######## block 1 ########
block_1/met2.png
Drawn at 2 px/µm. Cells faint in the background.
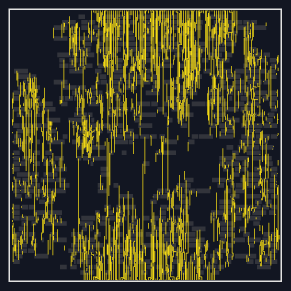

File: src/rtl/mem_port_arbiter.sv
// rtl/mem_port_arbiter.sv - arbitrates fetch and data requesters onto one shared memory port
module mem_port_arbiter #(
  parameter int AW      = 32,
  parameter int DW      = 32,
  parameter int TIMEOUT = 16
) (
  input  logic          clk,
  input  logic          rst,
  input  logic          if_req,
  input  logic [AW-1:0] if_addr,
  input  logic          flush,
  input  logic          d_req,
  input  logic          d_we,
  input  logic [AW-1:0] d_addr,
  input  logic [DW-1:0] d_wdata,
  input  logic [3:0]    d_mask,
  output logic          m_req,
  output logic          m_we,
  output logic [AW-1:0] m_addr,
  output logic [DW-1:0] m_wdata,
  output logic [3:0]    m_mask,
  input  logic          m_ready,
  input  logic          m_valid,
  input  logic [DW-1:0] m_rdata,
  output logic          if_valid,
  output logic [DW-1:0] if_rdata,
  output logic          d_valid,
  output logic [DW-1:0] d_rdata,
  output logic          resp_err
);

  typedef enum logic [1:0] {
    S_IDLE  = 2'd0,
    S_ISSUE = 2'd1,
    S_WAIT  = 2'd2
  } state_t;

  typedef enum logic {
    OWN_FETCH = 1'b0,
    OWN_DATA  = 1'b1
  } owner_t;

  // Watchdog only has to count up to TIMEOUT-1, one spare bit keeps the compare simple.
  localparam int             WDW     = $clog2(TIMEOUT) + 1;
  // The access expires on the edge that would take the counter to TIMEOUT-1.
  localparam logic [WDW-1:0] WD_LAST = WDW'(TIMEOUT - 2);
  localparam logic [WDW-1:0] WD_ONE  = WDW'(1);

  state_t         r_state;
  state_t         w_next;
  owner_t         r_owner;
  owner_t         r_last_grant;
  logic           r_drop;
  logic [WDW-1:0] r_wdog;

  logic w_if_pend;
  logic w_grant_any;
  logic w_grant_fetch;
  logic w_busy;
  logic w_resp;
  logic w_timeout;
  logic w_done;
  logic w_suppress;

  // A fetch presented together with a redirect is stale and must not be granted.
  assign w_if_pend     = if_req & ~flush;
  assign w_grant_any   = w_if_pend | d_req;
  // Data wins by default; fetch only wins a tie when data had the previous grant.
  assign w_grant_fetch = w_if_pend & (~d_req | (r_last_grant == OWN_DATA));

  assign w_busy     = (r_state == S_ISSUE) | (r_state == S_WAIT);
  assign w_resp     = (r_state == S_WAIT) & m_valid;
  // A response in the expiry cycle takes priority over the timeout.
  assign w_timeout  = w_busy & (r_wdog == WD_LAST) & ~w_resp;
  assign w_done     = w_resp | w_timeout;
  // A flush coinciding with completion also cancels the fetch pulse.
  assign w_suppress = (r_owner == OWN_FETCH) & (r_drop | flush);

  assign m_req = (r_state == S_ISSUE);

  // State register.
  always_ff @(posedge clk) begin
    if (!rst) begin
      r_state <= S_IDLE;
    end else begin
      r_state <= w_next;
    end
  end

  // Next-state decode.
  always_comb begin
    w_next = r_state;
    case (r_state)
      S_IDLE: begin
        if (w_grant_any) begin
          w_next = S_ISSUE;
        end
      end
      S_ISSUE: begin
        if (w_timeout) begin
          w_next = S_IDLE;
        end else if (m_ready) begin
          w_next = S_WAIT;
        end
      end
      S_WAIT: begin
        if (w_done) begin
          w_next = S_IDLE;
        end
      end
      default: begin
        w_next = S_IDLE;
      end
    endcase
  end

  // Grant capture, watchdog, drop tracking and registered responses.
  always_ff @(posedge clk) begin
    if (!rst) begin
      r_owner      <= OWN_FETCH;
      r_last_grant <= OWN_FETCH;
      r_drop       <= 1'b0;
      r_wdog       <= '0;
      m_we         <= 1'b0;
      m_addr       <= '0;
      m_wdata      <= '0;
      m_mask       <= '0;
      if_valid     <= 1'b0;
      if_rdata     <= '0;
      d_valid      <= 1'b0;
      d_rdata      <= '0;
      resp_err     <= 1'b0;
    end else begin
      if_valid <= 1'b0;
      d_valid  <= 1'b0;
      resp_err <= 1'b0;

      if (r_state == S_IDLE) begin
        if (w_grant_any) begin
          r_drop <= 1'b0;
          r_wdog <= '0;
          if (w_grant_fetch) begin
            r_owner      <= OWN_FETCH;
            r_last_grant <= OWN_FETCH;
            m_we         <= 1'b0;
            m_addr       <= if_addr;
            m_wdata      <= '0;
            m_mask       <= 4'hF;
          end else begin
            r_owner      <= OWN_DATA;
            r_last_grant <= OWN_DATA;
            m_we         <= d_we;
            m_addr       <= d_addr;
            m_wdata      <= d_wdata;
            m_mask       <= d_mask;
          end
        end
      end else if (w_busy) begin
        r_wdog <= r_wdog + WD_ONE;
        if (flush && (r_owner == OWN_FETCH)) begin
          r_drop <= 1'b1;
        end
        if (w_done) begin
          if (r_owner == OWN_DATA) begin
            d_valid  <= 1'b1;
            d_rdata  <= w_resp ? m_rdata : '0;
            resp_err <= w_timeout;
          end else if (!w_suppress) begin
            if_valid <= 1'b1;
            if_rdata <= w_resp ? m_rdata : '0;
            resp_err <= w_timeout;
          end
        end
      end
    end
  end

endmodule

File: config.mk
export PLATFORM = sky130hd
export DESIGN_NAME = mem_port_arbiter
export DESIGN_NICKNAME = d
export VERILOG_FILES = /design/src/rtl/mem_port_arbiter.sv
export SDC_FILE = /design/constraint.sdc
export NUM_CORES = 1
export LEC_CHECK = 0
export CORE_UTILIZATION = 30
export CTS_BUF_LIST = sky130_fd_sc_hd__clkbuf_4 sky130_fd_sc_hd__clkbuf_8
export DETAILED_ROUTE_END_ITERATION = 6
export SYNTH_ARGS = -nofsm -noshare
export SYNTH_HDL_FRONTEND = slang
export SYNTH_SLANG_ARGS = --single-unit
File: constraint.sdc
create_clock -name clk -period 2.9 [get_ports clk]
set_input_delay 0.87 -clock clk [delete_from_list [all_inputs] [get_ports clk]]
set_output_delay 0.87 -clock clk [all_outputs]
set_load 0.005 [all_outputs]
######## block 2 ########
<file path="src/rtl/uart_pkg.sv">
// Shared definitions for the UART frame receiver: FSM state encoding, default
// frame marker and the inter-byte timeout sizing helper.
package uart_pkg;

  typedef enum logic [2:0] {
    ST_IDLE    = 3'd0,
    ST_LEN     = 3'd1,
    ST_PAYLOAD = 3'd2,
    ST_CHK     = 3'd3,
    ST_DRAIN   = 3'd4
  } state_e;

  localparam logic [7:0] DEFAULT_SYNC = 8'hA5;

  // One byte on the line is 10 bit times (start + 8 data + stop).
  function automatic int unsigned to_cyc(input int unsigned clk_freq,
                                         input int unsigned baud_rate,
                                         input int unsigned timeout_bytes);
    return (timeout_bytes * 32'd10 * clk_freq) / baud_rate;
  endfunction

endpackage

</file>
<file path="src/rtl/uart_pkt_buf.sv">
// Payload store: DEPTH x 8 register file, one synchronous write port and one
// asynchronous read port.
module uart_pkt_buf
  import uart_pkg::*;
#(
  parameter int unsigned DEPTH = 16,
  parameter int unsigned AW    = 4
) (
  input  logic          clk,
  input  logic          we,
  input  logic [AW-1:0] waddr,
  input  logic [7:0]    wdata,
  input  logic [AW-1:0] raddr,
  output logic [7:0]    rdata
);

  logic [7:0] mem_q [DEPTH];

  // Contents need no reset: the controller only reads entries it has written.
  always_ff @(posedge clk) begin
    if (we) begin
      mem_q[waddr] <= wdata;
    end
  end

  assign rdata = mem_q[raddr];

endmodule

</file>
<file path="src/rtl/uart_rx_pkt_ctrl.sv">
// Frame controller behind the UART byte receiver: parses SYNC/LEN/payload/CHK
// frames, buffers the payload and replays it on a valid/ready stream.
module uart_rx_pkt_ctrl
  import uart_pkg::*;
#(
  parameter int unsigned CLK_FREQ      = 50000000,
  parameter int unsigned BAUD_RATE     = 9600,
  parameter int unsigned MAX_LEN       = 16,
  parameter logic [7:0]  SYNC_BYTE     = DEFAULT_SYNC,
  parameter int unsigned TIMEOUT_BYTES = 2
) (
  input  logic       clk,
  input  logic       reset_n,
  input  logic [7:0] rx_data,
  input  logic       rx_ready,
  output logic [7:0] pkt_data,
  output logic       pkt_valid,
  output logic       pkt_last,
  input  logic       pkt_ready,
  output logic       frame_ok,
  output logic       err_chk,
  output logic       err_len,
  output logic       err_tmo,
  output logic       err_ovr,
  output logic       busy
);

  localparam int unsigned TO_CYC = to_cyc(CLK_FREQ, BAUD_RATE, TIMEOUT_BYTES);
  localparam int IDX_W = $clog2(MAX_LEN + 1);
  localparam int AW    = (MAX_LEN > 1) ? $clog2(MAX_LEN) : 1;
  localparam int TMO_W = (TO_CYC > 1) ? $clog2(TO_CYC) : 1;
  localparam logic [TMO_W-1:0] TMO_LAST  = TMO_W'(TO_CYC - 1);
  localparam logic [7:0]       MAX_LEN_B = 8'(MAX_LEN);
  localparam logic [IDX_W-1:0] IDX_ONE   = IDX_W'(1);

  state_e           state_q, state_d;
  logic [IDX_W-1:0] len_q, len_d;
  logic [IDX_W-1:0] wr_idx_q, wr_idx_d;
  logic [IDX_W-1:0] rd_idx_q, rd_idx_d;
  logic [IDX_W-1:0] rd_nxt_s;
  logic [7:0]       chk_q, chk_d;
  logic [TMO_W-1:0] tmo_q, tmo_d;
  logic [7:0]       pkt_data_q, pkt_data_d;
  logic             pkt_valid_q, pkt_valid_d;
  logic             pkt_last_q, pkt_last_d;
  logic             frame_ok_q, frame_ok_d;
  logic             err_chk_q, err_chk_d;
  logic             err_len_q, err_len_d;
  logic             err_tmo_q, err_tmo_d;
  logic             err_ovr_q, err_ovr_d;
  logic             busy_q, busy_d;
  logic             in_frame_s, tmo_hit_s, xfer_s, buf_we_s;
  logic [7:0]       buf_rdata_s;

  uart_pkt_buf #(
    .DEPTH (MAX_LEN),
    .AW    (AW)
  ) u_buf (
    .clk   (clk),
    .we    (buf_we_s),
    .waddr (wr_idx_q[AW-1:0]),
    .wdata (rx_data),
    .raddr (rd_nxt_s[AW-1:0]),
    .rdata (buf_rdata_s)
  );

  // Next-state, datapath and registered-output computation.
  always_comb begin
    state_d     = state_q;
    len_d       = len_q;
    wr_idx_d    = wr_idx_q;
    rd_idx_d    = rd_idx_q;
    chk_d       = chk_q;
    pkt_data_d  = pkt_data_q;
    pkt_valid_d = pkt_valid_q;
    pkt_last_d  = pkt_last_q;
    frame_ok_d  = 1'b0;
    err_chk_d   = 1'b0;
    err_len_d   = 1'b0;
    err_tmo_d   = 1'b0;
    err_ovr_d   = 1'b0;
    buf_we_s    = 1'b0;
    xfer_s      = pkt_valid_q & pkt_ready;

    // The read address always points at the byte to present next, so it never
    // runs past the last written entry.
    if (state_q == ST_CHK) begin
      rd_nxt_s = '0;
    end else if (pkt_last_q) begin
      rd_nxt_s = rd_idx_q;
    end else begin
      rd_nxt_s = rd_idx_q + IDX_ONE;
    end

    // A byte arriving in the expiry cycle wins over the timeout.
    in_frame_s = (state_q == ST_LEN) || (state_q == ST_PAYLOAD) || (state_q == ST_CHK);
    tmo_hit_s  = in_frame_s && !rx_ready && (tmo_q == TMO_LAST);
    if (in_frame_s && !rx_ready && !tmo_hit_s) begin
      tmo_d = tmo_q + TMO_W'(1);
    end else begin
      tmo_d = '0;
    end

    case (state_q)
      ST_IDLE: begin
        if (rx_ready && (rx_data == SYNC_BYTE)) begin
          state_d = ST_LEN;
        end else begin
          state_d = ST_IDLE;
        end
      end
      ST_LEN: begin
        if (rx_ready) begin
          if ((rx_data == 8'd0) || (rx_data > MAX_LEN_B)) begin
            err_len_d = 1'b1;
            state_d   = ST_IDLE;
          end else begin
            len_d    = rx_data[IDX_W-1:0];
            chk_d    = rx_data;
            wr_idx_d = '0;
            state_d  = ST_PAYLOAD;
          end
        end else if (tmo_hit_s) begin
          err_tmo_d = 1'b1;
          state_d   = ST_IDLE;
        end else begin
          state_d = ST_LEN;
        end
      end
      ST_PAYLOAD: begin
        if (rx_ready) begin
          buf_we_s = 1'b1;
          chk_d    = chk_q ^ rx_data;
          if (wr_idx_q == (len_q - IDX_ONE)) begin
            state_d = ST_CHK;
          end else begin
            wr_idx_d = wr_idx_q + IDX_ONE;
          end
        end else if (tmo_hit_s) begin
          err_tmo_d = 1'b1;
          state_d   = ST_IDLE;
        end else begin
          state_d = ST_PAYLOAD;
        end
      end
      ST_CHK: begin
        if (rx_ready) begin
          if (rx_data == chk_q) begin
            frame_ok_d  = 1'b1;
            rd_idx_d    = '0;
            pkt_valid_d = 1'b1;
            pkt_data_d  = buf_rdata_s;
            pkt_last_d  = (len_q == IDX_ONE);
            state_d     = ST_DRAIN;
          end else begin
            err_chk_d = 1'b1;
            state_d   = ST_IDLE;
          end
        end else if (tmo_hit_s) begin
          err_tmo_d = 1'b1;
          state_d   = ST_IDLE;
        end else begin
          state_d = ST_CHK;
        end
      end
      ST_DRAIN: begin
        err_ovr_d = rx_ready;
        if (xfer_s && pkt_last_q) begin
          pkt_valid_d = 1'b0;
          pkt_last_d  = 1'b0;
          state_d     = ST_IDLE;
        end else if (xfer_s) begin
          rd_idx_d   = rd_nxt_s;
          pkt_data_d = buf_rdata_s;
          pkt_last_d = (rd_nxt_s == (len_q - IDX_ONE));
        end else begin
          state_d = ST_DRAIN;
        end
      end
      default: begin
        pkt_valid_d = 1'b0;
        pkt_last_d  = 1'b0;
        state_d     = ST_IDLE;
      end
    endcase

    busy_d = (state_d != ST_IDLE);
  end

  // State and registered outputs.
  always_ff @(posedge clk or negedge reset_n) begin
    if (!reset_n) begin
      state_q     <= ST_IDLE;
      len_q       <= '0;
      wr_idx_q    <= '0;
      rd_idx_q    <= '0;
      chk_q       <= 8'd0;
      tmo_q       <= '0;
      pkt_data_q  <= 8'd0;
      pkt_valid_q <= 1'b0;
      pkt_last_q  <= 1'b0;
      frame_ok_q  <= 1'b0;
      err_chk_q   <= 1'b0;
      err_len_q   <= 1'b0;
      err_tmo_q   <= 1'b0;
      err_ovr_q   <= 1'b0;
      busy_q      <= 1'b0;
    end else begin
      state_q     <= state_d;
      len_q       <= len_d;
      wr_idx_q    <= wr_idx_d;
      rd_idx_q    <= rd_idx_d;
      chk_q       <= chk_d;
      tmo_q       <= tmo_d;
      pkt_data_q  <= pkt_data_d;
      pkt_valid_q <= pkt_valid_d;
      pkt_last_q  <= pkt_last_d;
      frame_ok_q  <= frame_ok_d;
      err_chk_q   <= err_chk_d;
      err_len_q   <= err_len_d;
      err_tmo_q   <= err_tmo_d;
      err_ovr_q   <= err_ovr_d;
      busy_q      <= busy_d;
    end
  end

  assign pkt_data  = pkt_data_q;
  assign pkt_valid = pkt_valid_q;
  assign pkt_last  = pkt_last_q;
  assign frame_ok  = frame_ok_q;
  assign err_chk   = err_chk_q;
  assign err_len   = err_len_q;
  assign err_tmo   = err_tmo_q;
  assign err_ovr   = err_ovr_q;
  assign busy      = busy_q;

endmodule
</file>
<file path="config.mk">
export PLATFORM = sky130hd
export DESIGN_NAME = uart_rx_pkt_ctrl
export DESIGN_NICKNAME = d
export VERILOG_FILES = /design/src/rtl/uart_pkg.sv /design/src/rtl/uart_pkt_buf.sv /design/src/rtl/uart_rx_pkt_ctrl.sv
export SDC_FILE = /design/constraint.sdc
export NUM_CORES = 1
export LEC_CHECK = 0
export CAP_MARGIN = 15
export CORE_MARGIN = 2
export CORE_UTILIZATION = 58
export CTS_BUF_LIST = sky130_fd_sc_hd__clkbuf_8
export CTS_CLUSTER_SIZE = 28
export DETAILED_ROUTE_END_ITERATION = 10
export GPL_ROUTABILITY_DRIVEN = 0
export PLACE_DENSITY_LB_ADDON = 0.15
export SLEW_MARGIN = 20
export SYNTH_ARGS = -nofsm -noshare
export SYNTH_HDL_FRONTEND = slang
export SYNTH_SLANG_ARGS = --single-unit
</file>
<file path="constraint.sdc">
create_clock -name clk -period 2.5 [get_ports clk]
set_input_delay 0.5 -clock clk [delete_from_list [all_inputs] [get_ports clk]]
set_output_delay 0.5 -clock clk [all_outputs]
set_load 0.1 [all_outputs]
</file>
block_2/zoom.png
Window x 43 to 83, y 68 to 108 µm. Cells in gray, sequential cells in the stronger gray; small squares are vias.
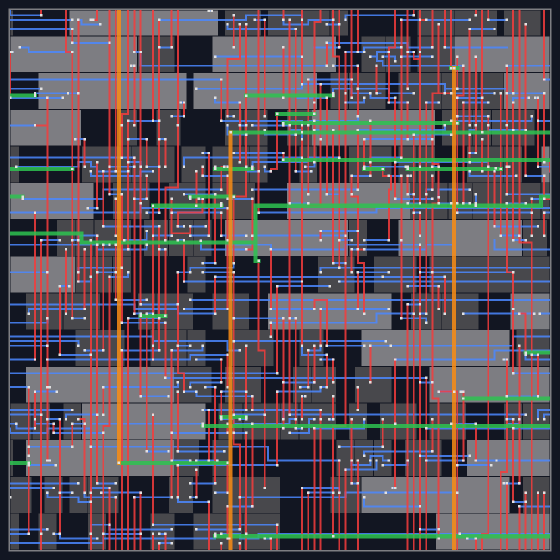
blue -> met1
orange -> met4
red -> met2
green -> met3
cells with their middle in the window = 123
most frequent = buf_4 (19), nand2_1 (14), nor2_1 (12)
netlist names of flops here include = `u_buf.mem_q` (11), `chk_q` (7), `pkt_data` (2)
sequential cells in the window = 20

==> results_slide.txt, block 2 <==
Implementation Results

Layout
  – Largest regs: u_buf.mem_q (128), tmo_q (17)
  – Fillers: 1067
  – Most frequent logic cell in the layout: edfxtp_1
  – Comb area share: 30.6%

Placement
  – Dpl ws: -123 ps

Status
  – Status: finished clean

Power and ir drop
  – Share of power burned in registers: 61.0%
  – Leak Pwr: 3.68 nW

STA
  – Worst slew margin: 58.5%
  – Worst-margin pin slew: 621 ps
  – Slew Viols, Final: 0

Global route
  – Gr ovfl total: 0

Worst setup path
  – Critical path depth: 8
  – Worst reg2reg endpoint: pkt_data[6]

Floorplan
  – Well tap count: 184

Clock tree
  – Latency at later pin: 480 ps
[block 2: power by group through the flow]
| stage | clock network [W] | logic, W | registers [W] |
|---|---|---|---|
| final | 0.00195 | 0.000181 | 0.00333 |
| after global placement | 0 | 0.000174 | 0.00339 |
| after global routing | 0.00210 | 0.000194 | 0.00333 |
| after floorplan | 0 | 0.0000388 | 0.00341 |
| after detailed placement | 0 | 0.000180 | 0.00339 |
| after CTS | 0.00198 | 0.000181 | 0.00333 |
[block 2: worst max path at each step]
stage	to
finish	pkt_data[6]
global route	pkt_data[0]
CTS	pkt_data[3]
detailed placement	busy
global placement	busy
floorplan	pkt_last
block_1/gate_families.png
Drawn at 3 px/µm.
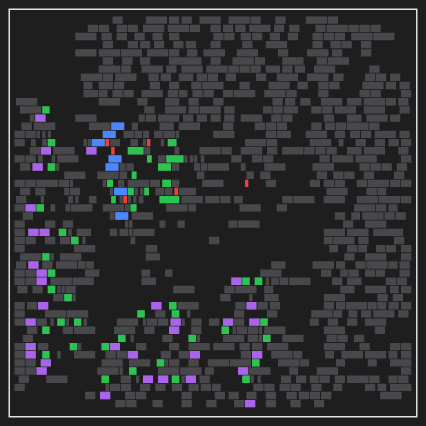
blue -> adder and majority cells  # cells 7, most used ha_1
green -> inverting AOI/OAI gates  # cells 45, most used a211oi_1
purple -> multiplexers  # cells 33, most used mux2i_1
red -> inverters  # cells 6, most used inv_1
Finished Layout Cells: 970
Comb area share: 24.9%
most frequent logic cell in the layout: clkdlybuf4s50_1

block_1/registers.png
Drawn at 3 px/µm. Other sequential cells in the stronger gray, the rest of the logic in the fainter gray.
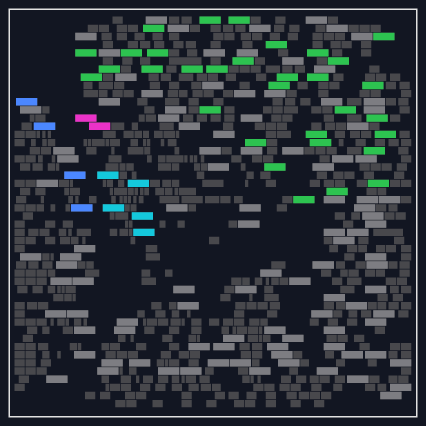
magenta -> `r_state`  # flops 2
cyan -> `r_wdog`  # flops 5
blue -> `m_mask`  # flops 4
green -> `if_rdata`  # flops 32
not colored = 102
post-layout util: 50.1%
Seq area share: 33.5%
Reg area: 2900 µm²

Notes on block_1/met2.png above:
nets with wire on the layer = 781
wire length on this layer = 8600 µm
total number of vias: 4785
Post-Route WL: 16.6 mm
grt met2 use: 32.2%

==> results_slide.txt, block 1 <==
Implementation Results

Layout
  – Fillers: 1553
  – Inverters: 6
  – Clock-cell share: 4.51%
  – Non-Clock Buffer Count: 289
  – Logic area: 2160 µm²
  – Fin nets: 878
  – #MultiIn Comb: 272
  – Most numerous logic cells after layout: clkdlybuf4s50_1, dfxtp_1, a32o_1
  – NonClk Buf Share: 33.5%
  – Clock buffers: 19

Worst setup path
  – R2R cell count: 7
  – Required time of the worst setup path: 2030 ps
  – Critical Path Source Type: flip-flop
  – Crit-path leading delay family: buffers and inverters
  – Slowest-stage cell, CP: clkdlybuf4s50_1

Synth
  – Adder share: 1.64%
  – Post-synth seq share: 54.4%
  – Mapped Cells: 466
  – Post-Syn Nets: 613
  – Yosys top cell by instances: dfxtp_1
  – Syn Std Cell Area: 5330 µm²
  – Post-synthesis simple-gate area fraction: 7.11%
  – Post-synthesis compound-gate area fraction: 25.1%
  – Number of library cell types mapped by synthesis: 42

Status
  – Status: finished clean

Global route
  – Antenna violations before repair: 1

Routing
  – 1st-iter DRT viols: 233
  – Wirelength per Cell: 17.1 µm

STA
  – Worst-margin pin slew: 752 ps
  – Final setup fails: 0
  – Final Cycle Share: 86.2%

Floorplan
  – Total core area: 17300 µm²
  – Die Y-Extent: 135 µm
  – Fp util: 30.8%

Clock tree
  – TritonCTS clock tree: built
  – Latency at later pin: 450 ps
  – Post-CTS Hold Buffers: 0
  – Bufs on Longest Clock Path: 2

Power and ir drop
  – Comb pwr: 0.00180 W
  – Seq. pwr: 0.00246 W
  – Clock Power Share: 26.7%

Placement
  – Routability cong.: 0.782
  – Dpl ws: -186 ps

Job
  – Maxcap violations: 0
==> block 1: layer usage <==
metal,wire [µm],share of wire [%],track usage (%)
met5,0,0,0
met4,273,1.6,6.43
met3,1230,7.4,5.95
met2,8600,52,32.2
met1,6500,39,19.5
==> block 1: registers in the layout, indices dropped and copies added (netlist names) <==
signal / cells
if_valid: 1
resp_err: 1
m_wdata: 32
m_mask: 4
m_addr: 32
r_state: 2
r_drop: 1
r_wdog: 5
d_valid: 1
if_rdata: 32
m_we: 1
r_last_grant: 1
d_rdata: 32

######## block 3 ########
block_3/met2.png
Drawn at 1.5 px/µm. Cells faint in the background.
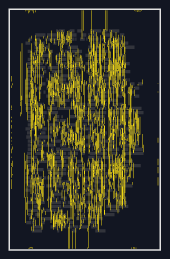

**config.mk**
```make
export PLATFORM = sky130hd
export DESIGN_NAME = gpio_pad_ctrl
export DESIGN_NICKNAME = d
export VERILOG_FILES = /design/src/rtl/gpio_pad_pkg.sv /design/src/rtl/gpio_in_filt.sv /design/src/rtl/gpio_pad_ctrl.sv
export SDC_FILE = /design/constraint.sdc
export NUM_CORES = 1
export LEC_CHECK = 0
export CORE_ASPECT_RATIO = 1.75
export CORE_MARGIN = 10
export CORE_UTILIZATION = 55
export CTS_CLUSTER_DIAMETER = 80
export CTS_CLUSTER_SIZE = 8
export DETAILED_ROUTE_END_ITERATION = 12
export PLACE_DENSITY_LB_ADDON = 0.2
export SLEW_MARGIN = 20
export SYNTH_ARGS = -nofsm -noshare
export SYNTH_HDL_FRONTEND = slang
export SYNTH_SLANG_ARGS = --single-unit
```
**constraint.sdc**
```tcl
create_clock -name clk_i -period 7.3 [get_ports clk_i]
set_input_delay 1.46 -clock clk_i [delete_from_list [all_inputs] [get_ports clk_i]]
set_output_delay 1.46 -clock clk_i [all_outputs]
set_load 0.03 [all_outputs]
```
**src/rtl/gpio_pad_pkg.sv**
```systemverilog
// gpio_pad_pkg: shared irq mode encoding and default debounce counter width
package gpio_pad_pkg;
    typedef enum logic [1:0] {
        GPIO_IRQ_RISE = 2'b00,
        GPIO_IRQ_FALL = 2'b01,
        GPIO_IRQ_BOTH = 2'b10,
        GPIO_IRQ_HIGH = 2'b11
    } gpio_irq_e;
    localparam int GPIO_DEB_W = 8;
endpackage

```
**src/rtl/gpio_in_filt.sv**
```systemverilog
// gpio_in_filt: one channel's pad synchroniser, debounce filter and irq event
module gpio_in_filt
    import gpio_pad_pkg::*;
#(
    parameter int DEB_W = GPIO_DEB_W
) (
    input  logic             clk_i,
    input  logic             rst_i,
    input  logic             c_i,
    input  logic [DEB_W-1:0] deb_cnt_i,
    input  gpio_irq_e        mode_i,
    output logic             filt_o,
    output logic             evt_o
);
    logic             r_s1, r_s2, r_filt;
    logic [DEB_W-1:0] r_cnt;
    logic [DEB_W:0]   w_cnt_inc;
    logic             w_hit, w_f_next;
    // one spare bit keeps cnt+1 from wrapping, so a full counter always commits
    assign w_cnt_inc = {1'b0, r_cnt} + (DEB_W+1)'(1);
    assign w_hit     = (r_s2 != r_filt) && (w_cnt_inc >= {1'b0, deb_cnt_i});
    assign w_f_next  = w_hit ? r_s2 : r_filt;
    assign filt_o    = r_filt;
    assign evt_o     = (mode_i == GPIO_IRQ_HIGH) ? w_f_next :
                       (mode_i == GPIO_IRQ_RISE) ? (w_f_next & ~r_filt) :
                       (mode_i == GPIO_IRQ_FALL) ? (~w_f_next & r_filt) :
                                                   (w_f_next ^ r_filt);
    always_ff @(posedge clk_i) begin
        if (rst_i) begin
            r_s1   <= 1'b0;
            r_s2   <= 1'b0;
            r_filt <= 1'b0;
            r_cnt  <= '0;
        end else begin
            r_s1   <= c_i;
            r_s2   <= r_s1;
            r_filt <= w_f_next;
            r_cnt  <= (r_s2 == r_filt || w_hit) ? '0 : w_cnt_inc[DEB_W-1:0];
        end
    end
endmodule

```
**src/rtl/gpio_pad_ctrl.sv**
```systemverilog
// gpio_pad_ctrl: N-channel GPIO pad wiring, filtered read-back and sticky interrupts
module gpio_pad_ctrl
    import gpio_pad_pkg::*;
#(
    parameter int N     = 8,
    parameter int DEB_W = GPIO_DEB_W
) (
    input  logic             clk_i,
    input  logic             rst_i,
    input  logic [N-1:0]     dir_i,
    input  logic [N-1:0]     dout_i,
    input  logic [N-1:0]     pull_i,
    input  logic [DEB_W-1:0] deb_cnt_i,
    input  logic [2*N-1:0]   mode_i,
    input  logic [N-1:0]     ie_i,
    input  logic [N-1:0]     ic_i,
    output logic [N-1:0]     din_o,
    output logic [N-1:0]     pend_o,
    output logic             irq_o,
    output logic [N-1:0]     pad_i_o,
    output logic [N-1:0]     pad_oen_o,
    output logic [N-1:0]     pad_ren_o,
    input  logic [N-1:0]     pad_c_i
);
    logic [N-1:0] w_filt, w_evt, r_pend;
    assign pad_i_o   = dout_i;
    assign pad_oen_o = dir_i;
    assign pad_ren_o = pull_i;
    assign din_o     = w_filt;
    assign pend_o    = r_pend;
    assign irq_o     = |(r_pend & ie_i);
    for (genvar g = 0; g < N; g++) begin : g_ch
        gpio_in_filt #(.DEB_W(DEB_W)) u_filt (
            .clk_i     (clk_i),
            .rst_i     (rst_i),
            .c_i       (pad_c_i[g]),
            .deb_cnt_i (deb_cnt_i),
            .mode_i    (gpio_irq_e'(mode_i[2*g +: 2])),
            .filt_o    (w_filt[g]),
            .evt_o     (w_evt[g])
        );
    end
    // a new event outranks a same-cycle clear
    always_ff @(posedge clk_i) begin
        if (rst_i) r_pend <= '0;
        else       r_pend <= (r_pend & ~ic_i) | w_evt;
    end
endmodule
```
######## block 4 ########
File: src/rtl/pipeline_ctrl.sv
// pipeline_ctrl: sequences the 5-stage pipeline. It resolves load-use, taken-branch and data-memory
// stalls into PC/IF-ID/ID-EX/freeze controls, and keeps saturating stall and flush counters.
module pipeline_ctrl #(
  parameter int MEM_TIMEOUT = 64,
  parameter int CNT_W = 16
) (
  input  logic             clk_i,
  input  logic             rst_i,
  input  logic             start_i,
  input  logic [4:0]       id_rs_i,
  input  logic [4:0]       id_rt_i,
  input  logic             id_uses_rt_i,
  input  logic             ex_memread_i,
  input  logic [4:0]       ex_rt_i,
  input  logic             branch_taken_i,
  input  logic             dmem_req_i,
  input  logic             dmem_ack_i,
  output logic             pc_write_o,
  output logic             ifid_write_o,
  output logic             ifid_flush_o,
  output logic             idex_bubble_o,
  output logic             freeze_o,
  output logic             err_o,
  output logic [CNT_W-1:0] stall_cnt_o,
  output logic [CNT_W-1:0] flush_cnt_o
);
  localparam int WW = $clog2(MEM_TIMEOUT);
  localparam logic [WW-1:0] WAIT_LAST = WW'(MEM_TIMEOUT - 1);
  localparam logic [WW-1:0] WAIT_ONE = WW'(1);

  typedef enum logic [1:0] {IDLE, RUN, MEM_WAIT, ERROR} state_t;

  state_t          state_q, state_d;
  logic [WW-1:0]   wait_q, wait_d;
  logic            err_q, err_d;
  logic [CNT_W-1:0] stall_q, stall_d, flush_q, flush_d;
  logic            mem_stall, load_use, issue;

  assign mem_stall = dmem_req_i & ~dmem_ack_i;
  assign load_use  = ex_memread_i & (ex_rt_i != 5'd0) &
                     ((ex_rt_i == id_rs_i) | (id_uses_rt_i & (ex_rt_i == id_rt_i)));
  // A cycle issues normally from RUN without a memory stall, or from MEM_WAIT on the ack cycle.
  assign issue = ((state_q == RUN) & ~mem_stall) | ((state_q == MEM_WAIT) & dmem_ack_i);

  always_comb begin
    state_d       = state_q;
    wait_d        = wait_q;
    err_d         = err_q;
    pc_write_o    = 1'b0;
    ifid_write_o  = 1'b0;
    ifid_flush_o  = 1'b0;
    idex_bubble_o = 1'b0;
    freeze_o      = 1'b0;
    if (issue) begin
      idex_bubble_o = load_use;
      pc_write_o    = ~load_use;
      ifid_write_o  = ~load_use;
      ifid_flush_o  = ~load_use & branch_taken_i;
    end
    case (state_q)
      IDLE: state_d = start_i ? RUN : IDLE;
      RUN: begin
        if (mem_stall) begin
          freeze_o = 1'b1;
          state_d  = MEM_WAIT;
          wait_d   = WAIT_ONE;
        end
      end
      MEM_WAIT: begin
        if (dmem_ack_i) begin
          state_d = RUN;
        end else begin
          freeze_o = 1'b1;
          if (wait_q == WAIT_LAST) begin
            state_d = ERROR;
            err_d   = 1'b1;
          end else begin
            wait_d = wait_q + WAIT_ONE;
          end
        end
      end
      default: freeze_o = 1'b1;
    endcase
    stall_d = (((state_q == RUN) | (state_q == MEM_WAIT)) & ~pc_write_o & ~&stall_q) ?
              stall_q + 1'b1 : stall_q;
    flush_d = (ifid_flush_o & ~&flush_q) ? flush_q + 1'b1 : flush_q;
  end

  always_ff @(posedge clk_i or negedge rst_i) begin
    if (!rst_i) begin
      state_q <= IDLE;
      wait_q  <= '0;
      err_q   <= 1'b0;
      stall_q <= '0;
      flush_q <= '0;
    end else begin
      state_q <= state_d;
      wait_q  <= wait_d;
      err_q   <= err_d;
      stall_q <= stall_d;
      flush_q <= flush_d;
    end
  end

  assign err_o       = err_q;
  assign stall_cnt_o = stall_q;
  assign flush_cnt_o = flush_q;
endmodule
File: config.mk
export PLATFORM = sky130hd
export DESIGN_NAME = pipeline_ctrl
export DESIGN_NICKNAME = d
export VERILOG_FILES = /design/src/rtl/pipeline_ctrl.sv
export SDC_FILE = /design/constraint.sdc
export NUM_CORES = 1
export LEC_CHECK = 0
export CAP_MARGIN = 0
export CORE_AREA = 2 2 77 79
export DETAILED_ROUTE_END_ITERATION = 7
export DIE_AREA = 0 0 79 81
export MAX_ROUTING_LAYER = met4
export PLACE_DENSITY = 0.7
export REMOVE_ABC_BUFFERS = 1
export SLEW_MARGIN = 10
export SYNTH_ARGS = -nofsm -noshare
export SYNTH_HDL_FRONTEND = slang
export SYNTH_SLANG_ARGS = --single-unit
File: constraint.sdc
create_clock -name clk_i -period 5.1 [get_ports clk_i]
set_input_delay 1.02 -clock clk_i [delete_from_list [all_inputs] [get_ports clk_i]]
set_output_delay 1.02 -clock clk_i [all_outputs]
set_load 0.03 [all_outputs]
######## block 5 ########
### config.mk
export PLATFORM = sky130hd
export DESIGN_NAME = star_softmax
export DESIGN_NICKNAME = d
export VERILOG_FILES = /design/src/rtl/star_pkg.sv /design/src/rtl/star_onehot_max.sv /design/src/rtl/star_softmax.sv
export SDC_FILE = /design/constraint.sdc
export NUM_CORES = 1
export LEC_CHECK = 0
export ABC_AREA = 1
export CAP_MARGIN = 20
export CORE_AREA = 2 2 164 166
export DETAILED_ROUTE_END_ITERATION = 8
export DIE_AREA = 0 0 166 168
export PLACE_DENSITY = 0.68
export SYNTH_ARGS = -nofsm -noshare
export SYNTH_HDL_FRONTEND = slang
export SYNTH_HIERARCHICAL = 1
export SYNTH_SLANG_ARGS = --single-unit
### constraint.sdc
create_clock -name clk -period 2.75 [get_ports clk]
set_input_delay 0.825 -clock clk [delete_from_list [all_inputs] [get_ports clk]]
set_output_delay 0.825 -clock clk [all_outputs]
set_load 0.02 [all_outputs]
### src/rtl/star_pkg.sv
`default_nettype none
// ============================================================================
// Module      : star_pkg
// Description : Shared constants and state encoding for the STAR softmax
//               sequencer.
// Revision    : 1.0 - initial release
// ============================================================================
package star_pkg;

  // One-hot vector width of the CAM/LUT interfaces
  localparam int LUT_LEN    = 64;
  // xi maps to one-hot bit (xi + XI_OFFSET)
  localparam int XI_OFFSET  = 20;
  // (xi - max) maps to one-hot bit (diff + SUB_OFFSET)
  localparam int SUB_OFFSET = 50;
  // Default matrix geometry
  localparam int INPUT_LEN  = 16;
  localparam int N_ROWS     = 16;
  localparam int ADDR_W     = 9;

  typedef enum logic [2:0] {
    IDLE    = 3'd0,
    FETCH   = 3'd1,
    LAST    = 3'd2,
    GAP1    = 3'd3,
    FINDSUB = 3'd4,
    GAP2    = 3'd5,
    EXP     = 3'd6,
    DONE    = 3'd7
  } state_e;

  // Counter width that never collapses to zero bits
  function automatic int cnt_width(input int n);
    return (n > 1) ? $clog2(n) : 1;
  endfunction

endpackage
`default_nettype wire

### src/rtl/star_onehot_max.sv
`default_nettype none
// ============================================================================
// Module      : star_onehot_max
// Description : OR-accumulates one-hot codes and isolates the highest set
//               bit, giving the running maximum in one-hot form.
// Revision    : 1.0 - initial release
// ============================================================================
module star_onehot_max import star_pkg::*; #(
  parameter int WIDTH = LUT_LEN
) (
  input  logic             clk_i,
  input  logic             rst_ni,
  input  logic             clr_i,
  input  logic             en_i,
  input  logic [WIDTH-1:0] onehot_i,
  output logic [WIDTH-1:0] max_o
);

  logic [WIDTH-1:0] acc_q;
  logic [WIDTH-1:0] acc_d;

  // Clear has priority so a new row never inherits the previous maximum
  always_comb begin
    acc_d = acc_q;
    if (clr_i) begin
      acc_d = '0;
    end else if (en_i) begin
      acc_d = acc_q | onehot_i;
    end
  end

  // Accumulator register
  always_ff @(posedge clk_i or negedge rst_ni) begin
    if (!rst_ni) begin
      acc_q <= '0;
    end else begin
      acc_q <= acc_d;
    end
  end

  // Ascending scan: the last set bit seen (the highest) wins
  always_comb begin
    max_o = '0;
    for (int b = 0; b < WIDTH; b++) begin
      if (acc_q[b]) begin
        max_o    = '0;
        max_o[b] = 1'b1;
      end
    end
  end

endmodule
`default_nettype wire

### src/rtl/star_softmax.sv
`default_nettype none
// ============================================================================
// Module      : star_softmax
// Description : Row sequencer for the STAR CAM/LUT softmax datapath. Each row
//               is fetched, stored/encoded (CAMSUB), max-subtracted (FindSub)
//               and sent to the exp LUT (EXP), with a one-cycle gap between
//               phases so the external memory counters can rewind.
// Revision    : 1.0 - initial release
// ============================================================================
module star_softmax #(
  parameter int INPUT_LEN = star_pkg::INPUT_LEN,
  parameter int N_ROWS    = star_pkg::N_ROWS,
  parameter int LUT_LEN   = star_pkg::LUT_LEN,
  parameter int ADDR_W    = star_pkg::ADDR_W
) (
  input  logic               clk,
  input  logic               reset,
  input  logic [7:0]         data,
  output logic               data_req,
  output logic [ADDR_W-1:0]  data_addr,
  input  logic [LUT_LEN-1:0] i_xi_MV,
  output logic               CAMSUB_req,
  output logic [7:0]         xi,
  output logic [LUT_LEN-1:0] o_xmax_MV,
  output logic [LUT_LEN-1:0] o_xi_MV,
  output logic               FindSub_req,
  input  logic [LUT_LEN-1:0] i_sub_MV,
  output logic               EXP_req,
  input  logic [31:0]        exp,
  input  logic [31:0]        Sum_exp,
  output logic [LUT_LEN-1:0] o_sub_MV,
  output logic               finish
);
  import star_pkg::*;

  localparam int                K_W      = cnt_width(INPUT_LEN);
  localparam int                ROW_W    = cnt_width(N_ROWS);
  localparam logic [K_W-1:0]    K_LAST   = K_W'(INPUT_LEN - 1);
  localparam logic [ROW_W-1:0]  ROW_LAST = ROW_W'(N_ROWS - 1);

  state_e               state_q;
  logic [K_W-1:0]       k_q;
  logic [ROW_W-1:0]     row_q;
  logic                 data_req_q;
  logic [ADDR_W-1:0]    data_addr_q;
  logic                 camsub_req_q;
  logic [7:0]           xi_q;
  logic                 findsub_req_q;
  logic                 exp_req_q;
  logic                 finish_q;
  logic [LUT_LEN-1:0]   o_xi_mv_q;
  logic                 w_phase_end;
  logic                 w_acc_clr;
  logic                 w_unused_lut;

  // The LUT value inputs are reserved; fold them into an intentionally unused net
  assign w_unused_lut = ^{exp, Sum_exp};

  assign w_phase_end = (k_q == K_LAST);

  // Accumulator clears on every edge that enters FETCH (first row or next row)
  assign w_acc_clr = (state_q == IDLE) ||
                     ((state_q == EXP) && w_phase_end && (row_q != ROW_LAST));

  // Sequencer FSM with all strobes registered for the next state
  always_ff @(posedge clk or negedge reset) begin
    if (!reset) begin
      state_q       <= IDLE;
      k_q           <= '0;
      row_q         <= '0;
      data_req_q    <= 1'b0;
      data_addr_q   <= '0;
      camsub_req_q  <= 1'b0;
      xi_q          <= '0;
      findsub_req_q <= 1'b0;
      exp_req_q     <= 1'b0;
      finish_q      <= 1'b0;
    end else begin
      case (state_q)
        IDLE: begin
          state_q     <= FETCH;
          k_q         <= '0;
          row_q       <= '0;
          data_req_q  <= 1'b1;
          data_addr_q <= '0;
        end
        FETCH: begin
          // Element k lands in xi and is strobed to CAMSUB one cycle later
          xi_q         <= data;
          camsub_req_q <= 1'b1;
          if (w_phase_end) begin
            state_q    <= LAST;
            data_req_q <= 1'b0;
            k_q        <= '0;
          end else begin
            k_q         <= k_q + K_W'(1);
            data_addr_q <= data_addr_q + ADDR_W'(1);
          end
        end
        LAST: begin
          camsub_req_q <= 1'b0;
          state_q      <= GAP1;
        end
        GAP1: begin
          state_q       <= FINDSUB;
          findsub_req_q <= 1'b1;
          k_q           <= '0;
        end
        FINDSUB: begin
          if (w_phase_end) begin
            findsub_req_q <= 1'b0;
            state_q       <= GAP2;
            k_q           <= '0;
          end else begin
            k_q <= k_q + K_W'(1);
          end
        end
        GAP2: begin
          state_q   <= EXP;
          exp_req_q <= 1'b1;
          k_q       <= '0;
        end
        EXP: begin
          if (w_phase_end) begin
            exp_req_q <= 1'b0;
            k_q       <= '0;
            if (row_q == ROW_LAST) begin
              state_q  <= DONE;
              finish_q <= 1'b1;
            end else begin
              // Next row starts right after the previous row's last address
              row_q       <= row_q + ROW_W'(1);
              state_q     <= FETCH;
              data_req_q  <= 1'b1;
              data_addr_q <= data_addr_q + ADDR_W'(1);
            end
          end else begin
            k_q <= k_q + K_W'(1);
          end
        end
        DONE: begin
          finish_q <= 1'b1;
        end
        default: begin
          state_q <= IDLE;
        end
      endcase
    end
  end

  // Capture the CAMSUB encoding of each element while it is strobed
  always_ff @(posedge clk or negedge reset) begin
    if (!reset) begin
      o_xi_mv_q <= '0;
    end else if (camsub_req_q) begin
      o_xi_mv_q <= i_xi_MV;
    end
  end

  star_onehot_max #(
    .WIDTH (LUT_LEN)
  ) u_max (
    .clk_i    (clk),
    .rst_ni   (reset),
    .clr_i    (w_acc_clr),
    .en_i     (camsub_req_q),
    .onehot_i (i_xi_MV),
    .max_o    (o_xmax_MV)
  );

  assign data_req    = data_req_q;
  assign data_addr   = data_addr_q;
  assign CAMSUB_req  = camsub_req_q;
  assign xi          = xi_q;
  assign o_xi_MV     = o_xi_mv_q;
  assign FindSub_req = findsub_req_q;
  assign EXP_req     = exp_req_q;
  assign finish      = finish_q;
  // AND-gating keeps anything driven on i_sub_MV outside EXP off the LUT bus
  assign o_sub_MV    = i_sub_MV & {LUT_LEN{exp_req_q}};

endmodule
`default_nettype wire

######## block 6 ########
File: src/rtl/rv32i_types_pkg.sv
// rtl/rv32i_types_pkg.sv - shared RV32I pipeline types for the execute stage
// Purpose: opcode/ALU/branch/multiply encodings, the control word and the
//          inter-stage register bundle shared by decode, execute and memory.
// Ports:   none (package).
package rv32i_types;

   typedef enum logic [6:0] {
      OPC_LUI    = 7'b0110111,
      OPC_AUIPC  = 7'b0010111,
      OPC_JAL    = 7'b1101111,
      OPC_JALR   = 7'b1100111,
      OPC_BRANCH = 7'b1100011,
      OPC_LOAD   = 7'b0000011,
      OPC_STORE  = 7'b0100011,
      OPC_OP_IMM = 7'b0010011,
      OPC_OP     = 7'b0110011
   } opcode_t;

   typedef enum logic [3:0] {
      ALU_ADD, ALU_SUB, ALU_SLL, ALU_SLT, ALU_SLTU,
      ALU_XOR, ALU_SRL, ALU_SRA, ALU_OR, ALU_AND
   } alu_ops_t;

   typedef enum logic [2:0] {
      BR_BEQ  = 3'b000,
      BR_BNE  = 3'b001,
      BR_BLT  = 3'b100,
      BR_BGE  = 3'b101,
      BR_BLTU = 3'b110,
      BR_BGEU = 3'b111
   } branch_funct3_t;

   typedef enum logic [2:0] {
      MF_MUL    = 3'b000,
      MF_MULH   = 3'b001,
      MF_MULHSU = 3'b010,
      MF_MULHU  = 3'b011
   } mul_funct3_t;

   // JALR clears bit 0 of the computed target.
   localparam logic [31:0] JALR_LSB_MASK = 32'hFFFF_FFFE;

   typedef struct packed {
      opcode_t     opcode;
      logic [2:0]  funct3;
      alu_ops_t    alu_op;
      logic        use_imm;   // operand_b = imm instead of rs2_v
      logic        is_mul;    // OP opcode with M-extension funct7
   } ctrl_t;

   typedef struct packed {
      logic [31:0] pc;
      ctrl_t       ctrl;
      logic [31:0] rs1_v;
      logic [31:0] rs2_v;
      logic [31:0] imm;
      logic [4:0]  rd;
      logic [31:0] alu;
      logic [31:0] br;
      logic        valid;
   } stage_regs;

endpackage

File: src/rtl/ex_stage_mul_iter.sv
// rtl/ex_stage_mul_iter.sv - iterative shift-add multiplier for RV32 MUL/MULH/MULHSU/MULHU
// Purpose: IDLE/BUSY/DONE FSM, one multiplier bit per BUSY cycle, sign fix-up at the end.
//          Optional EX_MUL_EARLY_OUT_EN: leave BUSY once the remaining multiplier bits are zero.
// Ports:   clk, rst (sync, active-high); start (valid mul op present), abort (flush),
//          ack (result consumed, leaves DONE); op (mul funct3), a/b (rs1/rs2);
//          done (result valid), result (32-bit selected half).
module mul_iter
   import rv32i_types::*;
#(
   parameter int MUL_CYCLES = 32
) (
   input  logic        clk,
   input  logic        rst,
   input  logic        start,
   input  logic        abort,
   input  logic        ack,
   input  logic [2:0]  op,
   input  logic [31:0] a,
   input  logic [31:0] b,
   output logic        done,
   output logic [31:0] result
);

   localparam int CW = $clog2(MUL_CYCLES) + 1;

   typedef enum logic [1:0] {S_IDLE, S_BUSY, S_DONE} state_t;

   state_t        state_q, state_d;
   logic [CW-1:0] cnt_q, cnt_d;
   logic [63:0]   acc_q, acc_d;
   logic [63:0]   mcand_q, mcand_d;
   logic [31:0]   mplier_q, mplier_d;
   logic          neg_q, neg_d;
   logic          hi_q, hi_d;

   logic          a_signed, b_signed;
   logic [31:0]   mag_a, mag_b;
   logic          last_iter;
   logic [63:0]   prod;

   // Multiply magnitudes; the sign is restored after accumulation.
   always_comb begin
      a_signed = (op == MF_MULH) || (op == MF_MULHSU);
      b_signed = (op == MF_MULH);
      mag_a    = (a_signed && a[31]) ? (32'd0 - a) : a;
      mag_b    = (b_signed && b[31]) ? (32'd0 - b) : b;
   end

`ifdef EX_MUL_EARLY_OUT_EN
   // Bits above the one consumed this cycle are all zero: nothing left to add.
   assign last_iter = (cnt_q == CW'(MUL_CYCLES - 1)) || (mplier_q[31:1] == 31'd0);
`else
   assign last_iter = (cnt_q == CW'(MUL_CYCLES - 1));
`endif

   always_comb begin
      state_d  = state_q;
      cnt_d    = cnt_q;
      acc_d    = acc_q;
      mcand_d  = mcand_q;
      mplier_d = mplier_q;
      neg_d    = neg_q;
      hi_d     = hi_q;
      case (state_q)
         S_IDLE: begin
            if (start) begin
               state_d  = S_BUSY;
               cnt_d    = '0;
               acc_d    = '0;
               mcand_d  = {32'd0, mag_a};
               mplier_d = mag_b;
               neg_d    = (a_signed && a[31]) ^ (b_signed && b[31]);
               hi_d     = (op != MF_MUL);
            end
         end
         S_BUSY: begin
            if (mplier_q[0]) acc_d = acc_q + mcand_q;
            mcand_d  = mcand_q << 1;
            mplier_d = mplier_q >> 1;
            cnt_d    = cnt_q + CW'(1);
            if (last_iter) state_d = S_DONE;
         end
         S_DONE: begin
            if (ack) state_d = S_IDLE;
         end
         default: state_d = S_IDLE;
      endcase
      if (abort) state_d = S_IDLE;
   end

   always_ff @(posedge clk) begin
      if (rst) begin
         state_q  <= S_IDLE;
         cnt_q    <= '0;
         acc_q    <= '0;
         mcand_q  <= '0;
         mplier_q <= '0;
         neg_q    <= 1'b0;
         hi_q     <= 1'b0;
      end else begin
         state_q  <= state_d;
         cnt_q    <= cnt_d;
         acc_q    <= acc_d;
         mcand_q  <= mcand_d;
         mplier_q <= mplier_d;
         neg_q    <= neg_d;
         hi_q     <= hi_d;
      end
   end

   assign prod   = neg_q ? (64'd0 - acc_q) : acc_q;
   assign result = hi_q ? prod[63:32] : prod[31:0];
   assign done   = (state_q == S_DONE);

endmodule

File: src/rtl/pipe_reg.sv
// rtl/pipe_reg.sv - shared enable-gated pipeline register
// Purpose: holds a WIDTH-bit bundle; loads d when en, clears on rst.
// Ports:   clk, rst (sync, active-high), en (load), d (next value), q (held value).
module pipe_reg #(
   parameter int WIDTH = 1
) (
   input  logic             clk,
   input  logic             rst,
   input  logic             en,
   input  logic [WIDTH-1:0] d,
   output logic [WIDTH-1:0] q
);

   logic [WIDTH-1:0] data_d;
   logic [WIDTH-1:0] data_q;

   always_comb begin
      data_d = data_q;
      if (en) data_d = d;
   end

   always_ff @(posedge clk) begin
      if (rst) data_q <= '0;
      else     data_q <= data_d;
   end

   assign q = data_q;

endmodule

File: src/rtl/ex_stage.sv
// rtl/ex_stage.sv - RV32IM execute stage: ALU, branch resolution, iterative multiplier
// Purpose: computes alu/br for the decode bundle and registers it for the memory stage;
//          MUL* ops run in mul_iter and stall upstream until done.
//          Optional EX_MUL_EARLY_OUT_EN shortens multiplies (see mul_iter).
// Ports:   clk, rst (sync, active-high); regs_in (decode bundle); stall_in (downstream hold);
//          flush (kill EX and multiply); regs_out (registered bundle); stall_out (upstream hold);
//          br_taken / br_target (combinational fetch redirect).
module ex_stage
   import rv32i_types::*;
#(
   parameter int MUL_CYCLES = 32
) (
   input  logic        clk,
   input  logic        rst,
   input  stage_regs   regs_in,
   input  logic        stall_in,
   input  logic        flush,
   output stage_regs   regs_out,
   output logic        stall_out,
   output logic        br_taken,
   output logic [31:0] br_target
);

   logic        advance;
   logic        is_mul_op, is_branch, is_jal, is_jalr;
   logic        mul_done;
   logic [31:0] mul_result;
   logic [31:0] op_b, alu_res, alu;
   logic [4:0]  shamt;
   logic        cmp;
   stage_regs   out_d;

   assign advance   = !stall_in;
   assign is_mul_op = regs_in.valid && (regs_in.ctrl.opcode == OPC_OP) && regs_in.ctrl.is_mul;
   assign is_branch = (regs_in.ctrl.opcode == OPC_BRANCH);
   assign is_jal    = (regs_in.ctrl.opcode == OPC_JAL);
   assign is_jalr   = (regs_in.ctrl.opcode == OPC_JALR);

   mul_iter #(.MUL_CYCLES(MUL_CYCLES)) u_mul (
      .clk    (clk),
      .rst    (rst),
      .start  (is_mul_op && !flush),
      .abort  (flush),
      .ack    (advance),
      .op     (regs_in.ctrl.funct3),
      .a      (regs_in.rs1_v),
      .b      (regs_in.rs2_v),
      .done   (mul_done),
      .result (mul_result)
   );

   always_comb begin
      op_b  = regs_in.ctrl.use_imm ? regs_in.imm : regs_in.rs2_v;
      shamt = op_b[4:0];
      case (regs_in.ctrl.alu_op)
         ALU_ADD:  alu_res = regs_in.rs1_v + op_b;
         ALU_SUB:  alu_res = regs_in.rs1_v - op_b;
         ALU_SLL:  alu_res = regs_in.rs1_v << shamt;
         ALU_SLT:  alu_res = {31'd0, $signed(regs_in.rs1_v) < $signed(op_b)};
         ALU_SLTU: alu_res = {31'd0, regs_in.rs1_v < op_b};
         ALU_XOR:  alu_res = regs_in.rs1_v ^ op_b;
         ALU_SRL:  alu_res = regs_in.rs1_v >> shamt;
         ALU_SRA:  alu_res = $unsigned($signed(regs_in.rs1_v) >>> shamt);
         ALU_OR:   alu_res = regs_in.rs1_v | op_b;
         ALU_AND:  alu_res = regs_in.rs1_v & op_b;
         default:  alu_res = regs_in.rs1_v + op_b;
      endcase
   end

   always_comb begin
      case (regs_in.ctrl.funct3)
         BR_BEQ:  cmp = (regs_in.rs1_v == regs_in.rs2_v);
         BR_BNE:  cmp = (regs_in.rs1_v != regs_in.rs2_v);
         BR_BLT:  cmp = ($signed(regs_in.rs1_v) <  $signed(regs_in.rs2_v));
         BR_BGE:  cmp = ($signed(regs_in.rs1_v) >= $signed(regs_in.rs2_v));
         BR_BLTU: cmp = (regs_in.rs1_v <  regs_in.rs2_v);
         BR_BGEU: cmp = (regs_in.rs1_v >= regs_in.rs2_v);
         default: cmp = 1'b0;
      endcase
   end

   always_comb begin
      case (regs_in.ctrl.opcode)
         OPC_LOAD, OPC_STORE: alu = regs_in.rs1_v + regs_in.imm;
         OPC_LUI:             alu = regs_in.imm;
         OPC_AUIPC:           alu = regs_in.pc + regs_in.imm;
         OPC_JAL, OPC_JALR:   alu = regs_in.pc + 32'd4;
         OPC_OP:              alu = regs_in.ctrl.is_mul ? mul_result : alu_res;
         default:             alu = alu_res;
      endcase

      br_target = is_jalr ? ((regs_in.rs1_v + regs_in.imm) & JALR_LSB_MASK)
                          : (regs_in.pc + regs_in.imm);
      br_taken  = regs_in.valid && !flush && ((is_branch && cmp) || is_jal || is_jalr);

      // A multiply only produces a valid bundle in its DONE cycle; before that, bubbles.
      out_d       = regs_in;
      out_d.alu   = alu;
      out_d.br    = {31'd0, is_branch && cmp};
      out_d.valid = regs_in.valid && !flush && (!is_mul_op || mul_done);
   end

   assign stall_out = stall_in || (is_mul_op && !mul_done);

   pipe_reg #(.WIDTH($bits(stage_regs))) u_out_reg (
      .clk (clk),
      .rst (rst),
      .en  (advance),
      .d   (out_d),
      .q   (regs_out)
   );

endmodule

File: config.mk
export PLATFORM = sky130hd
export DESIGN_NAME = ex_stage
export DESIGN_NICKNAME = d
export VERILOG_FILES = /design/src/rtl/rv32i_types_pkg.sv /design/src/rtl/ex_stage_mul_iter.sv /design/src/rtl/pipe_reg.sv /design/src/rtl/ex_stage.sv
export SDC_FILE = /design/constraint.sdc
export NUM_CORES = 2
export LEC_CHECK = 0
export CAP_MARGIN = 5
export CORE_MARGIN = 5
export CORE_UTILIZATION = 55
export DETAILED_ROUTE_END_ITERATION = 10
export PLACE_DENSITY = 0.79
export SLEW_MARGIN = 20
export SYNTH_ARGS = -nofsm -noshare
export SYNTH_HDL_FRONTEND = slang
export SYNTH_SLANG_ARGS = --single-unit
File: constraint.sdc
create_clock -name clk -period 7.35 [get_ports clk]
set_input_delay 1.47 -clock clk [delete_from_list [all_inputs] [get_ports clk]]
set_output_delay 1.47 -clock clk [all_outputs]
set_load 0.005 [all_outputs]

==> screenshots <==
Layout detail.
image #1
Window x 30 to 70, y 92 to 132 µm. Cells in gray, sequential cells in the stronger gray; small squares are vias.
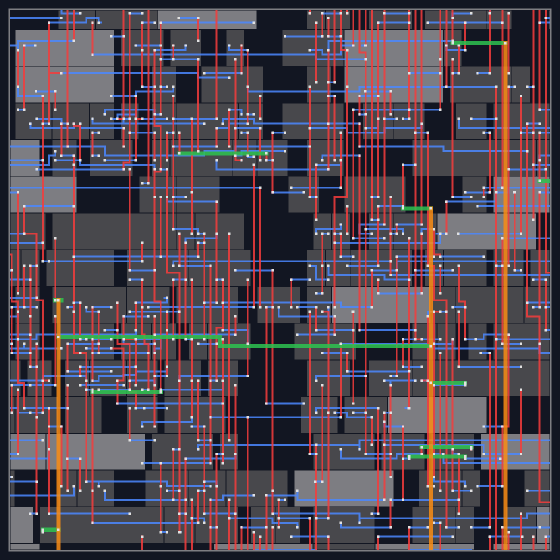
image #2
Window x 111 to 151, y 163 to 203 µm. Cells in gray, sequential cells in the stronger gray; small squares are vias.
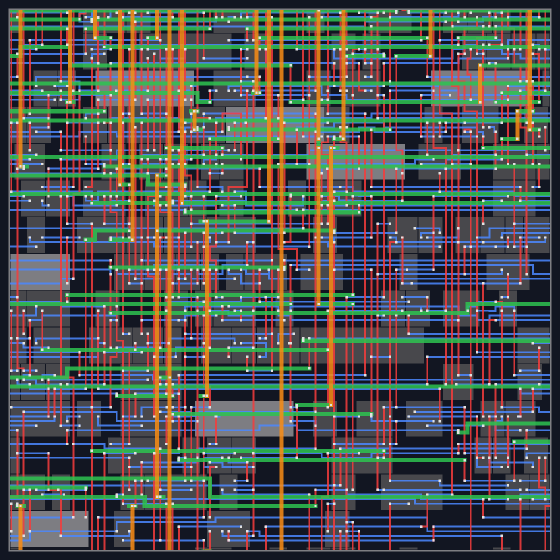
image #3
Window x 20 to 60, y 37 to 77 µm. Cells in gray, sequential cells in the stronger gray; small squares are vias.
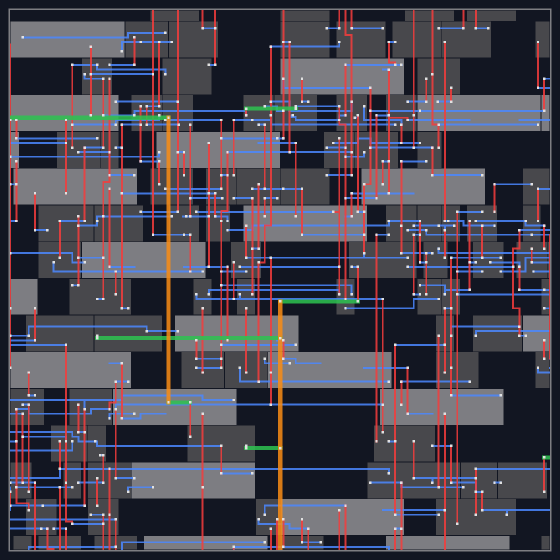
image #4
Window x 63 to 103, y 98 to 138 µm. Cells in gray, sequential cells in the stronger gray; small squares are vias.
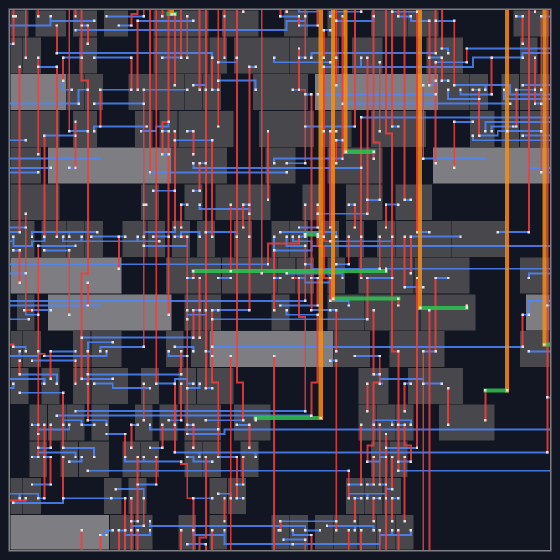
| from | picture |
|---|---|
| block 5 | image #4 |
| block 3 | image #1 |
| block 6 | image #2 |
| block 4 | image #3 |

block_5/final_congestion.png
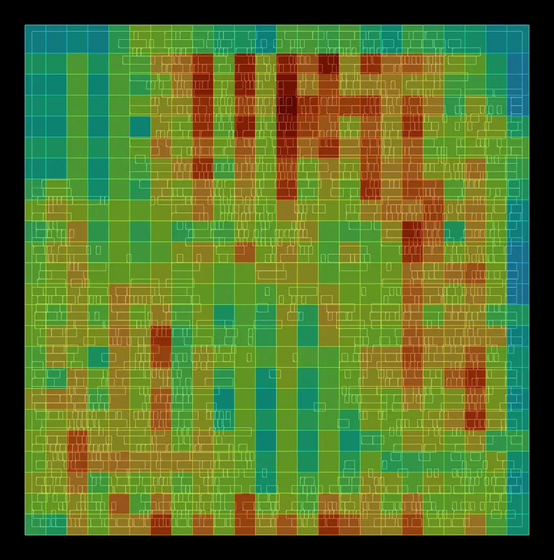
post-layout util: 50.2%
met1 usage: 27.2%

block_5/registers.png
Drawn at 3 px/µm. Other sequential cells in the stronger gray, the rest of the logic in the fainter gray.
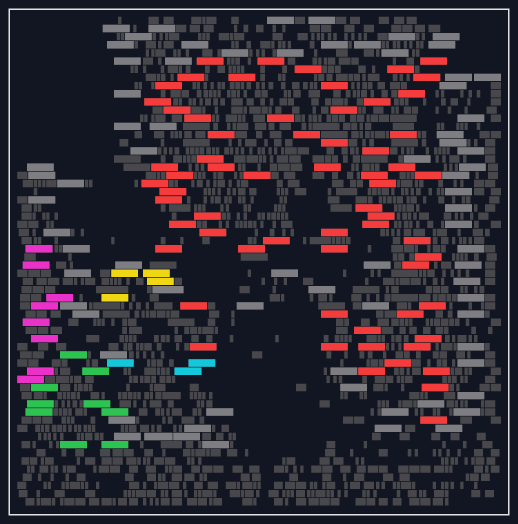
green -> `data_addr`  # flops 9, where bottom left
magenta -> `xi`  # flops 8, where left middle
yellow -> `k_q`  # flops 4, where left middle
cyan -> `state_q`  # flops 3
red -> `u_max/acc_q`  # flops 64
not colored = 73
Reg area: 4030 µm²
Seq. pwr: 0.00245 W
Seq area share: 30.5%

==> results_slide.txt, block 5 <==
Implementation Results

Worst setup path
  – R2R cell count: 7
  – Crit-path leading delay family: simple AND/OR/NAND/NOR gates
  – Critical path depth: 10
  – Max incr delay on CP: 400 ps
  – Reg-to-reg setup timing slack: 690 ps
  – Crit path capture: o_xmax_MV[4]

Routing
  – TritonRoute pass-1 iters: 5
  – Metal-1 WL: 13.2 mm
  – Vias per cell: 4.45

Power and ir drop
  – Top pwr grp: sequential cells
  – Comb pwr: 0.000676 W
  – Sw Share: 25.6%
  – Power Dens Cells: 409 nW/µm²
  – Leak Pwr: 6.51 nW

Clock tree
  – Bufs on Longest Clock Path: 2
  – Post-CTS setup buffer count: 2
  – Clock Root Buffer: clkbuf_16
  – H-tree levels: 4
  – TritonCTS clock tree: built

Floorplan
  – Total core area: 26400 µm²
  – Rows: 60
  – Fp util: 31.9%
  – Die Y-Extent: 168 µm

STA
  – Clock Skews: 11.2 ps
  – Final WS setup: -12.2 ps
  – Final setup fails: 2

Layout
  – Clock-cell share: 4.22%
  – Most numerous logic cells after layout: nand2_1, clkdlybuf4s50_1, dfrtp_1
  – #MultiIn Comb: 801
  – Comb area share: 28.3%
  – Area growth syn-to-layout: 57.6%
  – Design area: 13200 µm²

Placement
  – Placed Area: 12600 µm²
  – Dpl ws: -135 ps

Synth
  – YS chip area: 8400 µm²
  – Leading area contributor after synthesis: dfrtp_1

Global route
  – Antenna violations before repair: 0
  – GRT met3 Usage: 4.87%
  – Vias in the first global route: 8308
  – Largest net degree at the start of global routing: 77

Status
  – Failing checks: setup timing
  – Status: finished with violations

Job
  – Log Warnings: 92
==> block 5: stage by stage <==
stage	instances	TNS (ps)	utilization, %
2_1_floorplan	1163	0	-
3_3_place_gp	1866	-4660	47.8
3_5_place_dp	1866	-4950	47.8
4_1_cts	1899	-388	49.5
5_1_grt	1905	-1830	50.2
6_report	1905	-13.4	50.2
==> block 5: cells by family after synthesis <==
group / share of synthesized area, %
DFF: 48.0
and+or+nand+nor: 34.2
buffers and inverters: 9.68
muxes: 1.19
AOI/OAI and AO/OA: 6.17
xor gates and xnor gates: 0.313
adders and majority gates: 0.447
block_4/met2.png
Drawn at 3 px/µm. Cells faint in the background.
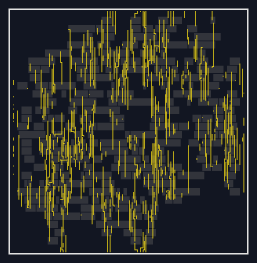
wire length on this layer = 2130 µm
main direction = vertical
share of all routed wire = 45%
Post-Route WL: 4.78 mm
total number of vias: 1862
grt met2 use: 24.6%

==> results_slide.txt, block 4 <==
Implementation Results

Status
  – Status: finished clean

Clock tree
  – Clock Root Buffer: clkbuf_8

Global route
  – Gr ovfl total: 0

Worst setup path
  – Slowest-stage cell, CP: clkdlybuf4s50_1
  – Critical Path Source Type: input port
  – Required time of the worst setup path: 4080 ps

Synth
  – Ys flop type: dfrtp_1
  – YS chip area: 2280 µm²
  – Number of library cell types mapped by synthesis: 39
  – Synth top area cells: dfrtp_1, xnor2_1, nand4_1, ha_1, nand2_1

Routing
  – Top layer in use: met4

Layout
  – Antenna Diode Count: 0
  – Most numerous logic cells after layout: clkdlybuf4s50_1, dfrtp_1, xnor2_1

Job
  – Log Warnings: 27

Power and ir drop
  – Clock Power Share: 22.3%
  – Power Dens Cells: 394 nW/µm²
  – Share of power burned in registers: 36.7%
  – VDD IR max: 0.312 mV
  – Comb pwr share: 41.0%

Hold path
  – Hold endpoint: err_o

STA
  – Total negative setup slack: 0 ps
  – Final setup fails: 0

Floorplan
  – Total core area: 5680 µm²
[block 4: logic make-up after synthesis]
group,share of synthesized area [%]
AOI/OAI and AO/OA,9.37
xor gates and xnor gates,13.8
adders and majority gates,3.29
buffers and inverters,2.96
DFF,45.0
muxes,3.29
and+or+nand+nor,22.3
[block 4: worst reg2reg max path, cell delays in order (launching register included)]
cell      delay [ps]
dfrtp_1          420
inv_1             70
ha_1             380
a22o_1           300
nand2_1          150
a211oi_2         680
mux2_2           410
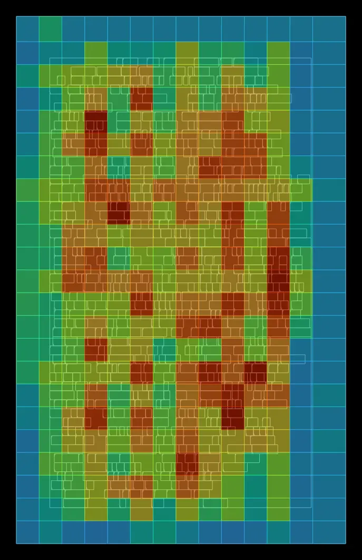
block_3/final_congestion.png
GRT met3 Usage: 4.60%
post-layout util: 64.5%

block_3/registers.png
Drawn at 3 px/µm. Other sequential cells in the stronger gray, the rest of the logic in the fainter gray.
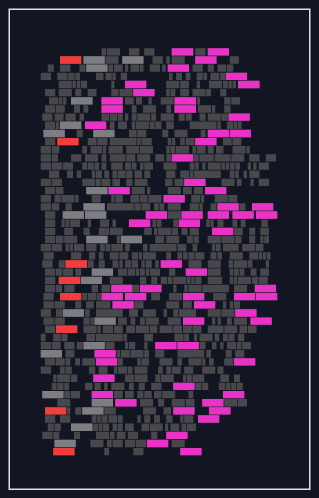
red -> `g_ch.u_filt.r_s1`  # flops 8
magenta -> `g_ch.u_filt.r_cnt`  # flops 64
not colored = 24
Reg area: 1920 µm²
Seq area share: 27.7%
Seq. pwr: 0.000537 W

## Picture notes: block_3/met2.png
wire length on this layer = 7290 µm
longest straight run = 63.4 µm
nets with wire on the layer = 763
share of all routed wire = 53%
total number of vias: 4884
Post-Route WL: 13.8 mm
grt met2 use: 31.1%

==> results_slide.txt, block 3 <==
Implementation Results

Status
  – Status: finished clean

Clock tree
  – Post-CTS Hold Buffers: 0
  – Num CTS Buffers: 9
  – TritonCTS clock tree: built
  – Post-CTS setup buffer count: 0
  – Latency at later pin: 340 ps

Floorplan
  – Die X: 99.7 µm
  – IO Count: 115
  – Fp util: 56.8%

Synth
  – Leading area contributor after synthesis: dfxtp_1
  – Number of library cell types mapped by synthesis: 50
  – Yosys reg bits: 96
  – Area leader share: 31.4%
  – Xor+xnor area frac: 8.02%
  – Adder share: 18.0%
  – Number of enable flip-flop cells: 0
  – Async set-reset flop share out of synthesis: 0%
  – Mux frac, synth: 1.37%
  – Syn Area/Cell: 9.04 µm²
  – Post-synth seq share: 31.4%

Layout
  – Largest class: multi-input combinational cells
  – Most numerous logic cells after layout: dfxtp_1, ha_1, clkdlybuf4s50_1
  – Most frequent logic cell in the layout: dfxtp_1
  – Fin nets: 875

Placement
  – Dpl ws: 2390 ps
  – Placed Area: 6650 µm²

STA
  – Clock Skews: 6.96 ps

Power and ir drop
  – Leak Pwr: 3.14 nW
  – Comb pwr: 0.0000981 W

Worst setup path
  – Slowest-stage cell, CP: clkdlybuf4s50_1
  – Crit. End Element: flip-flop
  – Required time of the worst setup path: 7520 ps
  – Crit-path leading delay family: AND-OR/OR-AND gates
  – Arr. time, crit path: 4810 ps

Routing
  – 1st-iter DRT viols: 169
  – Metal-1 WL: 5.40 mm
  – Top layer in use: met4
  – TritonRoute pass-1 iters: 4

Job
  – Maxcap violations: 0
-- block 3: final timing paths --
path / startpoint / to / slack (ps) / cells after the start
max reg2reg: g_ch[7].u_filt.r_cnt[0] / pend_o[7] / 3490 / 15
max: deb_cnt_i[7] / pend_o[7] / 2710 / 13
min reg2reg: g_ch[5].u_filt.r_s1 / g_ch[5].u_filt.r_s2 / 430 / 1
min: g_ch[5].u_filt.r_s1 / g_ch[5].u_filt.r_s2 / 430 / 1
block_6/met2.png
Drawn at 1 px/µm. Cells faint in the background.
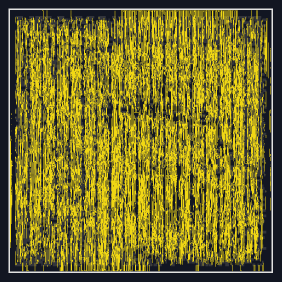
longest straight run = 112 µm
share of all routed wire = 42%
nets with wire on the layer = 4542
wire length on this layer = 67.3 mm
main direction = vertical
Post-Route WL: 161 mm
grt met2 use: 66.5%

block_6/final_congestion.png
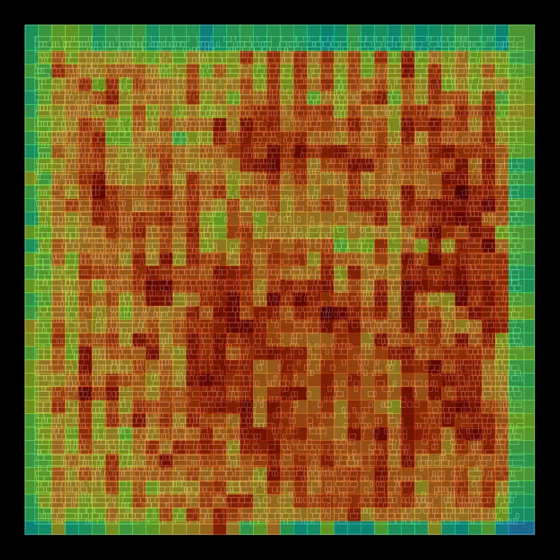
met1 usage: 56.8%
post-layout util: 65.3%
Wirelength per Cell: 27.3 µm

==> results_slide.txt, block 6 <==
Implementation Results

Status
  – Status: finished clean

Floorplan
  – Die Y-Extent: 262 µm
  – Rows: 92
  – IO Count: 466

STA
  – Fin crit period: 7200 ps

Synth
  – Yosys Instances: 4728
  – Async set-reset flop share out of synthesis: 0%
  – Mapped Cells: 4728
  – Comb area leader: AND-OR/OR-AND gates
  – YS chip area: 34800 µm²
  – Leading area contributor after synthesis: dfxtp_1

Clock tree
  – CTS sink cnt: 353

Worst setup path
  – Arr. time, crit path: 5730 ps
  – Worst reg2reg endpoint: u_out_reg.q[51]
  – Crit path capture: br_target[30]
  – Required time of the worst setup path: 5880 ps
  – Critical Path Source Type: input port

Layout
  – Seq cells: 353
  – Non-Clock Buffer Count: 528
  – Design area: 41000 µm²
  – NonClk Buf Share: 12.0%
  – Largest class: multi-input combinational cells

Placement
  – DP HPWL: 124 mm
  – Placed Area: 39600 µm²

Job
  – Log Warnings: 180

Routing
  – Final ANT Viol Nets: 0
  – Total number of vias: 39444
  – TritonRoute pass-1 iters: 6

Global route
  – GRT met3 Usage: 13.1%
  – Total Routing Usage GR: 44.2%

Hold path
  – Hold/Removal Path Class: reg -> reg
-- block 6: critical path, delay by kind of cell --
kind	cells	cell delay (ps)
adder cells (fa/ha/maj)	2	750
buffers and inverters	2	1230
AND-OR/OR-AND	6	1260
AND/OR/NAND/NOR	4	860
XOR/XNOR	1	170
-- block 6: where the power goes --
group | switching, W | internal, W | total [W]
logic | 0.00139 | 0.000887 | 0.00227
clock network | 0.000899 | 0.00130 | 0.00220
registers | 0.0000442 | 0.00198 | 0.00202
-- block 6: what timing repair did --
item | CTS | global route
gates resized | 0 | 1
endpoints found under the setup margin | 0 | 1
buffers inserted | 0 | 0

######## block 7 ########
--- src/rtl/lc3_ctrl_seq.sv ---
// LC-3 multi-cycle control sequencer: owns PC/IR/MDR/CC, fetches over a req/ready
// memory port and drives register-file/ALU control to an external datapath.
module lc3_ctrl_seq #(
    parameter logic [15:0] PC_RESET = 16'h0000
) (
    input  logic        i_clk,
    input  logic        i_rst,
    output logic        o_mem_req,
    output logic        o_mem_we,
    output logic [15:0] o_mem_addr,
    input  logic        i_mem_ready,
    input  logic [15:0] i_mem_rdata,
    output logic [2:0]  o_rf_rd_addr1,
    output logic [2:0]  o_rf_rd_addr2,
    output logic [1:0]  o_alu_op,
    output logic        o_alu_use_imm,
    output logic [15:0] o_imm,
    output logic        o_rf_we,
    output logic [2:0]  o_rf_wr_addr,
    output logic        o_wb_sel,
    output logic [15:0] o_mdr,
    input  logic [15:0] i_wb_value,
    output logic [15:0] o_pc,
    output logic [2:0]  o_cc,
    output logic        o_retire,
    output logic        o_illegal,
    output logic        o_halted
);
    localparam int unsigned W = 16;

    localparam logic [2:0] S_FETCH  = 3'd0;
    localparam logic [2:0] S_DECODE = 3'd1;
    localparam logic [2:0] S_EXEC   = 3'd2;
    localparam logic [2:0] S_MEM    = 3'd3;
    localparam logic [2:0] S_WB     = 3'd4;
    localparam logic [2:0] S_HALT   = 3'd5;

    localparam logic [3:0] OP_BR   = 4'b0000;
    localparam logic [3:0] OP_ADD  = 4'b0001;
    localparam logic [3:0] OP_LD   = 4'b0010;
    localparam logic [3:0] OP_ST   = 4'b0011;
    localparam logic [3:0] OP_AND  = 4'b0101;
    localparam logic [3:0] OP_NOT  = 4'b1001;
    localparam logic [3:0] OP_HALT = 4'b1111;

    localparam logic [1:0] ALU_ADD  = 2'b00;
    localparam logic [1:0] ALU_AND  = 2'b01;
    localparam logic [1:0] ALU_NOT  = 2'b10;
    localparam logic [1:0] ALU_PASS = 2'b11;

    logic [2:0]   state, state_n;
    logic [W-1:0] pc, pc_n, ir, ir_n, mdr, mdr_n, addr, addr_n, imm, imm_n;
    logic [2:0]   cc, cc_n, rd1, rd1_n, rd2, rd2_n, wr, wr_n;
    logic [1:0]   alu_op, alu_op_n;
    logic         use_imm, use_imm_n, wb_sel, wb_sel_n;
    logic         req, req_n, we, we_n, rf_we, rf_we_n;
    logic         retire_q, retire_n, illegal, illegal_n, halted, halted_n;

    logic [3:0]   op;
    logic [W-1:0] off9;
    logic [1:0]   alu_dec;
    logic         taken, known_op, mem_done, st_done;

    assign op       = ir[15:12];
    assign off9     = {{7{ir[8]}}, ir[8:0]};
    assign taken    = (ir[11] & cc[0]) | (ir[10] & cc[1]) | (ir[9] & cc[2]);
    assign known_op = (op == OP_BR) | (op == OP_ADD) | (op == OP_LD) | (op == OP_ST) |
                      (op == OP_AND) | (op == OP_NOT) | (op == OP_HALT);
    assign alu_dec  = (op == OP_ADD) ? ALU_ADD :
                      (op == OP_AND) ? ALU_AND :
                      (op == OP_NOT) ? ALU_NOT : ALU_PASS;
    assign mem_done = req & i_mem_ready;
    // A store completes in its MEM handshake cycle, so its retire cannot wait a clock.
    assign st_done  = (state == S_MEM) & we & i_mem_ready;

    // Next-state and next-output logic; outputs are registered from the next state.
    always_comb begin
        state_n   = state;
        pc_n      = pc;
        ir_n      = ir;
        mdr_n     = mdr;
        cc_n      = cc;
        addr_n    = addr;
        rd1_n     = rd1;
        rd2_n     = rd2;
        wr_n      = wr;
        imm_n     = imm;
        alu_op_n  = alu_op;
        use_imm_n = use_imm;
        wb_sel_n  = wb_sel;
        retire_n  = 1'b0;
        illegal_n = 1'b0;

        case (state)
            S_FETCH: begin
                if (mem_done) begin
                    ir_n    = i_mem_rdata;
                    pc_n    = pc + W'(1);
                    state_n = S_DECODE;
                end else begin
                    addr_n  = pc;
                end
            end
            S_DECODE: begin
                state_n   = S_EXEC;
                rd1_n     = (op == OP_ST) ? ir[11:9] : ir[8:6];
                rd2_n     = ir[2:0];
                wr_n      = ir[11:9];
                imm_n     = {{11{ir[4]}}, ir[4:0]};
                use_imm_n = ((op == OP_ADD) || (op == OP_AND)) && ir[5];
                alu_op_n  = alu_dec;
                wb_sel_n  = (op == OP_LD);
                retire_n  = (op == OP_BR) || (op == OP_HALT);
                illegal_n = !known_op;
            end
            S_EXEC: begin
                case (op)
                    OP_ADD, OP_AND, OP_NOT: state_n = S_WB;
                    OP_BR: begin
                        pc_n    = taken ? pc + off9 : pc;
                        addr_n  = pc_n;
                        state_n = S_FETCH;
                    end
                    OP_LD, OP_ST: begin
                        addr_n  = pc + off9;
                        state_n = S_MEM;
                    end
                    OP_HALT: state_n = S_HALT;
                    default: begin
                        addr_n  = pc;
                        state_n = S_FETCH;
                    end
                endcase
            end
            S_MEM: begin
                if (mem_done) begin
                    addr_n = pc;
                    if (op == OP_ST) begin
                        state_n = S_FETCH;
                    end else begin
                        mdr_n   = i_mem_rdata;
                        state_n = S_WB;
                    end
                end
            end
            S_WB: begin
                if (i_wb_value[15])           cc_n = 3'b001;
                else if (i_wb_value == '0)    cc_n = 3'b010;
                else                          cc_n = 3'b100;
                addr_n  = pc;
                state_n = S_FETCH;
            end
            S_HALT:  state_n = S_HALT;
            default: state_n = S_FETCH;
        endcase

        req_n    = (state_n == S_FETCH) || (state_n == S_MEM);
        we_n     = (state_n == S_MEM) && (op == OP_ST);
        rf_we_n  = (state_n == S_WB);
        retire_n = retire_n || (state_n == S_WB);
        halted_n = (state_n == S_HALT);
    end

    always_ff @(posedge i_clk) begin
        if (i_rst) begin
            state    <= S_FETCH;
            pc       <= PC_RESET;
            ir       <= '0;
            mdr      <= '0;
            cc       <= 3'b010;
            addr     <= '0;
            rd1      <= '0;
            rd2      <= '0;
            wr       <= '0;
            imm      <= '0;
            alu_op   <= '0;
            use_imm  <= 1'b0;
            wb_sel   <= 1'b0;
            req      <= 1'b0;
            we       <= 1'b0;
            rf_we    <= 1'b0;
            retire_q <= 1'b0;
            illegal  <= 1'b0;
            halted   <= 1'b0;
        end else begin
            state    <= state_n;
            pc       <= pc_n;
            ir       <= ir_n;
            mdr      <= mdr_n;
            cc       <= cc_n;
            addr     <= addr_n;
            rd1      <= rd1_n;
            rd2      <= rd2_n;
            wr       <= wr_n;
            imm      <= imm_n;
            alu_op   <= alu_op_n;
            use_imm  <= use_imm_n;
            wb_sel   <= wb_sel_n;
            req      <= req_n;
            we       <= we_n;
            rf_we    <= rf_we_n;
            retire_q <= retire_n;
            illegal  <= illegal_n;
            halted   <= halted_n;
        end
    end

    assign o_mem_req     = req;
    assign o_mem_we      = we;
    assign o_mem_addr    = addr;
    assign o_rf_rd_addr1 = rd1;
    assign o_rf_rd_addr2 = rd2;
    assign o_alu_op      = alu_op;
    assign o_alu_use_imm = use_imm;
    assign o_imm         = imm;
    assign o_rf_we       = rf_we;
    assign o_rf_wr_addr  = wr;
    assign o_wb_sel      = wb_sel;
    assign o_mdr         = mdr;
    assign o_pc          = pc;
    assign o_cc          = cc;
    assign o_retire      = retire_q | st_done;
    assign o_illegal     = illegal;
    assign o_halted      = halted;

endmodule

--- config.mk ---
export PLATFORM = sky130hd
export DESIGN_NAME = lc3_ctrl_seq
export DESIGN_NICKNAME = d
export VERILOG_FILES = /design/src/rtl/lc3_ctrl_seq.sv
export SDC_FILE = /design/constraint.sdc
export NUM_CORES = 1
export LEC_CHECK = 0
export CORE_ASPECT_RATIO = 0.7
export CORE_MARGIN = 3
export CORE_UTILIZATION = 45
export CTS_CLUSTER_SIZE = 12
export DETAILED_ROUTE_END_ITERATION = 8
export GPL_TIMING_DRIVEN = 0
export PLACE_DENSITY = 0.77
export SLEW_MARGIN = 20
export SYNTH_ARGS = -nofsm -noshare
export SYNTH_HDL_FRONTEND = slang
export SYNTH_SLANG_ARGS = --single-unit
--- constraint.sdc ---
create_clock -name i_clk -period 2.18 [get_ports i_clk]
set_input_delay 0.654 -clock i_clk [delete_from_list [all_inputs] [get_ports i_clk]]
set_output_delay 0.654 -clock i_clk [all_outputs]
set_load 0.01 [all_outputs]
######## block 8 ########
**config.mk**
```make
export PLATFORM = sky130hd
export DESIGN_NAME = cdb_arbiter_rr
export DESIGN_NICKNAME = d
export VERILOG_FILES = /design/src/rtl/cdb_arbiter_rr.sv
export SDC_FILE = /design/constraint.sdc
export NUM_CORES = 1
export LEC_CHECK = 0
export ABC_AREA = 1
export CORE_MARGIN = 1.5
export CORE_UTILIZATION = 28
export DETAILED_ROUTE_END_ITERATION = 8
export GPL_TIMING_DRIVEN = 1
export PLACE_DENSITY = 0.56
export SLEW_MARGIN = 20
export SYNTH_ARGS = -nofsm -noshare
export SYNTH_HDL_FRONTEND = slang
export SYNTH_HIERARCHICAL = 1
export SYNTH_SLANG_ARGS = --single-unit
```
**constraint.sdc**
```tcl
create_clock -name clk -period 2.9 [get_ports clk]
set_input_delay 0.29 -clock clk [delete_from_list [all_inputs] [get_ports clk]]
set_output_delay 0.29 -clock clk [all_outputs]
set_load 0.01 [all_outputs]
```
**src/rtl/cdb_arbiter_rr.sv**
```systemverilog
// Round-robin common data bus arbiter.
// Each functional unit pushes {tag, data} results into a private FIFO; one
// FIFO head per cycle is broadcast on the registered bus. The search for the
// winner starts at a rotating pointer, so every busy channel gets served.

// Per-channel result FIFO. Memory is unreset; only occupancy/pointers are.
module cdb_arbiter_rr_fifo #(
    parameter int W     = 40,
    parameter int DEPTH = 2
) (
    input  logic         clk,
    input  logic         rst,
    input  logic         flush,
    input  logic         push,
    input  logic         pop,
    input  logic [W-1:0] wdata,
    output logic [W-1:0] head,
    output logic         empty,
    output logic         full
);
    localparam int AW = $clog2(DEPTH);
    localparam int CW = AW + 1;

    logic [DEPTH-1:0][W-1:0] mem;
    logic [AW-1:0]           wr_ptr;
    logic [AW-1:0]           rd_ptr;
    logic [CW-1:0]           count;
    logic                    do_push;
    logic                    do_pop;

    assign full  = (count == CW'(DEPTH));
    assign empty = (count == '0);

    // A full FIFO refuses a push even when it pops on the same edge.
    // Flush overrides both sides.
    assign do_push = push && !full  && !flush;
    assign do_pop  = pop  && !empty && !flush;

    assign head = mem[rd_ptr];

    // Storage write; contents are don't-care while the slot is unoccupied.
    always_ff @(posedge clk) begin
        if (do_push) mem[wr_ptr] <= wdata;
    end

    // Pointer and occupancy bookkeeping; flush empties the queue.
    always_ff @(posedge clk or posedge rst) begin
        if (rst) begin
            wr_ptr <= '0;
            rd_ptr <= '0;
            count  <= '0;
        end else if (flush) begin
            wr_ptr <= '0;
            rd_ptr <= '0;
            count  <= '0;
        end else begin
            if (do_push) wr_ptr <= wr_ptr + 1'b1;
            if (do_pop)  rd_ptr <= rd_ptr + 1'b1;
            case ({do_push, do_pop})
                2'b10:   count <= count + 1'b1;
                2'b01:   count <= count - 1'b1;
                default: count <= count;
            endcase
        end
    end
endmodule

module cdb_arbiter_rr #(
    parameter int NUM_CH     = 4,
    parameter int TAG_W      = 8,
    parameter int DATA_W     = 32,
    parameter int FIFO_DEPTH = 2
) (
    input  logic                             clk,
    input  logic                             rst,
    input  logic                             flush,
    input  logic [NUM_CH-1:0]                req_in,
    input  logic [NUM_CH*(TAG_W+DATA_W)-1:0] data_in,
    output logic [NUM_CH-1:0]                ready_out,
    output logic [TAG_W+DATA_W:0]            cdb,
    output logic [NUM_CH-1:0]                grant
);
    localparam int ENT_W = TAG_W + DATA_W;
    localparam int PTR_W = (NUM_CH > 1) ? $clog2(NUM_CH) : 1;

    typedef struct packed {
        logic [TAG_W-1:0]  tag;
        logic [DATA_W-1:0] data;
    } entry_t;

    typedef struct packed {
        logic   vld;
        entry_t ent;
    } beat_t;

    entry_t [NUM_CH-1:0] head;
    logic   [NUM_CH-1:0] empty;
    logic   [NUM_CH-1:0] full;
    logic   [NUM_CH-1:0] win_onehot;
    logic   [PTR_W-1:0]  rr_ptr;
    logic   [PTR_W-1:0]  win_idx;
    logic   [PTR_W-1:0]  next_ptr;
    logic   [PTR_W-1:0]  scan_sel;
    logic                win_found;
    int                  scan_idx;
    beat_t               bus_q;

    // One FIFO per channel; the winner's onehot bit doubles as its pop strobe.
    for (genvar k = 0; k < NUM_CH; k++) begin : g_ch
        cdb_arbiter_rr_fifo #(
            .W     (ENT_W),
            .DEPTH (FIFO_DEPTH)
        ) u_fifo (
            .clk   (clk),
            .rst   (rst),
            .flush (flush),
            .push  (req_in[k]),
            .pop   (win_onehot[k]),
            .wdata (data_in[k*ENT_W +: ENT_W]),
            .head  (head[k]),
            .empty (empty[k]),
            .full  (full[k])
        );
    end

    // Ready depends on occupancy only, never on this cycle's pop.
    assign ready_out = ~full;

    // Rotating priority scan: p, p+1, ..., wrapping; first non-empty wins.
    always_comb begin
        win_found  = 1'b0;
        win_idx    = '0;
        win_onehot = '0;
        scan_idx   = 0;
        scan_sel   = '0;
        for (int i = 0; i < NUM_CH; i++) begin
            scan_idx = int'(rr_ptr) + i;
            if (scan_idx >= NUM_CH) scan_idx = scan_idx - NUM_CH;
            scan_sel = PTR_W'(scan_idx);
            if (!win_found && !empty[scan_sel]) begin
                win_found            = 1'b1;
                win_idx              = scan_sel;
                win_onehot[scan_sel] = 1'b1;
            end
        end
    end

    assign next_ptr = (win_idx == PTR_W'(NUM_CH - 1)) ? '0 : win_idx + 1'b1;

    // Registered bus beat, grant and round-robin pointer.
    always_ff @(posedge clk or posedge rst) begin
        if (rst) begin
            bus_q  <= '0;
            grant  <= '0;
            rr_ptr <= '0;
        end else if (flush) begin
            // Drop the beat but keep the pointer so fairness carries on.
            bus_q <= '0;
            grant <= '0;
        end else begin
            bus_q.vld <= win_found;
            bus_q.ent <= win_found ? head[win_idx] : '0;
            grant     <= win_onehot;
            if (win_found) rr_ptr <= next_ptr;
        end
    end

    assign cdb = bus_q;
endmodule

```
block_8/zoom.png
Window x 102 to 142, y 151 to 191 µm. Cells in gray, sequential cells in the stronger gray; small squares are vias.
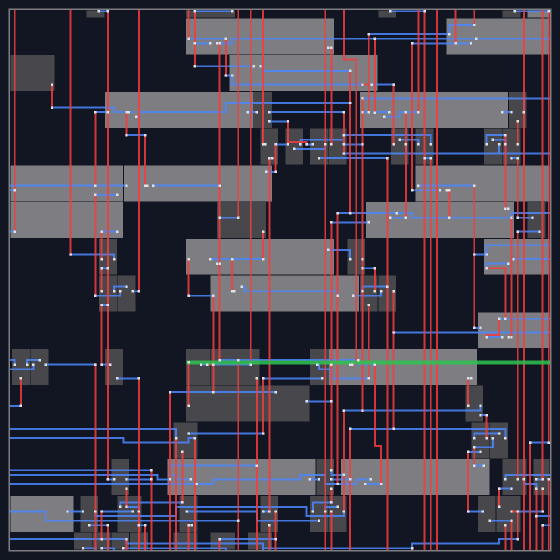
blue -> met1
green -> met3
red -> met2
cells with their middle in the window = 57
sequential cells in the window = 15
most frequent = nand2_1 (27), edfxtp_1 (15), inv_1 (6)
netlist names of flops here include = `g_ch.u_fifo/mem` (15)

==> results_slide.txt, block 8 <==
Implementation Results

Synth
  – Yosys top cell by instances: nand2_1
  – Area leader share: 59.0%
  – Syn Std Cell Area: 16300 µm²
  – Async set-reset flop share out of synthesis: 16.4%
  – Number of enable flip-flop cells: 320

Layout
  – Fin nets: 1964
  – Largest class: registers
  – Most numerous logic cells after layout: nand2_1, edfxtp_1, clkdlybuf4s50_1
  – Comb area share: 20.1%
  – Seq area share: 53.4%
  – Clock-cell share: 6.67%
  – Area growth syn-to-layout: 28.6%
  – Logic area: 4210 µm²

STA
  – Clock Skews: 17.7 ps
  – Final Cycle Share: 89.6%
  – WHS: 240 ps
  – Fin crit period: 2600 ps

Worst setup path
  – Max incr delay on CP: 420 ps
  – Reg2Reg Launch Point: g_ch[0].u_fifo/count[0]
  – Crit-path leading delay family: simple AND/OR/NAND/NOR gates
  – Required time of the worst setup path: 3370 ps
  – Crit path capture: cdb[19]

Status
  – Status: finished clean

Floorplan
  – Fp util: 28.3%
  – Well tap count: 765
  – Die X: 244 µm

Global route
  – Vias in the first global route: 11513
  – Largest net degree at the start of global routing: 82

Power and ir drop
  – Power Dens Cells: 1120 nW/µm²
  – Leak Pwr: 8.66 nW

Routing
  – Final ANT Viol Nets: 0
  – 1st-iter DRT viols: 889
  – Post-Route WL: 46.6 mm

Clock tree
  – Post-CTS setup buffer count: 0
  – Resized Gates After CTS: 0

Placement
  – Port buffer count: 215
==> block 8: routing by layer <==
metal	GRT usage [%]	vias to the layer above	wire length (µm)
met5	0	-	21
met1	18.8	5568	18600
li1	-	5584	-
met3	2.96	85	2910
met4	5.45	4	1430
met2	27.6	347	23700
==> block 8: worst register-to-register path, delay by kind of cell (launching register included) <==
family / cells / cell delay [ps]
simple gates: 8 / 1290
flops: 1 / 420
compound gates: 2 / 500
buf+inv: 2 / 310
block_7/met2.png
Drawn at 2 px/µm. Cells faint in the background.
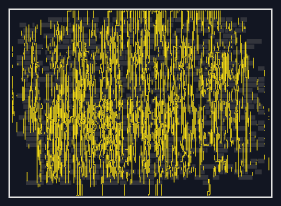
main direction = vertical
nets with wire on the layer = 742
longest straight run = 46.9 µm
Post-Route WL: 19.3 mm
grt met2 use: 42.4%
total number of vias: 5654

block_7/gate_families.png
Drawn at 4 px/µm.
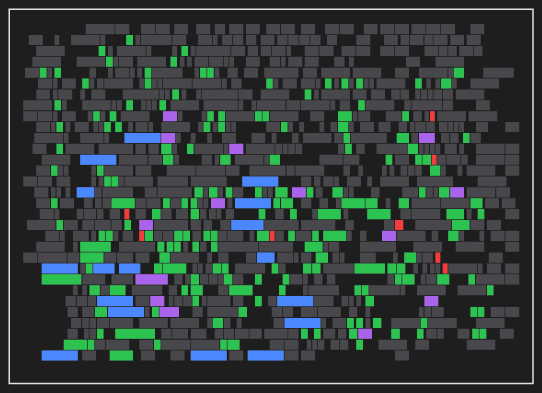
red -> inverters  # cells 8, most used inv_1
blue -> adder and majority cells  # cells 17, most used ha_4
green -> inverting AOI/OAI gates  # cells 171, most used a21oi_1, where widely spread
purple -> multiplexers  # cells 14, most used mux2i_1
Finished Layout Cells: 939
Comb area share: 44.8%
most frequent logic cell in the layout: clkdlybuf4s50_1

==> results_slide.txt, block 7 <==
Implementation Results

Status
  – Status: finished with violations
  – Failing checks: setup timing

Synth
  – Yosys Instances: 636
  – Syn Area/Cell: 7.68 µm²

Global route
  – First-pass GRT wire length: 28.1 mm

Worst setup path
  – Crit path capture: o_mem_addr[6]
  – Required time of the worst setup path: 2400 ps

Clock tree
  – Clock Root Buffer: clkbuf_16
  – CTS clk-pin slew, worst paths: 70 ps

Power and ir drop
  – Top pwr grp: sequential cells
  – Leak Pwr: 2.67 nW

STA
  – Final setup fails: 11
  – Total negative setup slack: -1240 ps
  – Final WS setup: -191 ps

Placement
  – DP HPWL: 13.4 mm
  – Dpl ws: -988 ps

Hold path
  – Hold-critical path depth: 2

Floorplan
  – Well tap count: 132
  – DIE AREA: 12200 µm²

Routing
  – TritonRoute pass-1 iters: 9

Layout
  – Share of layout cells above drive strength 1: 22.8%
-- block 7: routing by layer --
layer	share of wire (%)	track usage, %	routed length [µm]	vias to the layer above
met5	0	0	0	-
met4	2.5	4.79	478	0
met3	13	10.8	2430	62
met2	42	42.4	8120	336
met1	43	43.5	8250	2663
li1	-	-	-	2593
-- block 7: what timing repair did --
item / 4_1_cts / 5_1_grt
pin swaps: 34 / 33
setup endpoints to repair: 83 / 48
buffers inserted: 18 / 20
cloned: 0 / 1
gates resized: 87 / 74
-- block 7: worst min-delay path: stages, from the launching register on --
cell and delay, ps:
dfxtp_1 310, nand2_1 50, a21oi_1 50

######## block 9 ########
block_9/met2.png
Drawn at 1 px/µm. Cells faint in the background.
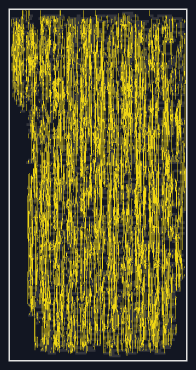

===== src/rtl/sq_mwi_pkg.sv =====
// Shared constants for the squaring / moving-window-integration stage of the
// QRS detection chain.
package sq_mwi_pkg;

    localparam int DATA_INPUT   = 8;
    localparam int SLOPE_OFFSET = 256;
    localparam int MWI_WIN_LOG2 = 5;

    // One square of a 10-bit signed slope (max 65536) needs 17 bits.
    localparam int SQ_W = 17;

    // The accumulator must hold N full-scale squares without wrapping.
    function automatic int sum_width(input int win_log2);
        return SQ_W + win_log2;
    endfunction

endpackage


===== src/rtl/sq_mwi_ring.sv =====
// Circular buffer of the last N squares: combinational read at the write
// pointer, synchronous write, and synchronous clear of every entry.
module mwi_ring
    import sq_mwi_pkg::*;
#(
    parameter int WIN_LOG2 = MWI_WIN_LOG2,
    parameter int W        = SQ_W
) (
    input  logic         clk,
    input  logic         rst,
    input  logic         we,
    input  logic [W-1:0] wdata,
    output logic [W-1:0] rdata
);

    localparam int N = 1 << WIN_LOG2;

    logic [W-1:0]        mem [N];
    logic [WIN_LOG2-1:0] wp;

    // The slot about to be overwritten is the oldest sample in the window.
    assign rdata = mem[wp];

    // N is a power of two, so the pointer wraps N-1 -> 0 on its own.
    always_ff @(posedge clk) begin
        if (rst) begin
            wp <= '0;
            for (int i = 0; i < N; i++) begin
                mem[i] <= '0;
            end
        end else if (we) begin
            mem[wp] <= wdata;
            wp      <= wp + 1'b1;
        end
    end

endmodule


===== src/rtl/sq_mwi.sv =====
// Squarer plus moving-window integrator: removes the slope offset, squares,
// and reports the average of the last 2^WIN_LOG2 squares.
module sq_mwi
    import sq_mwi_pkg::*;
#(
    parameter int DW       = DATA_INPUT + 1,
    parameter int OFFSET   = SLOPE_OFFSET,
    parameter int WIN_LOG2 = MWI_WIN_LOG2
) (
    input  logic            clk,
    input  logic            rst,
    input  logic [DW-1:0]   d_in,
    input  logic            in_valid,
    output logic [SQ_W-1:0] y_out,
    output logic            out_valid,
    output logic            primed
);

    localparam int N     = 1 << WIN_LOG2;
    localparam int SUM_W = sum_width(WIN_LOG2);
    localparam int CNT_W = WIN_LOG2 + 1;

    logic signed [DW:0]     slope;
    logic signed [SQ_W-1:0] slope_ext;
    logic [SQ_W-1:0]        sq_next;
    logic [SQ_W-1:0]        sq_r;
    logic [SQ_W-1:0]        oldest;
    logic [SUM_W-1:0]       sum_r;
    logic [CNT_W-1:0]       cnt;
    logic                   v1;
    logic                   v2;

    // Sign-extend before squaring so (-256)^2 = 65536 lands in 17 bits intact.
    assign slope     = $signed({1'b0, d_in}) - $signed((DW + 1)'(OFFSET));
    assign slope_ext = SQ_W'(slope);
    assign sq_next   = $unsigned(slope_ext * slope_ext);

    mwi_ring #(
        .WIN_LOG2(WIN_LOG2),
        .W       (SQ_W)
    ) u_ring (
        .clk  (clk),
        .rst  (rst),
        .we   (v1),
        .wdata(sq_r),
        .rdata(oldest)
    );

    always_ff @(posedge clk) begin
        if (rst) begin
            sq_r      <= '0;
            v1        <= 1'b0;
            v2        <= 1'b0;
            sum_r     <= '0;
            cnt       <= '0;
            y_out     <= '0;
            out_valid <= 1'b0;
            primed    <= 1'b0;
        end else begin
            v1 <= in_valid;
            if (in_valid) begin
                sq_r <= sq_next;
            end

            v2 <= v1;
            if (v1) begin
                sum_r <= sum_r + SUM_W'(sq_r) - SUM_W'(oldest);
                if (cnt != CNT_W'(N)) begin
                    cnt <= cnt + 1'b1;
                end
            end

            // cnt hits N one edge after the Nth sample enters the sum,
            // which lines primed up with that sample's output strobe.
            primed    <= (cnt == CNT_W'(N));
            out_valid <= v2;
            if (v2) begin
                y_out <= SQ_W'(sum_r >> WIN_LOG2);
            end
        end
    end

endmodule


===== config.mk =====
export PLATFORM = sky130hd
export DESIGN_NAME = sq_mwi
export DESIGN_NICKNAME = d
export VERILOG_FILES = /design/src/rtl/sq_mwi_pkg.sv /design/src/rtl/sq_mwi_ring.sv /design/src/rtl/sq_mwi.sv
export SDC_FILE = /design/constraint.sdc
export NUM_CORES = 1
export LEC_CHECK = 0
export CAP_MARGIN = 5
export CORE_ASPECT_RATIO = 2
export CORE_UTILIZATION = 50
export CTS_BUF_LIST = sky130_fd_sc_hd__clkbuf_4 sky130_fd_sc_hd__clkbuf_8
export DETAILED_ROUTE_END_ITERATION = 10
export GPL_ROUTABILITY_DRIVEN = 0
export PLACE_DENSITY_LB_ADDON = 0.08
export SYNTH_ARGS = -nofsm -noshare
export SYNTH_HDL_FRONTEND = slang
export SYNTH_SLANG_ARGS = --single-unit

===== constraint.sdc =====
create_clock -name clk -period 8.31 [get_ports clk]
set_input_delay 0.831 -clock clk [delete_from_list [all_inputs] [get_ports clk]]
set_output_delay 0.831 -clock clk [all_outputs]
set_load 0.005 [all_outputs]

######## block 10 ########
==> config.mk <==
export PLATFORM = sky130hd
export DESIGN_NAME = if_id_pipe
export DESIGN_NICKNAME = d
export VERILOG_FILES = /design/src/rtl/if_id_pipe_pkg.sv /design/src/rtl/pipe_slot.sv /design/src/rtl/if_id_pipe.sv
export SDC_FILE = /design/constraint.sdc
export NUM_CORES = 1
export LEC_CHECK = 0
export CORE_MARGIN = 5
export CORE_UTILIZATION = 40
export DETAILED_ROUTE_END_ITERATION = 8
export GPL_ROUTABILITY_DRIVEN = 1
export GPL_TIMING_DRIVEN = 1
export PLACE_DENSITY_LB_ADDON = 0.08
export SYNTH_ARGS = -nofsm -noshare
export SYNTH_HDL_FRONTEND = slang
export SYNTH_SLANG_ARGS = --single-unit
==> constraint.sdc <==
create_clock -name clk -period 4.75 [get_ports clk]
set_input_delay 0.475 -clock clk [delete_from_list [all_inputs] [get_ports clk]]
set_output_delay 0.475 -clock clk [all_outputs]
set_load 0.01 [all_outputs]
==> src/rtl/if_id_pipe_pkg.sv <==
// if_id_pipe_pkg: shared IF/ID pipeline types and constants.
package if_id_pipe_pkg;
   localparam logic [31:0] NOP_INSTR_DEF = 32'h0000_0013;
   typedef enum logic [1:0] {EMPTY, FULL, SKID} state_t;
   typedef struct packed {
      logic [31:0] instr;
      logic [31:0] pc;
      logic        write_reg;
      logic        signal_to_reg;
   } payload_t;
endpackage

==> src/rtl/pipe_slot.sv <==
// pipe_slot: payload register with load enable and async active-low clear.
module pipe_slot #(
   parameter int W = 8
) (
   input  logic         clk,
   input  logic         reset,
   input  logic         ld,
   input  logic [W-1:0] d,
   output logic [W-1:0] q
);
   logic [W-1:0] data_q, data_d;
   always_comb data_d = ld ? d : data_q;
   always_ff @(posedge clk or negedge reset)
      if (!reset) data_q <= '0;
      else        data_q <= data_d;
   assign q = data_q;
endmodule

==> src/rtl/if_id_pipe.sv <==
// if_id_pipe: IF/ID register with valid/ready handshake, one-entry skid buffer,
// flush to a NOP bubble.
module if_id_pipe
   import if_id_pipe_pkg::*;
#(
   parameter int          INSTR_W   = 32,
   parameter int          PC_W      = 32,
   parameter logic [31:0] NOP_INSTR = NOP_INSTR_DEF
) (
   input  logic               clk,
   input  logic               reset,
   input  logic               flush,
   input  logic               in_valid,
   output logic               in_ready,
   input  logic [INSTR_W-1:0] in_instr,
   input  logic [PC_W-1:0]    in_pc,
   input  logic               in_write_reg,
   input  logic               in_signal_to_reg,
   output logic               out_valid,
   input  logic               out_ready,
   output logic [INSTR_W-1:0] out_instr,
   output logic [PC_W-1:0]    out_pc,
   output logic               out_write_reg,
   output logic               out_signal_to_reg
);
   typedef struct packed {
      logic [INSTR_W-1:0] instr;
      logic [PC_W-1:0]    pc;
      logic               write_reg;
      logic               signal_to_reg;
   } slot_t;
   localparam int SLOT_W = $bits(slot_t);
   state_t state_q, state_d;
   logic   in_ready_q, in_ready_d;
   slot_t  in_beat, main_q, main_d, skid_q;
   logic   main_ld, skid_ld, accept, consume;
   assign in_beat = {in_instr, in_pc, in_write_reg, in_signal_to_reg};
   always_comb begin
      accept     = in_valid & in_ready_q;
      consume    = (state_q != EMPTY) & out_ready;
      state_d    = state_q;
      main_ld    = 1'b0;
      skid_ld    = 1'b0;
      main_d     = in_beat;
      if (flush) state_d = EMPTY;
      else case (state_q)
         EMPTY: if (accept) begin
            state_d = FULL;
            main_ld = 1'b1;
         end
         FULL: if (accept) begin
            state_d = consume ? FULL : SKID;
            main_ld = consume;
            skid_ld = !consume;
         end else if (consume) state_d = EMPTY;
         SKID: if (consume) begin
            state_d = FULL;
            main_ld = 1'b1;
            main_d  = skid_q;
         end
         default: state_d = EMPTY;
      endcase
      // Registered ready: depends only on next state, never on out_ready combinationally.
      in_ready_d = state_d != SKID;
   end
   always_ff @(posedge clk or negedge reset)
      if (!reset) begin
         state_q    <= EMPTY;
         in_ready_q <= 1'b0;
      end else begin
         state_q    <= state_d;
         in_ready_q <= in_ready_d;
      end
   pipe_slot #(.W(SLOT_W)) u_main (
      .clk(clk), .reset(reset), .ld(main_ld), .d(main_d), .q(main_q)
   );
   pipe_slot #(.W(SLOT_W)) u_skid (
      .clk(clk), .reset(reset), .ld(skid_ld), .d(in_beat), .q(skid_q)
   );
   assign in_ready          = in_ready_q;
   assign out_valid         = state_q != EMPTY;
   assign out_instr         = out_valid ? main_q.instr : INSTR_W'(NOP_INSTR);
   assign out_pc            = main_q.pc;
   assign out_write_reg     = out_valid & main_q.write_reg;
   assign out_signal_to_reg = out_valid & main_q.signal_to_reg;
endmodule
######## block 11 ########
--- config.mk ---
export PLATFORM = sky130hd
export DESIGN_NAME = alu_seq
export DESIGN_NICKNAME = d
export VERILOG_FILES = /design/src/rtl/alu_seq.sv
export SDC_FILE = /design/constraint.sdc
export NUM_CORES = 1
export LEC_CHECK = 0
export ABC_AREA = 1
export ABC_CLOCK_PERIOD_IN_PS = 2600
export CORE_MARGIN = 5
export CORE_UTILIZATION = 60
export DETAILED_ROUTE_END_ITERATION = 10
export MAX_ROUTING_LAYER = met4
export PLACE_DENSITY = 0.79
export SYNTH_ARGS = -nofsm -noshare
export SYNTH_HDL_FRONTEND = slang
export SYNTH_SLANG_ARGS = --single-unit
--- constraint.sdc ---
create_clock -name clk -period 2.6 [get_ports clk]
set_clock_uncertainty 0.2 [all_clocks]
set_input_delay 0.26 -clock clk [delete_from_list [all_inputs] [get_ports clk]]
set_output_delay 0.26 -clock clk [all_outputs]
set_load 0.01 [all_outputs]
--- src/rtl/alu_seq.sv ---
// Sequential arithmetic unit: add/sub in one step, shift-add multiply and
// restoring-division modulo in W iterations each; result held until next start.
module alu_seq #(
    parameter int unsigned W      = 8,
    parameter logic [7:0]  OP_ADD = 8'd130,
    parameter logic [7:0]  OP_SUB = 8'd131,
    parameter logic [7:0]  OP_MUL = 8'd132,
    parameter logic [7:0]  OP_MOD = 8'd133
) (
    input  logic             clk,
    input  logic             rst,
    input  logic             start,
    input  logic [W-1:0]     a,
    input  logic [W-1:0]     b,
    input  logic [7:0]       op,
    output logic [2*W-1:0]   result,
    output logic             sign,
    output logic             err,
    output logic             valid,
    output logic             busy
);

    localparam int unsigned CW = (W > 1) ? $clog2(W) : 1;

    typedef enum logic [2:0] {IDLE, ADDSUB, MUL, DIV, DONE} state_t;

    state_t           state, state_nx;
    logic [W-1:0]     a_r, b_r;
    logic [7:0]       op_r;
    logic [CW-1:0]    cnt;
    logic             last;
    logic [2*W-1:0]   acc, mcand;
    logic [W-1:0]     mplier;
    logic [W-1:0]     rem, dvd;
    logic [W:0]       trial;
    logic [2*W-1:0]   res_r;
    logic             sgn_r;
    logic             err_p;
    logic             busy_nx;
    logic             op_bad;

    assign trial = {rem, dvd[W-1]};

    always_comb begin
        op_bad = !(op == OP_ADD || op == OP_SUB || op == OP_MUL ||
                   (op == OP_MOD && b != '0));
    end

    always_comb begin
        state_nx = state;
        case (state)
            IDLE: begin
                if (start) begin
                    if (op == OP_ADD || op == OP_SUB)       state_nx = ADDSUB;
                    else if (op == OP_MUL)                  state_nx = MUL;
                    else if (op == OP_MOD && b != '0)       state_nx = DIV;
                    else                                    state_nx = DONE;
                end
            end
            ADDSUB:  state_nx = DONE;
            MUL:     if (last) state_nx = DONE;
            DIV:     if (last) state_nx = DONE;
            DONE:    state_nx = IDLE;
            default: state_nx = IDLE;
        endcase
        busy_nx = (state_nx == ADDSUB) || (state_nx == MUL) || (state_nx == DIV);
    end

    always_ff @(posedge clk or negedge rst) begin
        if (!rst) state <= IDLE;
        else      state <= state_nx;
    end

    always_ff @(posedge clk or negedge rst) begin
        if (!rst) begin
            a_r    <= '0;
            b_r    <= '0;
            op_r   <= '0;
            cnt    <= '0;
            last   <= 1'b0;
            acc    <= '0;
            mcand  <= '0;
            mplier <= '0;
            rem    <= '0;
            dvd    <= '0;
            res_r  <= '0;
            sgn_r  <= 1'b0;
            err_p  <= 1'b0;
            result <= '0;
            sign   <= 1'b0;
            err    <= 1'b0;
            valid  <= 1'b0;
            busy   <= 1'b0;
        end else begin
            valid <= (state == DONE);
            busy  <= busy_nx;
            case (state)
                IDLE: begin
                    if (start) begin
                        a_r    <= a;
                        b_r    <= b;
                        op_r   <= op;
                        cnt    <= '0;
                        last   <= 1'b0;
                        acc    <= '0;
                        mcand  <= (2*W)'(a);
                        mplier <= b;
                        rem    <= '0;
                        dvd    <= a;
                        err_p  <= op_bad;
                    end
                end
                ADDSUB: begin
                    if (op_r == OP_ADD) begin
                        res_r <= (2*W)'(a_r) + (2*W)'(b_r);
                        sgn_r <= 1'b0;
                    end else if (a_r >= b_r) begin
                        res_r <= (2*W)'(a_r - b_r);
                        sgn_r <= 1'b0;
                    end else begin
                        res_r <= (2*W)'(b_r - a_r);
                        sgn_r <= 1'b1;
                    end
                end
                MUL: begin
                    // W iterations, then one extra cycle to publish the product
                    if (!last) begin
                        if (mplier[0]) acc <= acc + mcand;
                        mcand  <= mcand << 1;
                        mplier <= mplier >> 1;
                        if (cnt == CW'(W-1)) last <= 1'b1;
                        else                 cnt  <= cnt + 1'b1;
                    end else begin
                        res_r <= acc;
                        sgn_r <= 1'b0;
                    end
                end
                DIV: begin
                    if (!last) begin
                        if (trial >= {1'b0, b_r}) rem <= W'(trial - {1'b0, b_r});
                        else                      rem <= trial[W-1:0];
                        dvd <= dvd << 1;
                        if (cnt == CW'(W-1)) last <= 1'b1;
                        else                 cnt  <= cnt + 1'b1;
                    end else begin
                        res_r <= (2*W)'(rem);
                        sgn_r <= 1'b0;
                    end
                end
                DONE: begin
                    // an error completion leaves the previous result and sign intact
                    err <= err_p;
                    if (!err_p) begin
                        result <= res_r;
                        sign   <= sgn_r;
                    end
                end
                default: ;
            endcase
        end
    end

endmodule
block_11/final_congestion.png
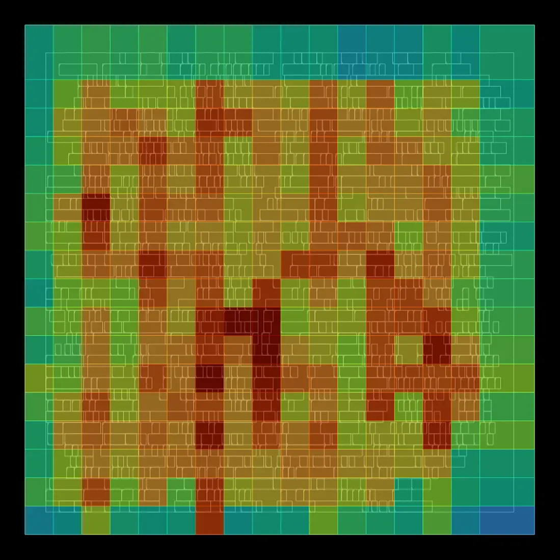
post-layout util: 70.8%
met1 usage: 38.5%

==> results_slide.txt, block 11 <==
Implementation Results

Status
  – Status: finished clean

Synth
  – Syn Std Cell Area: 7750 µm²
  – Post-synthesis compound-gate area fraction: 16.7%
  – Mux frac, synth: 0%

Routing
  – Vias per cell: 5.60
  – Post-Route WL: 20.2 mm
  – Final ANT Viol Nets: 0

Global route
  – GRT met3 Usage: 5.86%

Power and ir drop
  – VDD IR max: 0.892 mV
  – Int Power: 0.00426 W
  – Comb pwr share: 29.2%
  – Sw Share: 34.4%

Worst setup path
  – Critical path depth: 12

Placement
  – DP Cell Count: 1205

STA
  – Final setup fails: 0

Floorplan
  – Die X: 124 µm
## block 11: final cells by class
cell class	instances	area [µm²]
sequential	125	3130
clock buffer	20	457
tap	172	215
inverter	152	571
timing repair buffer	69	648
clock inverter	12	88.8
multi-input combinational	690	3860
fill	1054	3700
## block 11: flip-flops by register name, indices dropped and copies added (netlist names)
register  flops
acc          16
b_r           8
sign          1
last          1
valid         1
dvd           8
busy          1
sgn_r         1
err           1
state         3
res_r        16
result       16
a_r           8
op_r          8
mcand        16
mplier        8
cnt           3
rem           8
err_p         1
block_9/registers.png
Drawn at 2 px/µm. Other sequential cells in the stronger gray, the rest of the logic in the fainter gray.
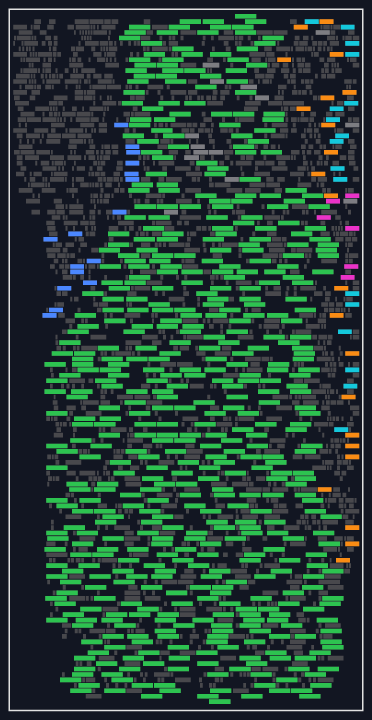
magenta -> `cnt`  # flops 6
cyan -> `y_out`  # flops 17
green -> `u_ring.mem`  # flops 512
blue -> `sq_r`  # flops 16
orange -> `sum_r`  # flops 22
not colored = 14
Reg area: 16900 µm²
Seq. pwr: 0.00344 W

Notes on block_9/met2.png above:
nets with wire on the layer = 2177
main direction = vertical
wire length on this layer = 45.6 mm
grt met2 use: 52.1%
Post-Route WL: 80.1 mm

==> results_slide.txt, block 9 <==
Implementation Results

Status
  – Status: finished clean

Synth
  – Ys Warns: 0
  – Adder share: 8.29%
  – Post-synthesis compound-gate area fraction: 2.97%

Floorplan
  – Rows: 127

STA
  – WHS: 484 ps
  – Fmax: 0.166 GHz
  – Slew Viols, Final: 0

Worst setup path
  – Worst path bufs/invs: 2
  – Arr. time, crit path: 6580 ps

Power and ir drop
  – Leak Pwr: 11.4 nW

Layout
  – Antenna Diode Count: 1
  – Most frequent logic cell in the layout: edfxtp_1
  – Comb area share: 35.8%

Clock tree
  – Post-CTS setup buffer count: 0

Routing
  – Metal-1 WL: 28.1 mm
==> block 9: path summary, 6_finish.rpt <==
check / slack, ps / startpoint / cells past startpoint / to
min reg2reg: 480 / sum_r[12] / 2 / sum_r[12]
max reg2reg: 2280 / flip-flop / 14 / sum_r[15]
max: 2280 / flip-flop / 14 / sum_r[15]
min: 480 / sum_r[12] / 2 / sum_r[12]
==> block 9: registers in the layout, summed over array words and instances, names as in the netlist, named ones only <==
signal      count
cnt             6
y_out          17
out_valid       1
sum_r          22
u_ring.mem    512
sq_r           16
primed          1
v2              1
u_ring.wp       5
v1              1
block_10/zoom.png
Window x 47 to 87, y 74 to 114 µm. Cells in gray, sequential cells in the stronger gray; small squares are vias.
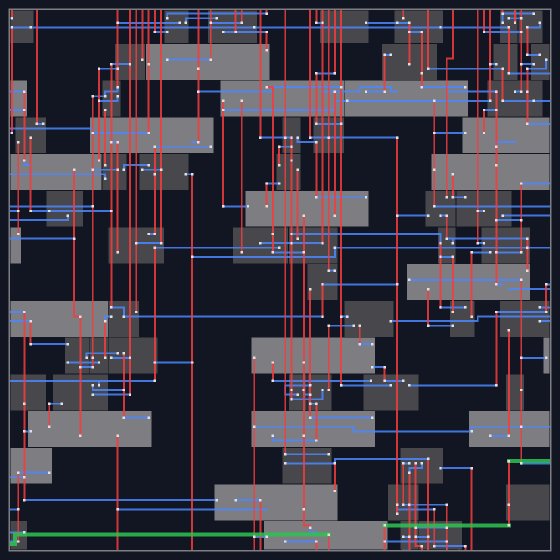
red -> met2
blue -> met1
green -> met3
cells with their middle in the window = 59
netlist names of flops here include = `u_skid.q` (9), `u_main.q` (5)
sequential cells in the window = 16
most frequent = dfrtp_1 (16), mux2_2 (8)

==> results_slide.txt, block 10 <==
Implementation Results

Layout
  – Non-Clock Buffer Count: 145
  – Comb area share: 29.4%
  – Seq cells: 135
  – Clock buffers: 23
  – Area growth syn-to-layout: 30.5%
  – Design area: 7990 µm²

Placement
  – Port buffer count: 138
  – Dpl ws: 1830 ps

Synth
  – Adder share: 0%
  – Yosys top cell by instances: dfrtp_1
  – Mapped Cells: 515
  – Post-synth seq share: 55.2%
  – Synth top area cells: dfrtp_1, mux2_2, mux2i_1, a21oi_1, nor2_1
  – Mux frac, synth: 22.9%
  – Post-synthesis simple-gate area fraction: 8.87%
  – Post-Syn Nets: 586

Power and ir drop
  – Sw Pwr: 0.000896 W
  – Comb pwr: 0.000709 W
  – Power Dens Cells: 448 nW/µm²

Status
  – Status: finished clean

Floorplan
  – Die X: 134 µm
  – Well tap count: 188

Worst setup path
  – Reg2Reg Launch Point: in_ready
  – Crit path from: state_q[0]
  – Crit-path cells: nor2_2 -> buf_4 -> nor2b_1 -> clkdlybuf4s50_1
  – Required time of the worst setup path: 4280 ps
  – Max incr delay on CP: 500 ps

Global route
  – GRT met3 Usage: 5.36%
  – Antenna violations before repair: 2
  – Grt peak-use layer: met2
  – Grt met2 use: 24.8%
  – Total Routing Usage GR: 15.6%

STA
  – Total negative setup slack: 0 ps
  – Fmax: 0.347 GHz
==> block 10: layout by cell type (no fill, tap or decap), types with 2 or more instances in the layout <==
cell	instances
clkbuf_8	4
clkdlybuf4s50_1	137
dfrtp_1	135
nor2b_1	31
nand2_1	2
a21oi_1	66
clkbuf_1	2
bufinv_16	2
buf_4	7
nor2_1	69
or2_2	3
mux2i_1	66
clkbuf_16	17
mux2_2	66
clkinv_2	6
==> block 10: worst register-to-register path: stages, from the launching register on <==
cell,delay (ps)
dfrtp_1,380
nand2_1,100
nor2_1,220
nand3_4,790
mux2_2,640

######## block 12 ########
block_12/gate_families.png
Drawn at 4 px/µm.
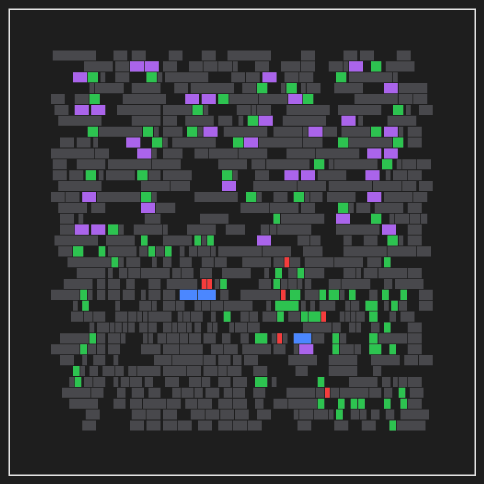
block_12/zoom.png
Window x 38 to 78, y 61 to 101 µm. Cells in gray, sequential cells in the stronger gray; small squares are vias.
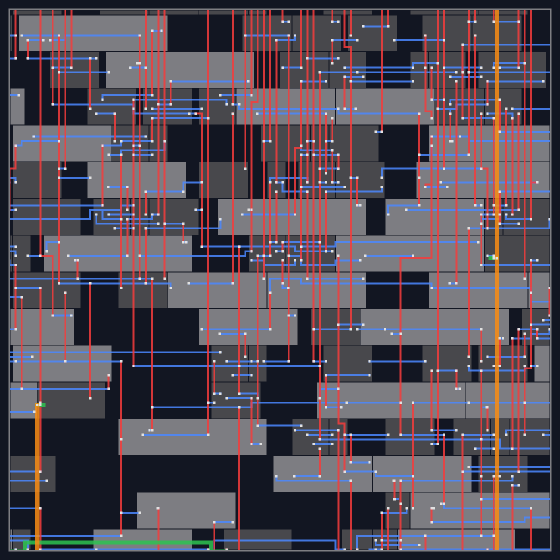
block_12/met2.png
Drawn at 2 px/µm. Cells faint in the background.
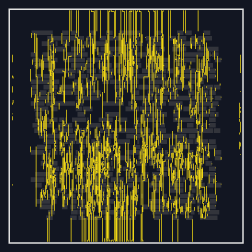
File: src/rtl/count_frame_pkg.sv
// Shared types and constants for the count-tagged frame checker.
package count_frame_pkg;

   localparam int CNT_W = 16;
   localparam logic [CNT_W-1:0] ERR_MAX = 16'hFFFF;

   typedef enum logic {HUNT, LOCKED} state_t;

   // Count expected after forwarding a beat: a frame's last count restarts at zero.
   function automatic logic [CNT_W-1:0] next_exp(input logic [CNT_W-1:0] count,
                                                  input logic             is_last);
      return is_last ? '0 : count + 16'd1;
   endfunction

endpackage

File: src/rtl/axi_skid_buf.sv
// Two-entry AXI-Stream skid buffer: an output register plus one skid slot, registered in_ready.
module axi_skid_buf #(
   parameter int WIDTH = 33
) (
   input  logic             clk,
   input  logic             sync_reset,
   input  logic             in_valid,
   input  logic [WIDTH-1:0] in_data,
   output logic             in_ready,
   output logic             out_valid,
   output logic [WIDTH-1:0] out_data,
   input  logic             out_ready
);

   logic             skid_valid;
   logic [WIDTH-1:0] skid_data;
   logic             load_out;
   logic             skid_valid_nxt;

   // NOTE: every signal written in always_comb gets a default first, so no latch is inferred.
   always_comb begin
      load_out       = !out_valid || out_ready;
      skid_valid_nxt = skid_valid;
      if (load_out) skid_valid_nxt = 1'b0;
      else if (in_valid) skid_valid_nxt = 1'b1;
   end

   // NOTE: sequential state uses non-blocking assignments so all registers update together.
   always_ff @(posedge clk) begin
      if (sync_reset) begin
         out_valid  <= 1'b0;
         out_data   <= '0;
         skid_valid <= 1'b0;
         in_ready   <= 1'b0;
      end else begin
         if (load_out) begin
            if (skid_valid) begin
               out_valid <= 1'b1;
               out_data  <= skid_data;
            end else begin
               out_valid <= in_valid;
               if (in_valid) out_data <= in_data;
            end
         end
         skid_valid <= skid_valid_nxt;
         in_ready   <= !skid_valid_nxt;
      end
   end

   // NOTE: skid payload is storage qualified by skid_valid, so it carries no reset.
   always_ff @(posedge clk) begin
      if (!load_out && in_valid && !skid_valid) skid_data <= in_data;
   end

endmodule

File: src/rtl/count_frame_check.sv
// Checks 0..cnt_limit count sequencing on a tagged stream and reframes it with tlast.
module count_frame_check
   import count_frame_pkg::*;
#(
   parameter int DATA_WIDTH = 32
) (
   input  logic                  clk,
   input  logic                  sync_reset,
   input  logic [CNT_W-1:0]      cnt_limit,
   input  logic                  s_axis_tvalid,
   input  logic [DATA_WIDTH-1:0] s_axis_tdata,
   input  logic [CNT_W-1:0]      s_axis_count,
   input  logic                  s_axis_final_cnt,
   output logic                  s_axis_tready,
   output logic                  m_axis_tvalid,
   output logic [DATA_WIDTH-1:0] m_axis_tdata,
   output logic                  m_axis_tlast,
   input  logic                  m_axis_tready,
   output logic                  locked,
   output logic                  seq_err,
   output logic [CNT_W-1:0]      err_cnt
);

   state_t             state, state_nxt;
   logic [CNT_W-1:0]   exp_cnt, exp_nxt;
   logic               accept, is_last, flag_ok, resync_ok;
   logic               fwd, bad;
   logic [DATA_WIDTH:0] out_word;

   assign accept    = s_axis_tvalid && s_axis_tready;
   assign is_last   = (s_axis_count == cnt_limit);
   assign flag_ok   = (s_axis_final_cnt == is_last);
   // A count-0 beat with a consistent flag restarts the frame even after an error.
   assign resync_ok = (s_axis_count == '0) && (s_axis_final_cnt == (cnt_limit == '0));

   always_comb begin
      state_nxt = state;
      exp_nxt   = exp_cnt;
      fwd       = 1'b0;
      bad       = 1'b0;
      if (accept) begin
         case (state)
            HUNT: begin
               if (s_axis_count == '0) begin
                  fwd       = 1'b1;
                  state_nxt = LOCKED;
               end
            end
            LOCKED: begin
               if ((s_axis_count == exp_cnt) && flag_ok) begin
                  fwd = 1'b1;
               end else begin
                  bad = 1'b1;
                  if (resync_ok) fwd = 1'b1;
                  else state_nxt = HUNT;
               end
            end
            default: state_nxt = HUNT;
         endcase
      end
      if (fwd) exp_nxt = next_exp(s_axis_count, is_last);
   end

   always_ff @(posedge clk) begin
      if (sync_reset) begin
         state   <= HUNT;
         exp_cnt <= '0;
         seq_err <= 1'b0;
         err_cnt <= '0;
      end else begin
         state   <= state_nxt;
         exp_cnt <= exp_nxt;
         seq_err <= bad;
         if (bad && (err_cnt != ERR_MAX)) err_cnt <= err_cnt + 16'd1;
      end
   end

   assign locked = (state == LOCKED);

   axi_skid_buf #(
      .WIDTH(DATA_WIDTH + 1)
   ) u_skid (
      .clk       (clk),
      .sync_reset(sync_reset),
      .in_valid  (fwd),
      .in_data   ({is_last, s_axis_tdata}),
      .in_ready  (s_axis_tready),
      .out_valid (m_axis_tvalid),
      .out_data  (out_word),
      .out_ready (m_axis_tready)
   );

   assign m_axis_tdata = out_word[DATA_WIDTH-1:0];
   assign m_axis_tlast = out_word[DATA_WIDTH];

endmodule
File: config.mk
export PLATFORM = sky130hd
export DESIGN_NAME = count_frame_check
export DESIGN_NICKNAME = d
export VERILOG_FILES = /design/src/rtl/count_frame_pkg.sv /design/src/rtl/axi_skid_buf.sv /design/src/rtl/count_frame_check.sv
export SDC_FILE = /design/constraint.sdc
export NUM_CORES = 1
export LEC_CHECK = 0
export CORE_MARGIN = 10
export CORE_UTILIZATION = 54
export DETAILED_ROUTE_END_ITERATION = 8
export PLACE_DENSITY_LB_ADDON = 0.1
export SLEW_MARGIN = 25
export SYNTH_ARGS = -nofsm -noshare
export SYNTH_HDL_FRONTEND = slang
export SYNTH_SLANG_ARGS = --single-unit
File: constraint.sdc
create_clock -name clk -period 14.21 [get_ports clk]
set_input_delay 3.5525 -clock clk [delete_from_list [all_inputs] [get_ports clk]]
set_output_delay 3.5525 -clock clk [all_outputs]
set_load 0.05 [all_outputs]
==> results_slide.txt <==
Implementation Results

Layout
  – Finished Layout Cells: 710
  – Most numerous logic cells after layout: clkdlybuf4s50_1, dfxtp_1, nor2_1

Synth
  – Number of enable flip-flop cells: 33
  – Syn Area/Cell: 9.99 µm²
  – Ys flop type: dfxtp_1
  – Post-synthesis compound-gate area fraction: 11.9%
  – Adder share: 0.753%
  – Yosys Instances: 499
  – Area leader share: 28.1%
  – YS chip area: 4990 µm²
  – Yosys top cell by instances: dfxtp_1

Power and ir drop
  – Int Power: 0.000403 W
  – Sw Share: 24.8%
  – Power Dens Cells: 84.2 nW/µm²
  – Share of power burned in registers: 56.6%
  – Top pwr grp: sequential cells
  – Leak Pwr: 1.93 nW

Hold path
  – Min-delay src: exp_cnt[5]

Clock tree
  – TritonCTS clock tree: built
  – Latency at later pin: 370 ps
  – Num CTS Buffers: 9
  – Post-CTS Hold Buffers: 0
  – Bufs on Longest Clock Path: 2

Placement
  – Port buffer count: 121

Worst setup path
  – Reg2Reg Launch Point: exp_cnt[8]
  – Crit. End Element: flip-flop
  – Reg-to-reg setup timing slack: 11460 ps
  – Critical Path Source Type: input port
  – Arr. time, crit path: 6920 ps
  – Max incr delay on CP: 860 ps
  – Worst reg2reg endpoint: exp_cnt[6]
  – Slowest-stage cell, CP: o32a_1
  – Crit-path leading delay family: simple AND/OR/NAND/NOR gates

STA
  – Unrepaired setup endpoints after global routing: false

Job
  – Maxcap violations: 0
  – Log Warnings: 27

Global route
  – Total Routing Usage GR: 18.1%
  – GRT met3 Usage: 4.06%
  – First-pass GRT wire length: 19.7 mm

Routing
  – Wirelength per Cell: 17.3 µm
  – Routed wl met2: 6.08 mm
  – Metal-1 WL: 5.34 mm

Status
  – Status: finished clean

Floorplan
  – Fp util: 54.8%
Notes on block_12/gate_families.png above:
blue -> adder and majority cells  # cells 3, most used ha_1
red -> inverters  # cells 7, most used inv_1, where middle
green -> inverting AOI/OAI gates  # cells 84, most used a211oi_1, where widely spread
purple -> multiplexers  # cells 34, most used mux2i_1
most frequent logic cell in the layout: clkdlybuf4s50_1
Comb area share: 37.1%

Notes on block_12/zoom.png above:
orange -> met4
red -> met2
green -> met3
blue -> met1
netlist names of flops here include = `u_skid.out_data` (13), `u_skid.skid_data` (11), `exp_cnt` (2)
sequential cells in the window = 28
most frequent = dfxtp_1 (16), clkdlybuf4s50_1 (15), a211oi_1 (12)
cells with their middle in the window = 89

Notes on block_12/met2.png above:
nets with wire on the layer = 585
longest straight run = 46.4 µm
wire length on this layer = 6080 µm
total number of vias: 4055
grt met2 use: 30.3%
Post-Route WL: 12.3 mm

[registers in the layout (all words and copies together), names as in the netlist, 16 cells and up]
register,cells
u_skid.out_data,33
u_skid.skid_data,33
err_cnt,16
exp_cnt,16
[final cells by class]
cell class | instances | area [µm²]
clock inverter | 6 | 62.6
timing repair buffer | 125 | 1240
clock buffer | 10 | 138
sequential | 103 | 2400
multi-input combinational | 348 | 2360
inverter | 7 | 26.3
fill | 700 | 2750
tap | 111 | 139


## Gallery

Where the registers sit.
Plate I
Drawn at 4 px/µm. Other sequential cells in the stronger gray, the rest of the logic in the fainter gray.
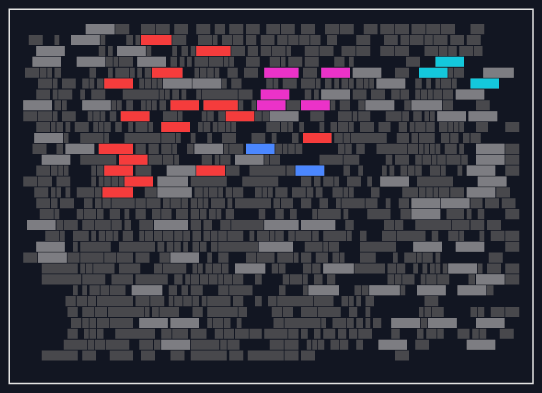
Plate II
Drawn at 6 px/µm. Other sequential cells in the stronger gray, the rest of the logic in the fainter gray.
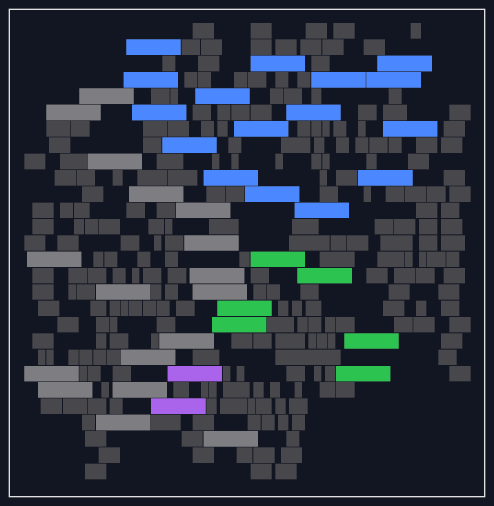
Plate III
Drawn at 4 px/µm. Other sequential cells in the stronger gray, the rest of the logic in the fainter gray.
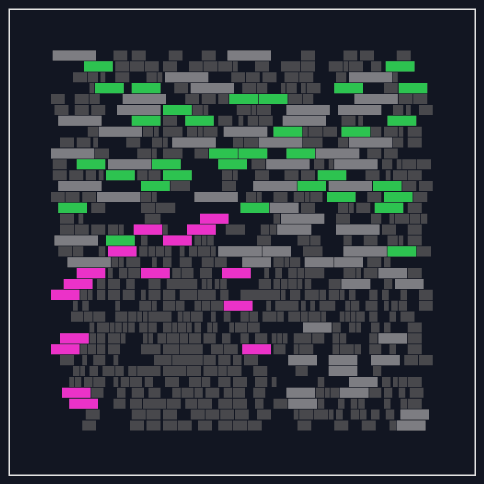
Plate IV
Drawn at 4 px/µm. Other sequential cells in the stronger gray, the rest of the logic in the fainter gray.
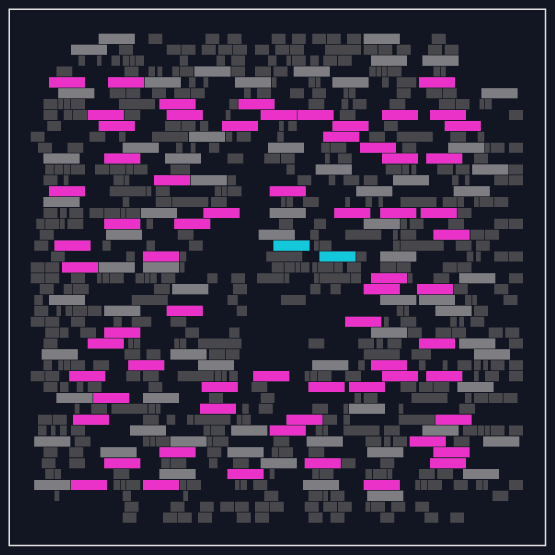
Plate V
Drawn at 2 px/µm. Other sequential cells in the stronger gray, the rest of the logic in the fainter gray.
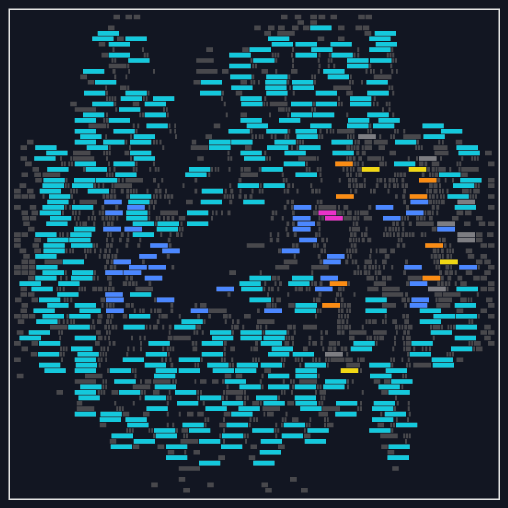
Plate VI
Drawn at 4 px/µm. Other sequential cells in the stronger gray, the rest of the logic in the fainter gray.
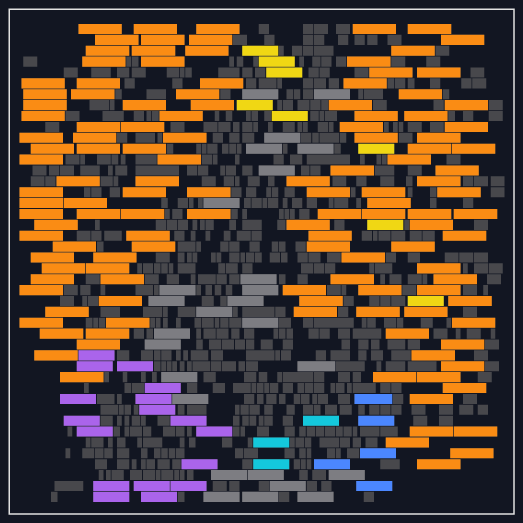
Plate V: block 8
Plate I: block 7
Plate III: block 12
Plate VI: block 2
Plate IV: block 10
Plate II: block 4
- largest die: Plate V
- most sequential cells: Plate V


==> gallery <==
Routing congestion.
(a)
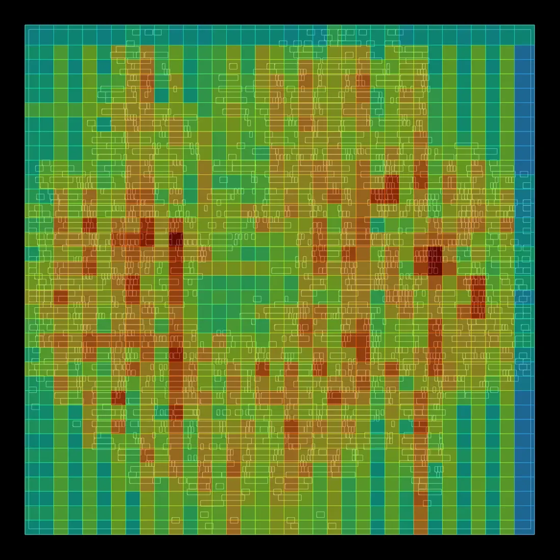
(b)
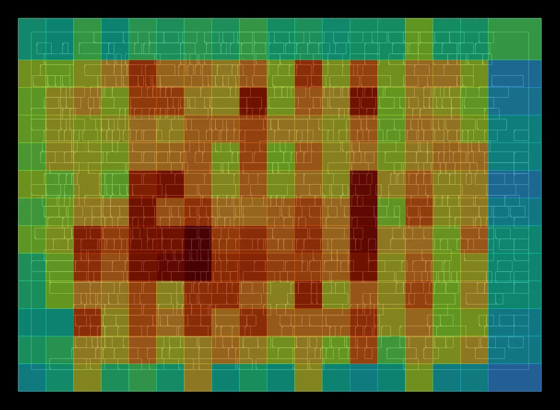
(c)
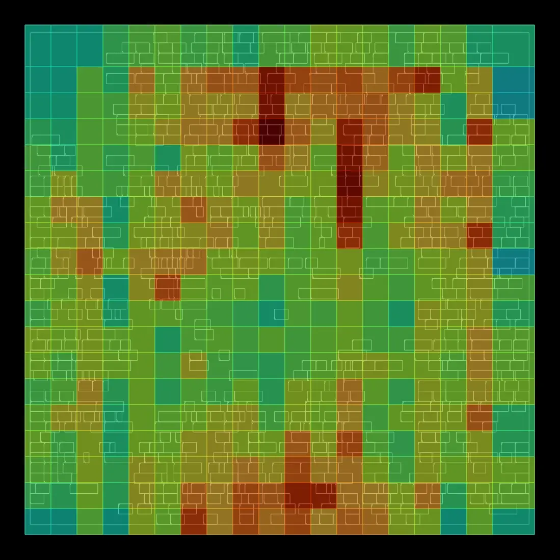
(d)
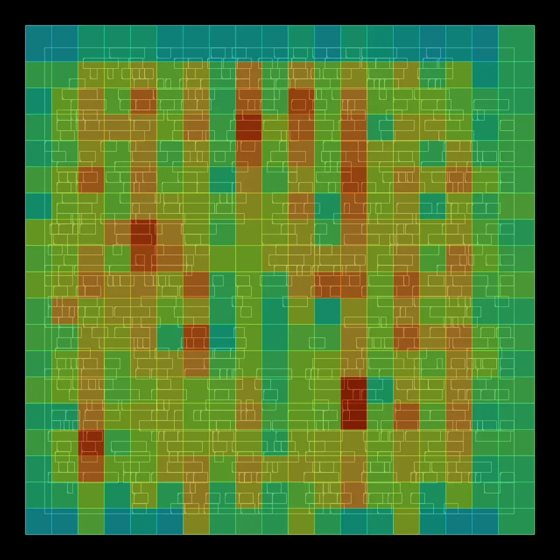
(e)
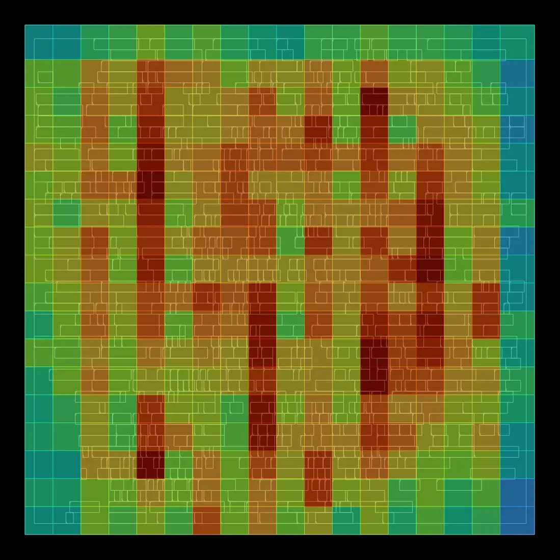
| picture | from |
|---|---|
| (e) | block 2 |
| (b) | block 7 |
| (c) | block 1 |
| (a) | block 8 |
| (d) | block 10 |

No activity file was given, so power comes from the tool's default toggle rates.
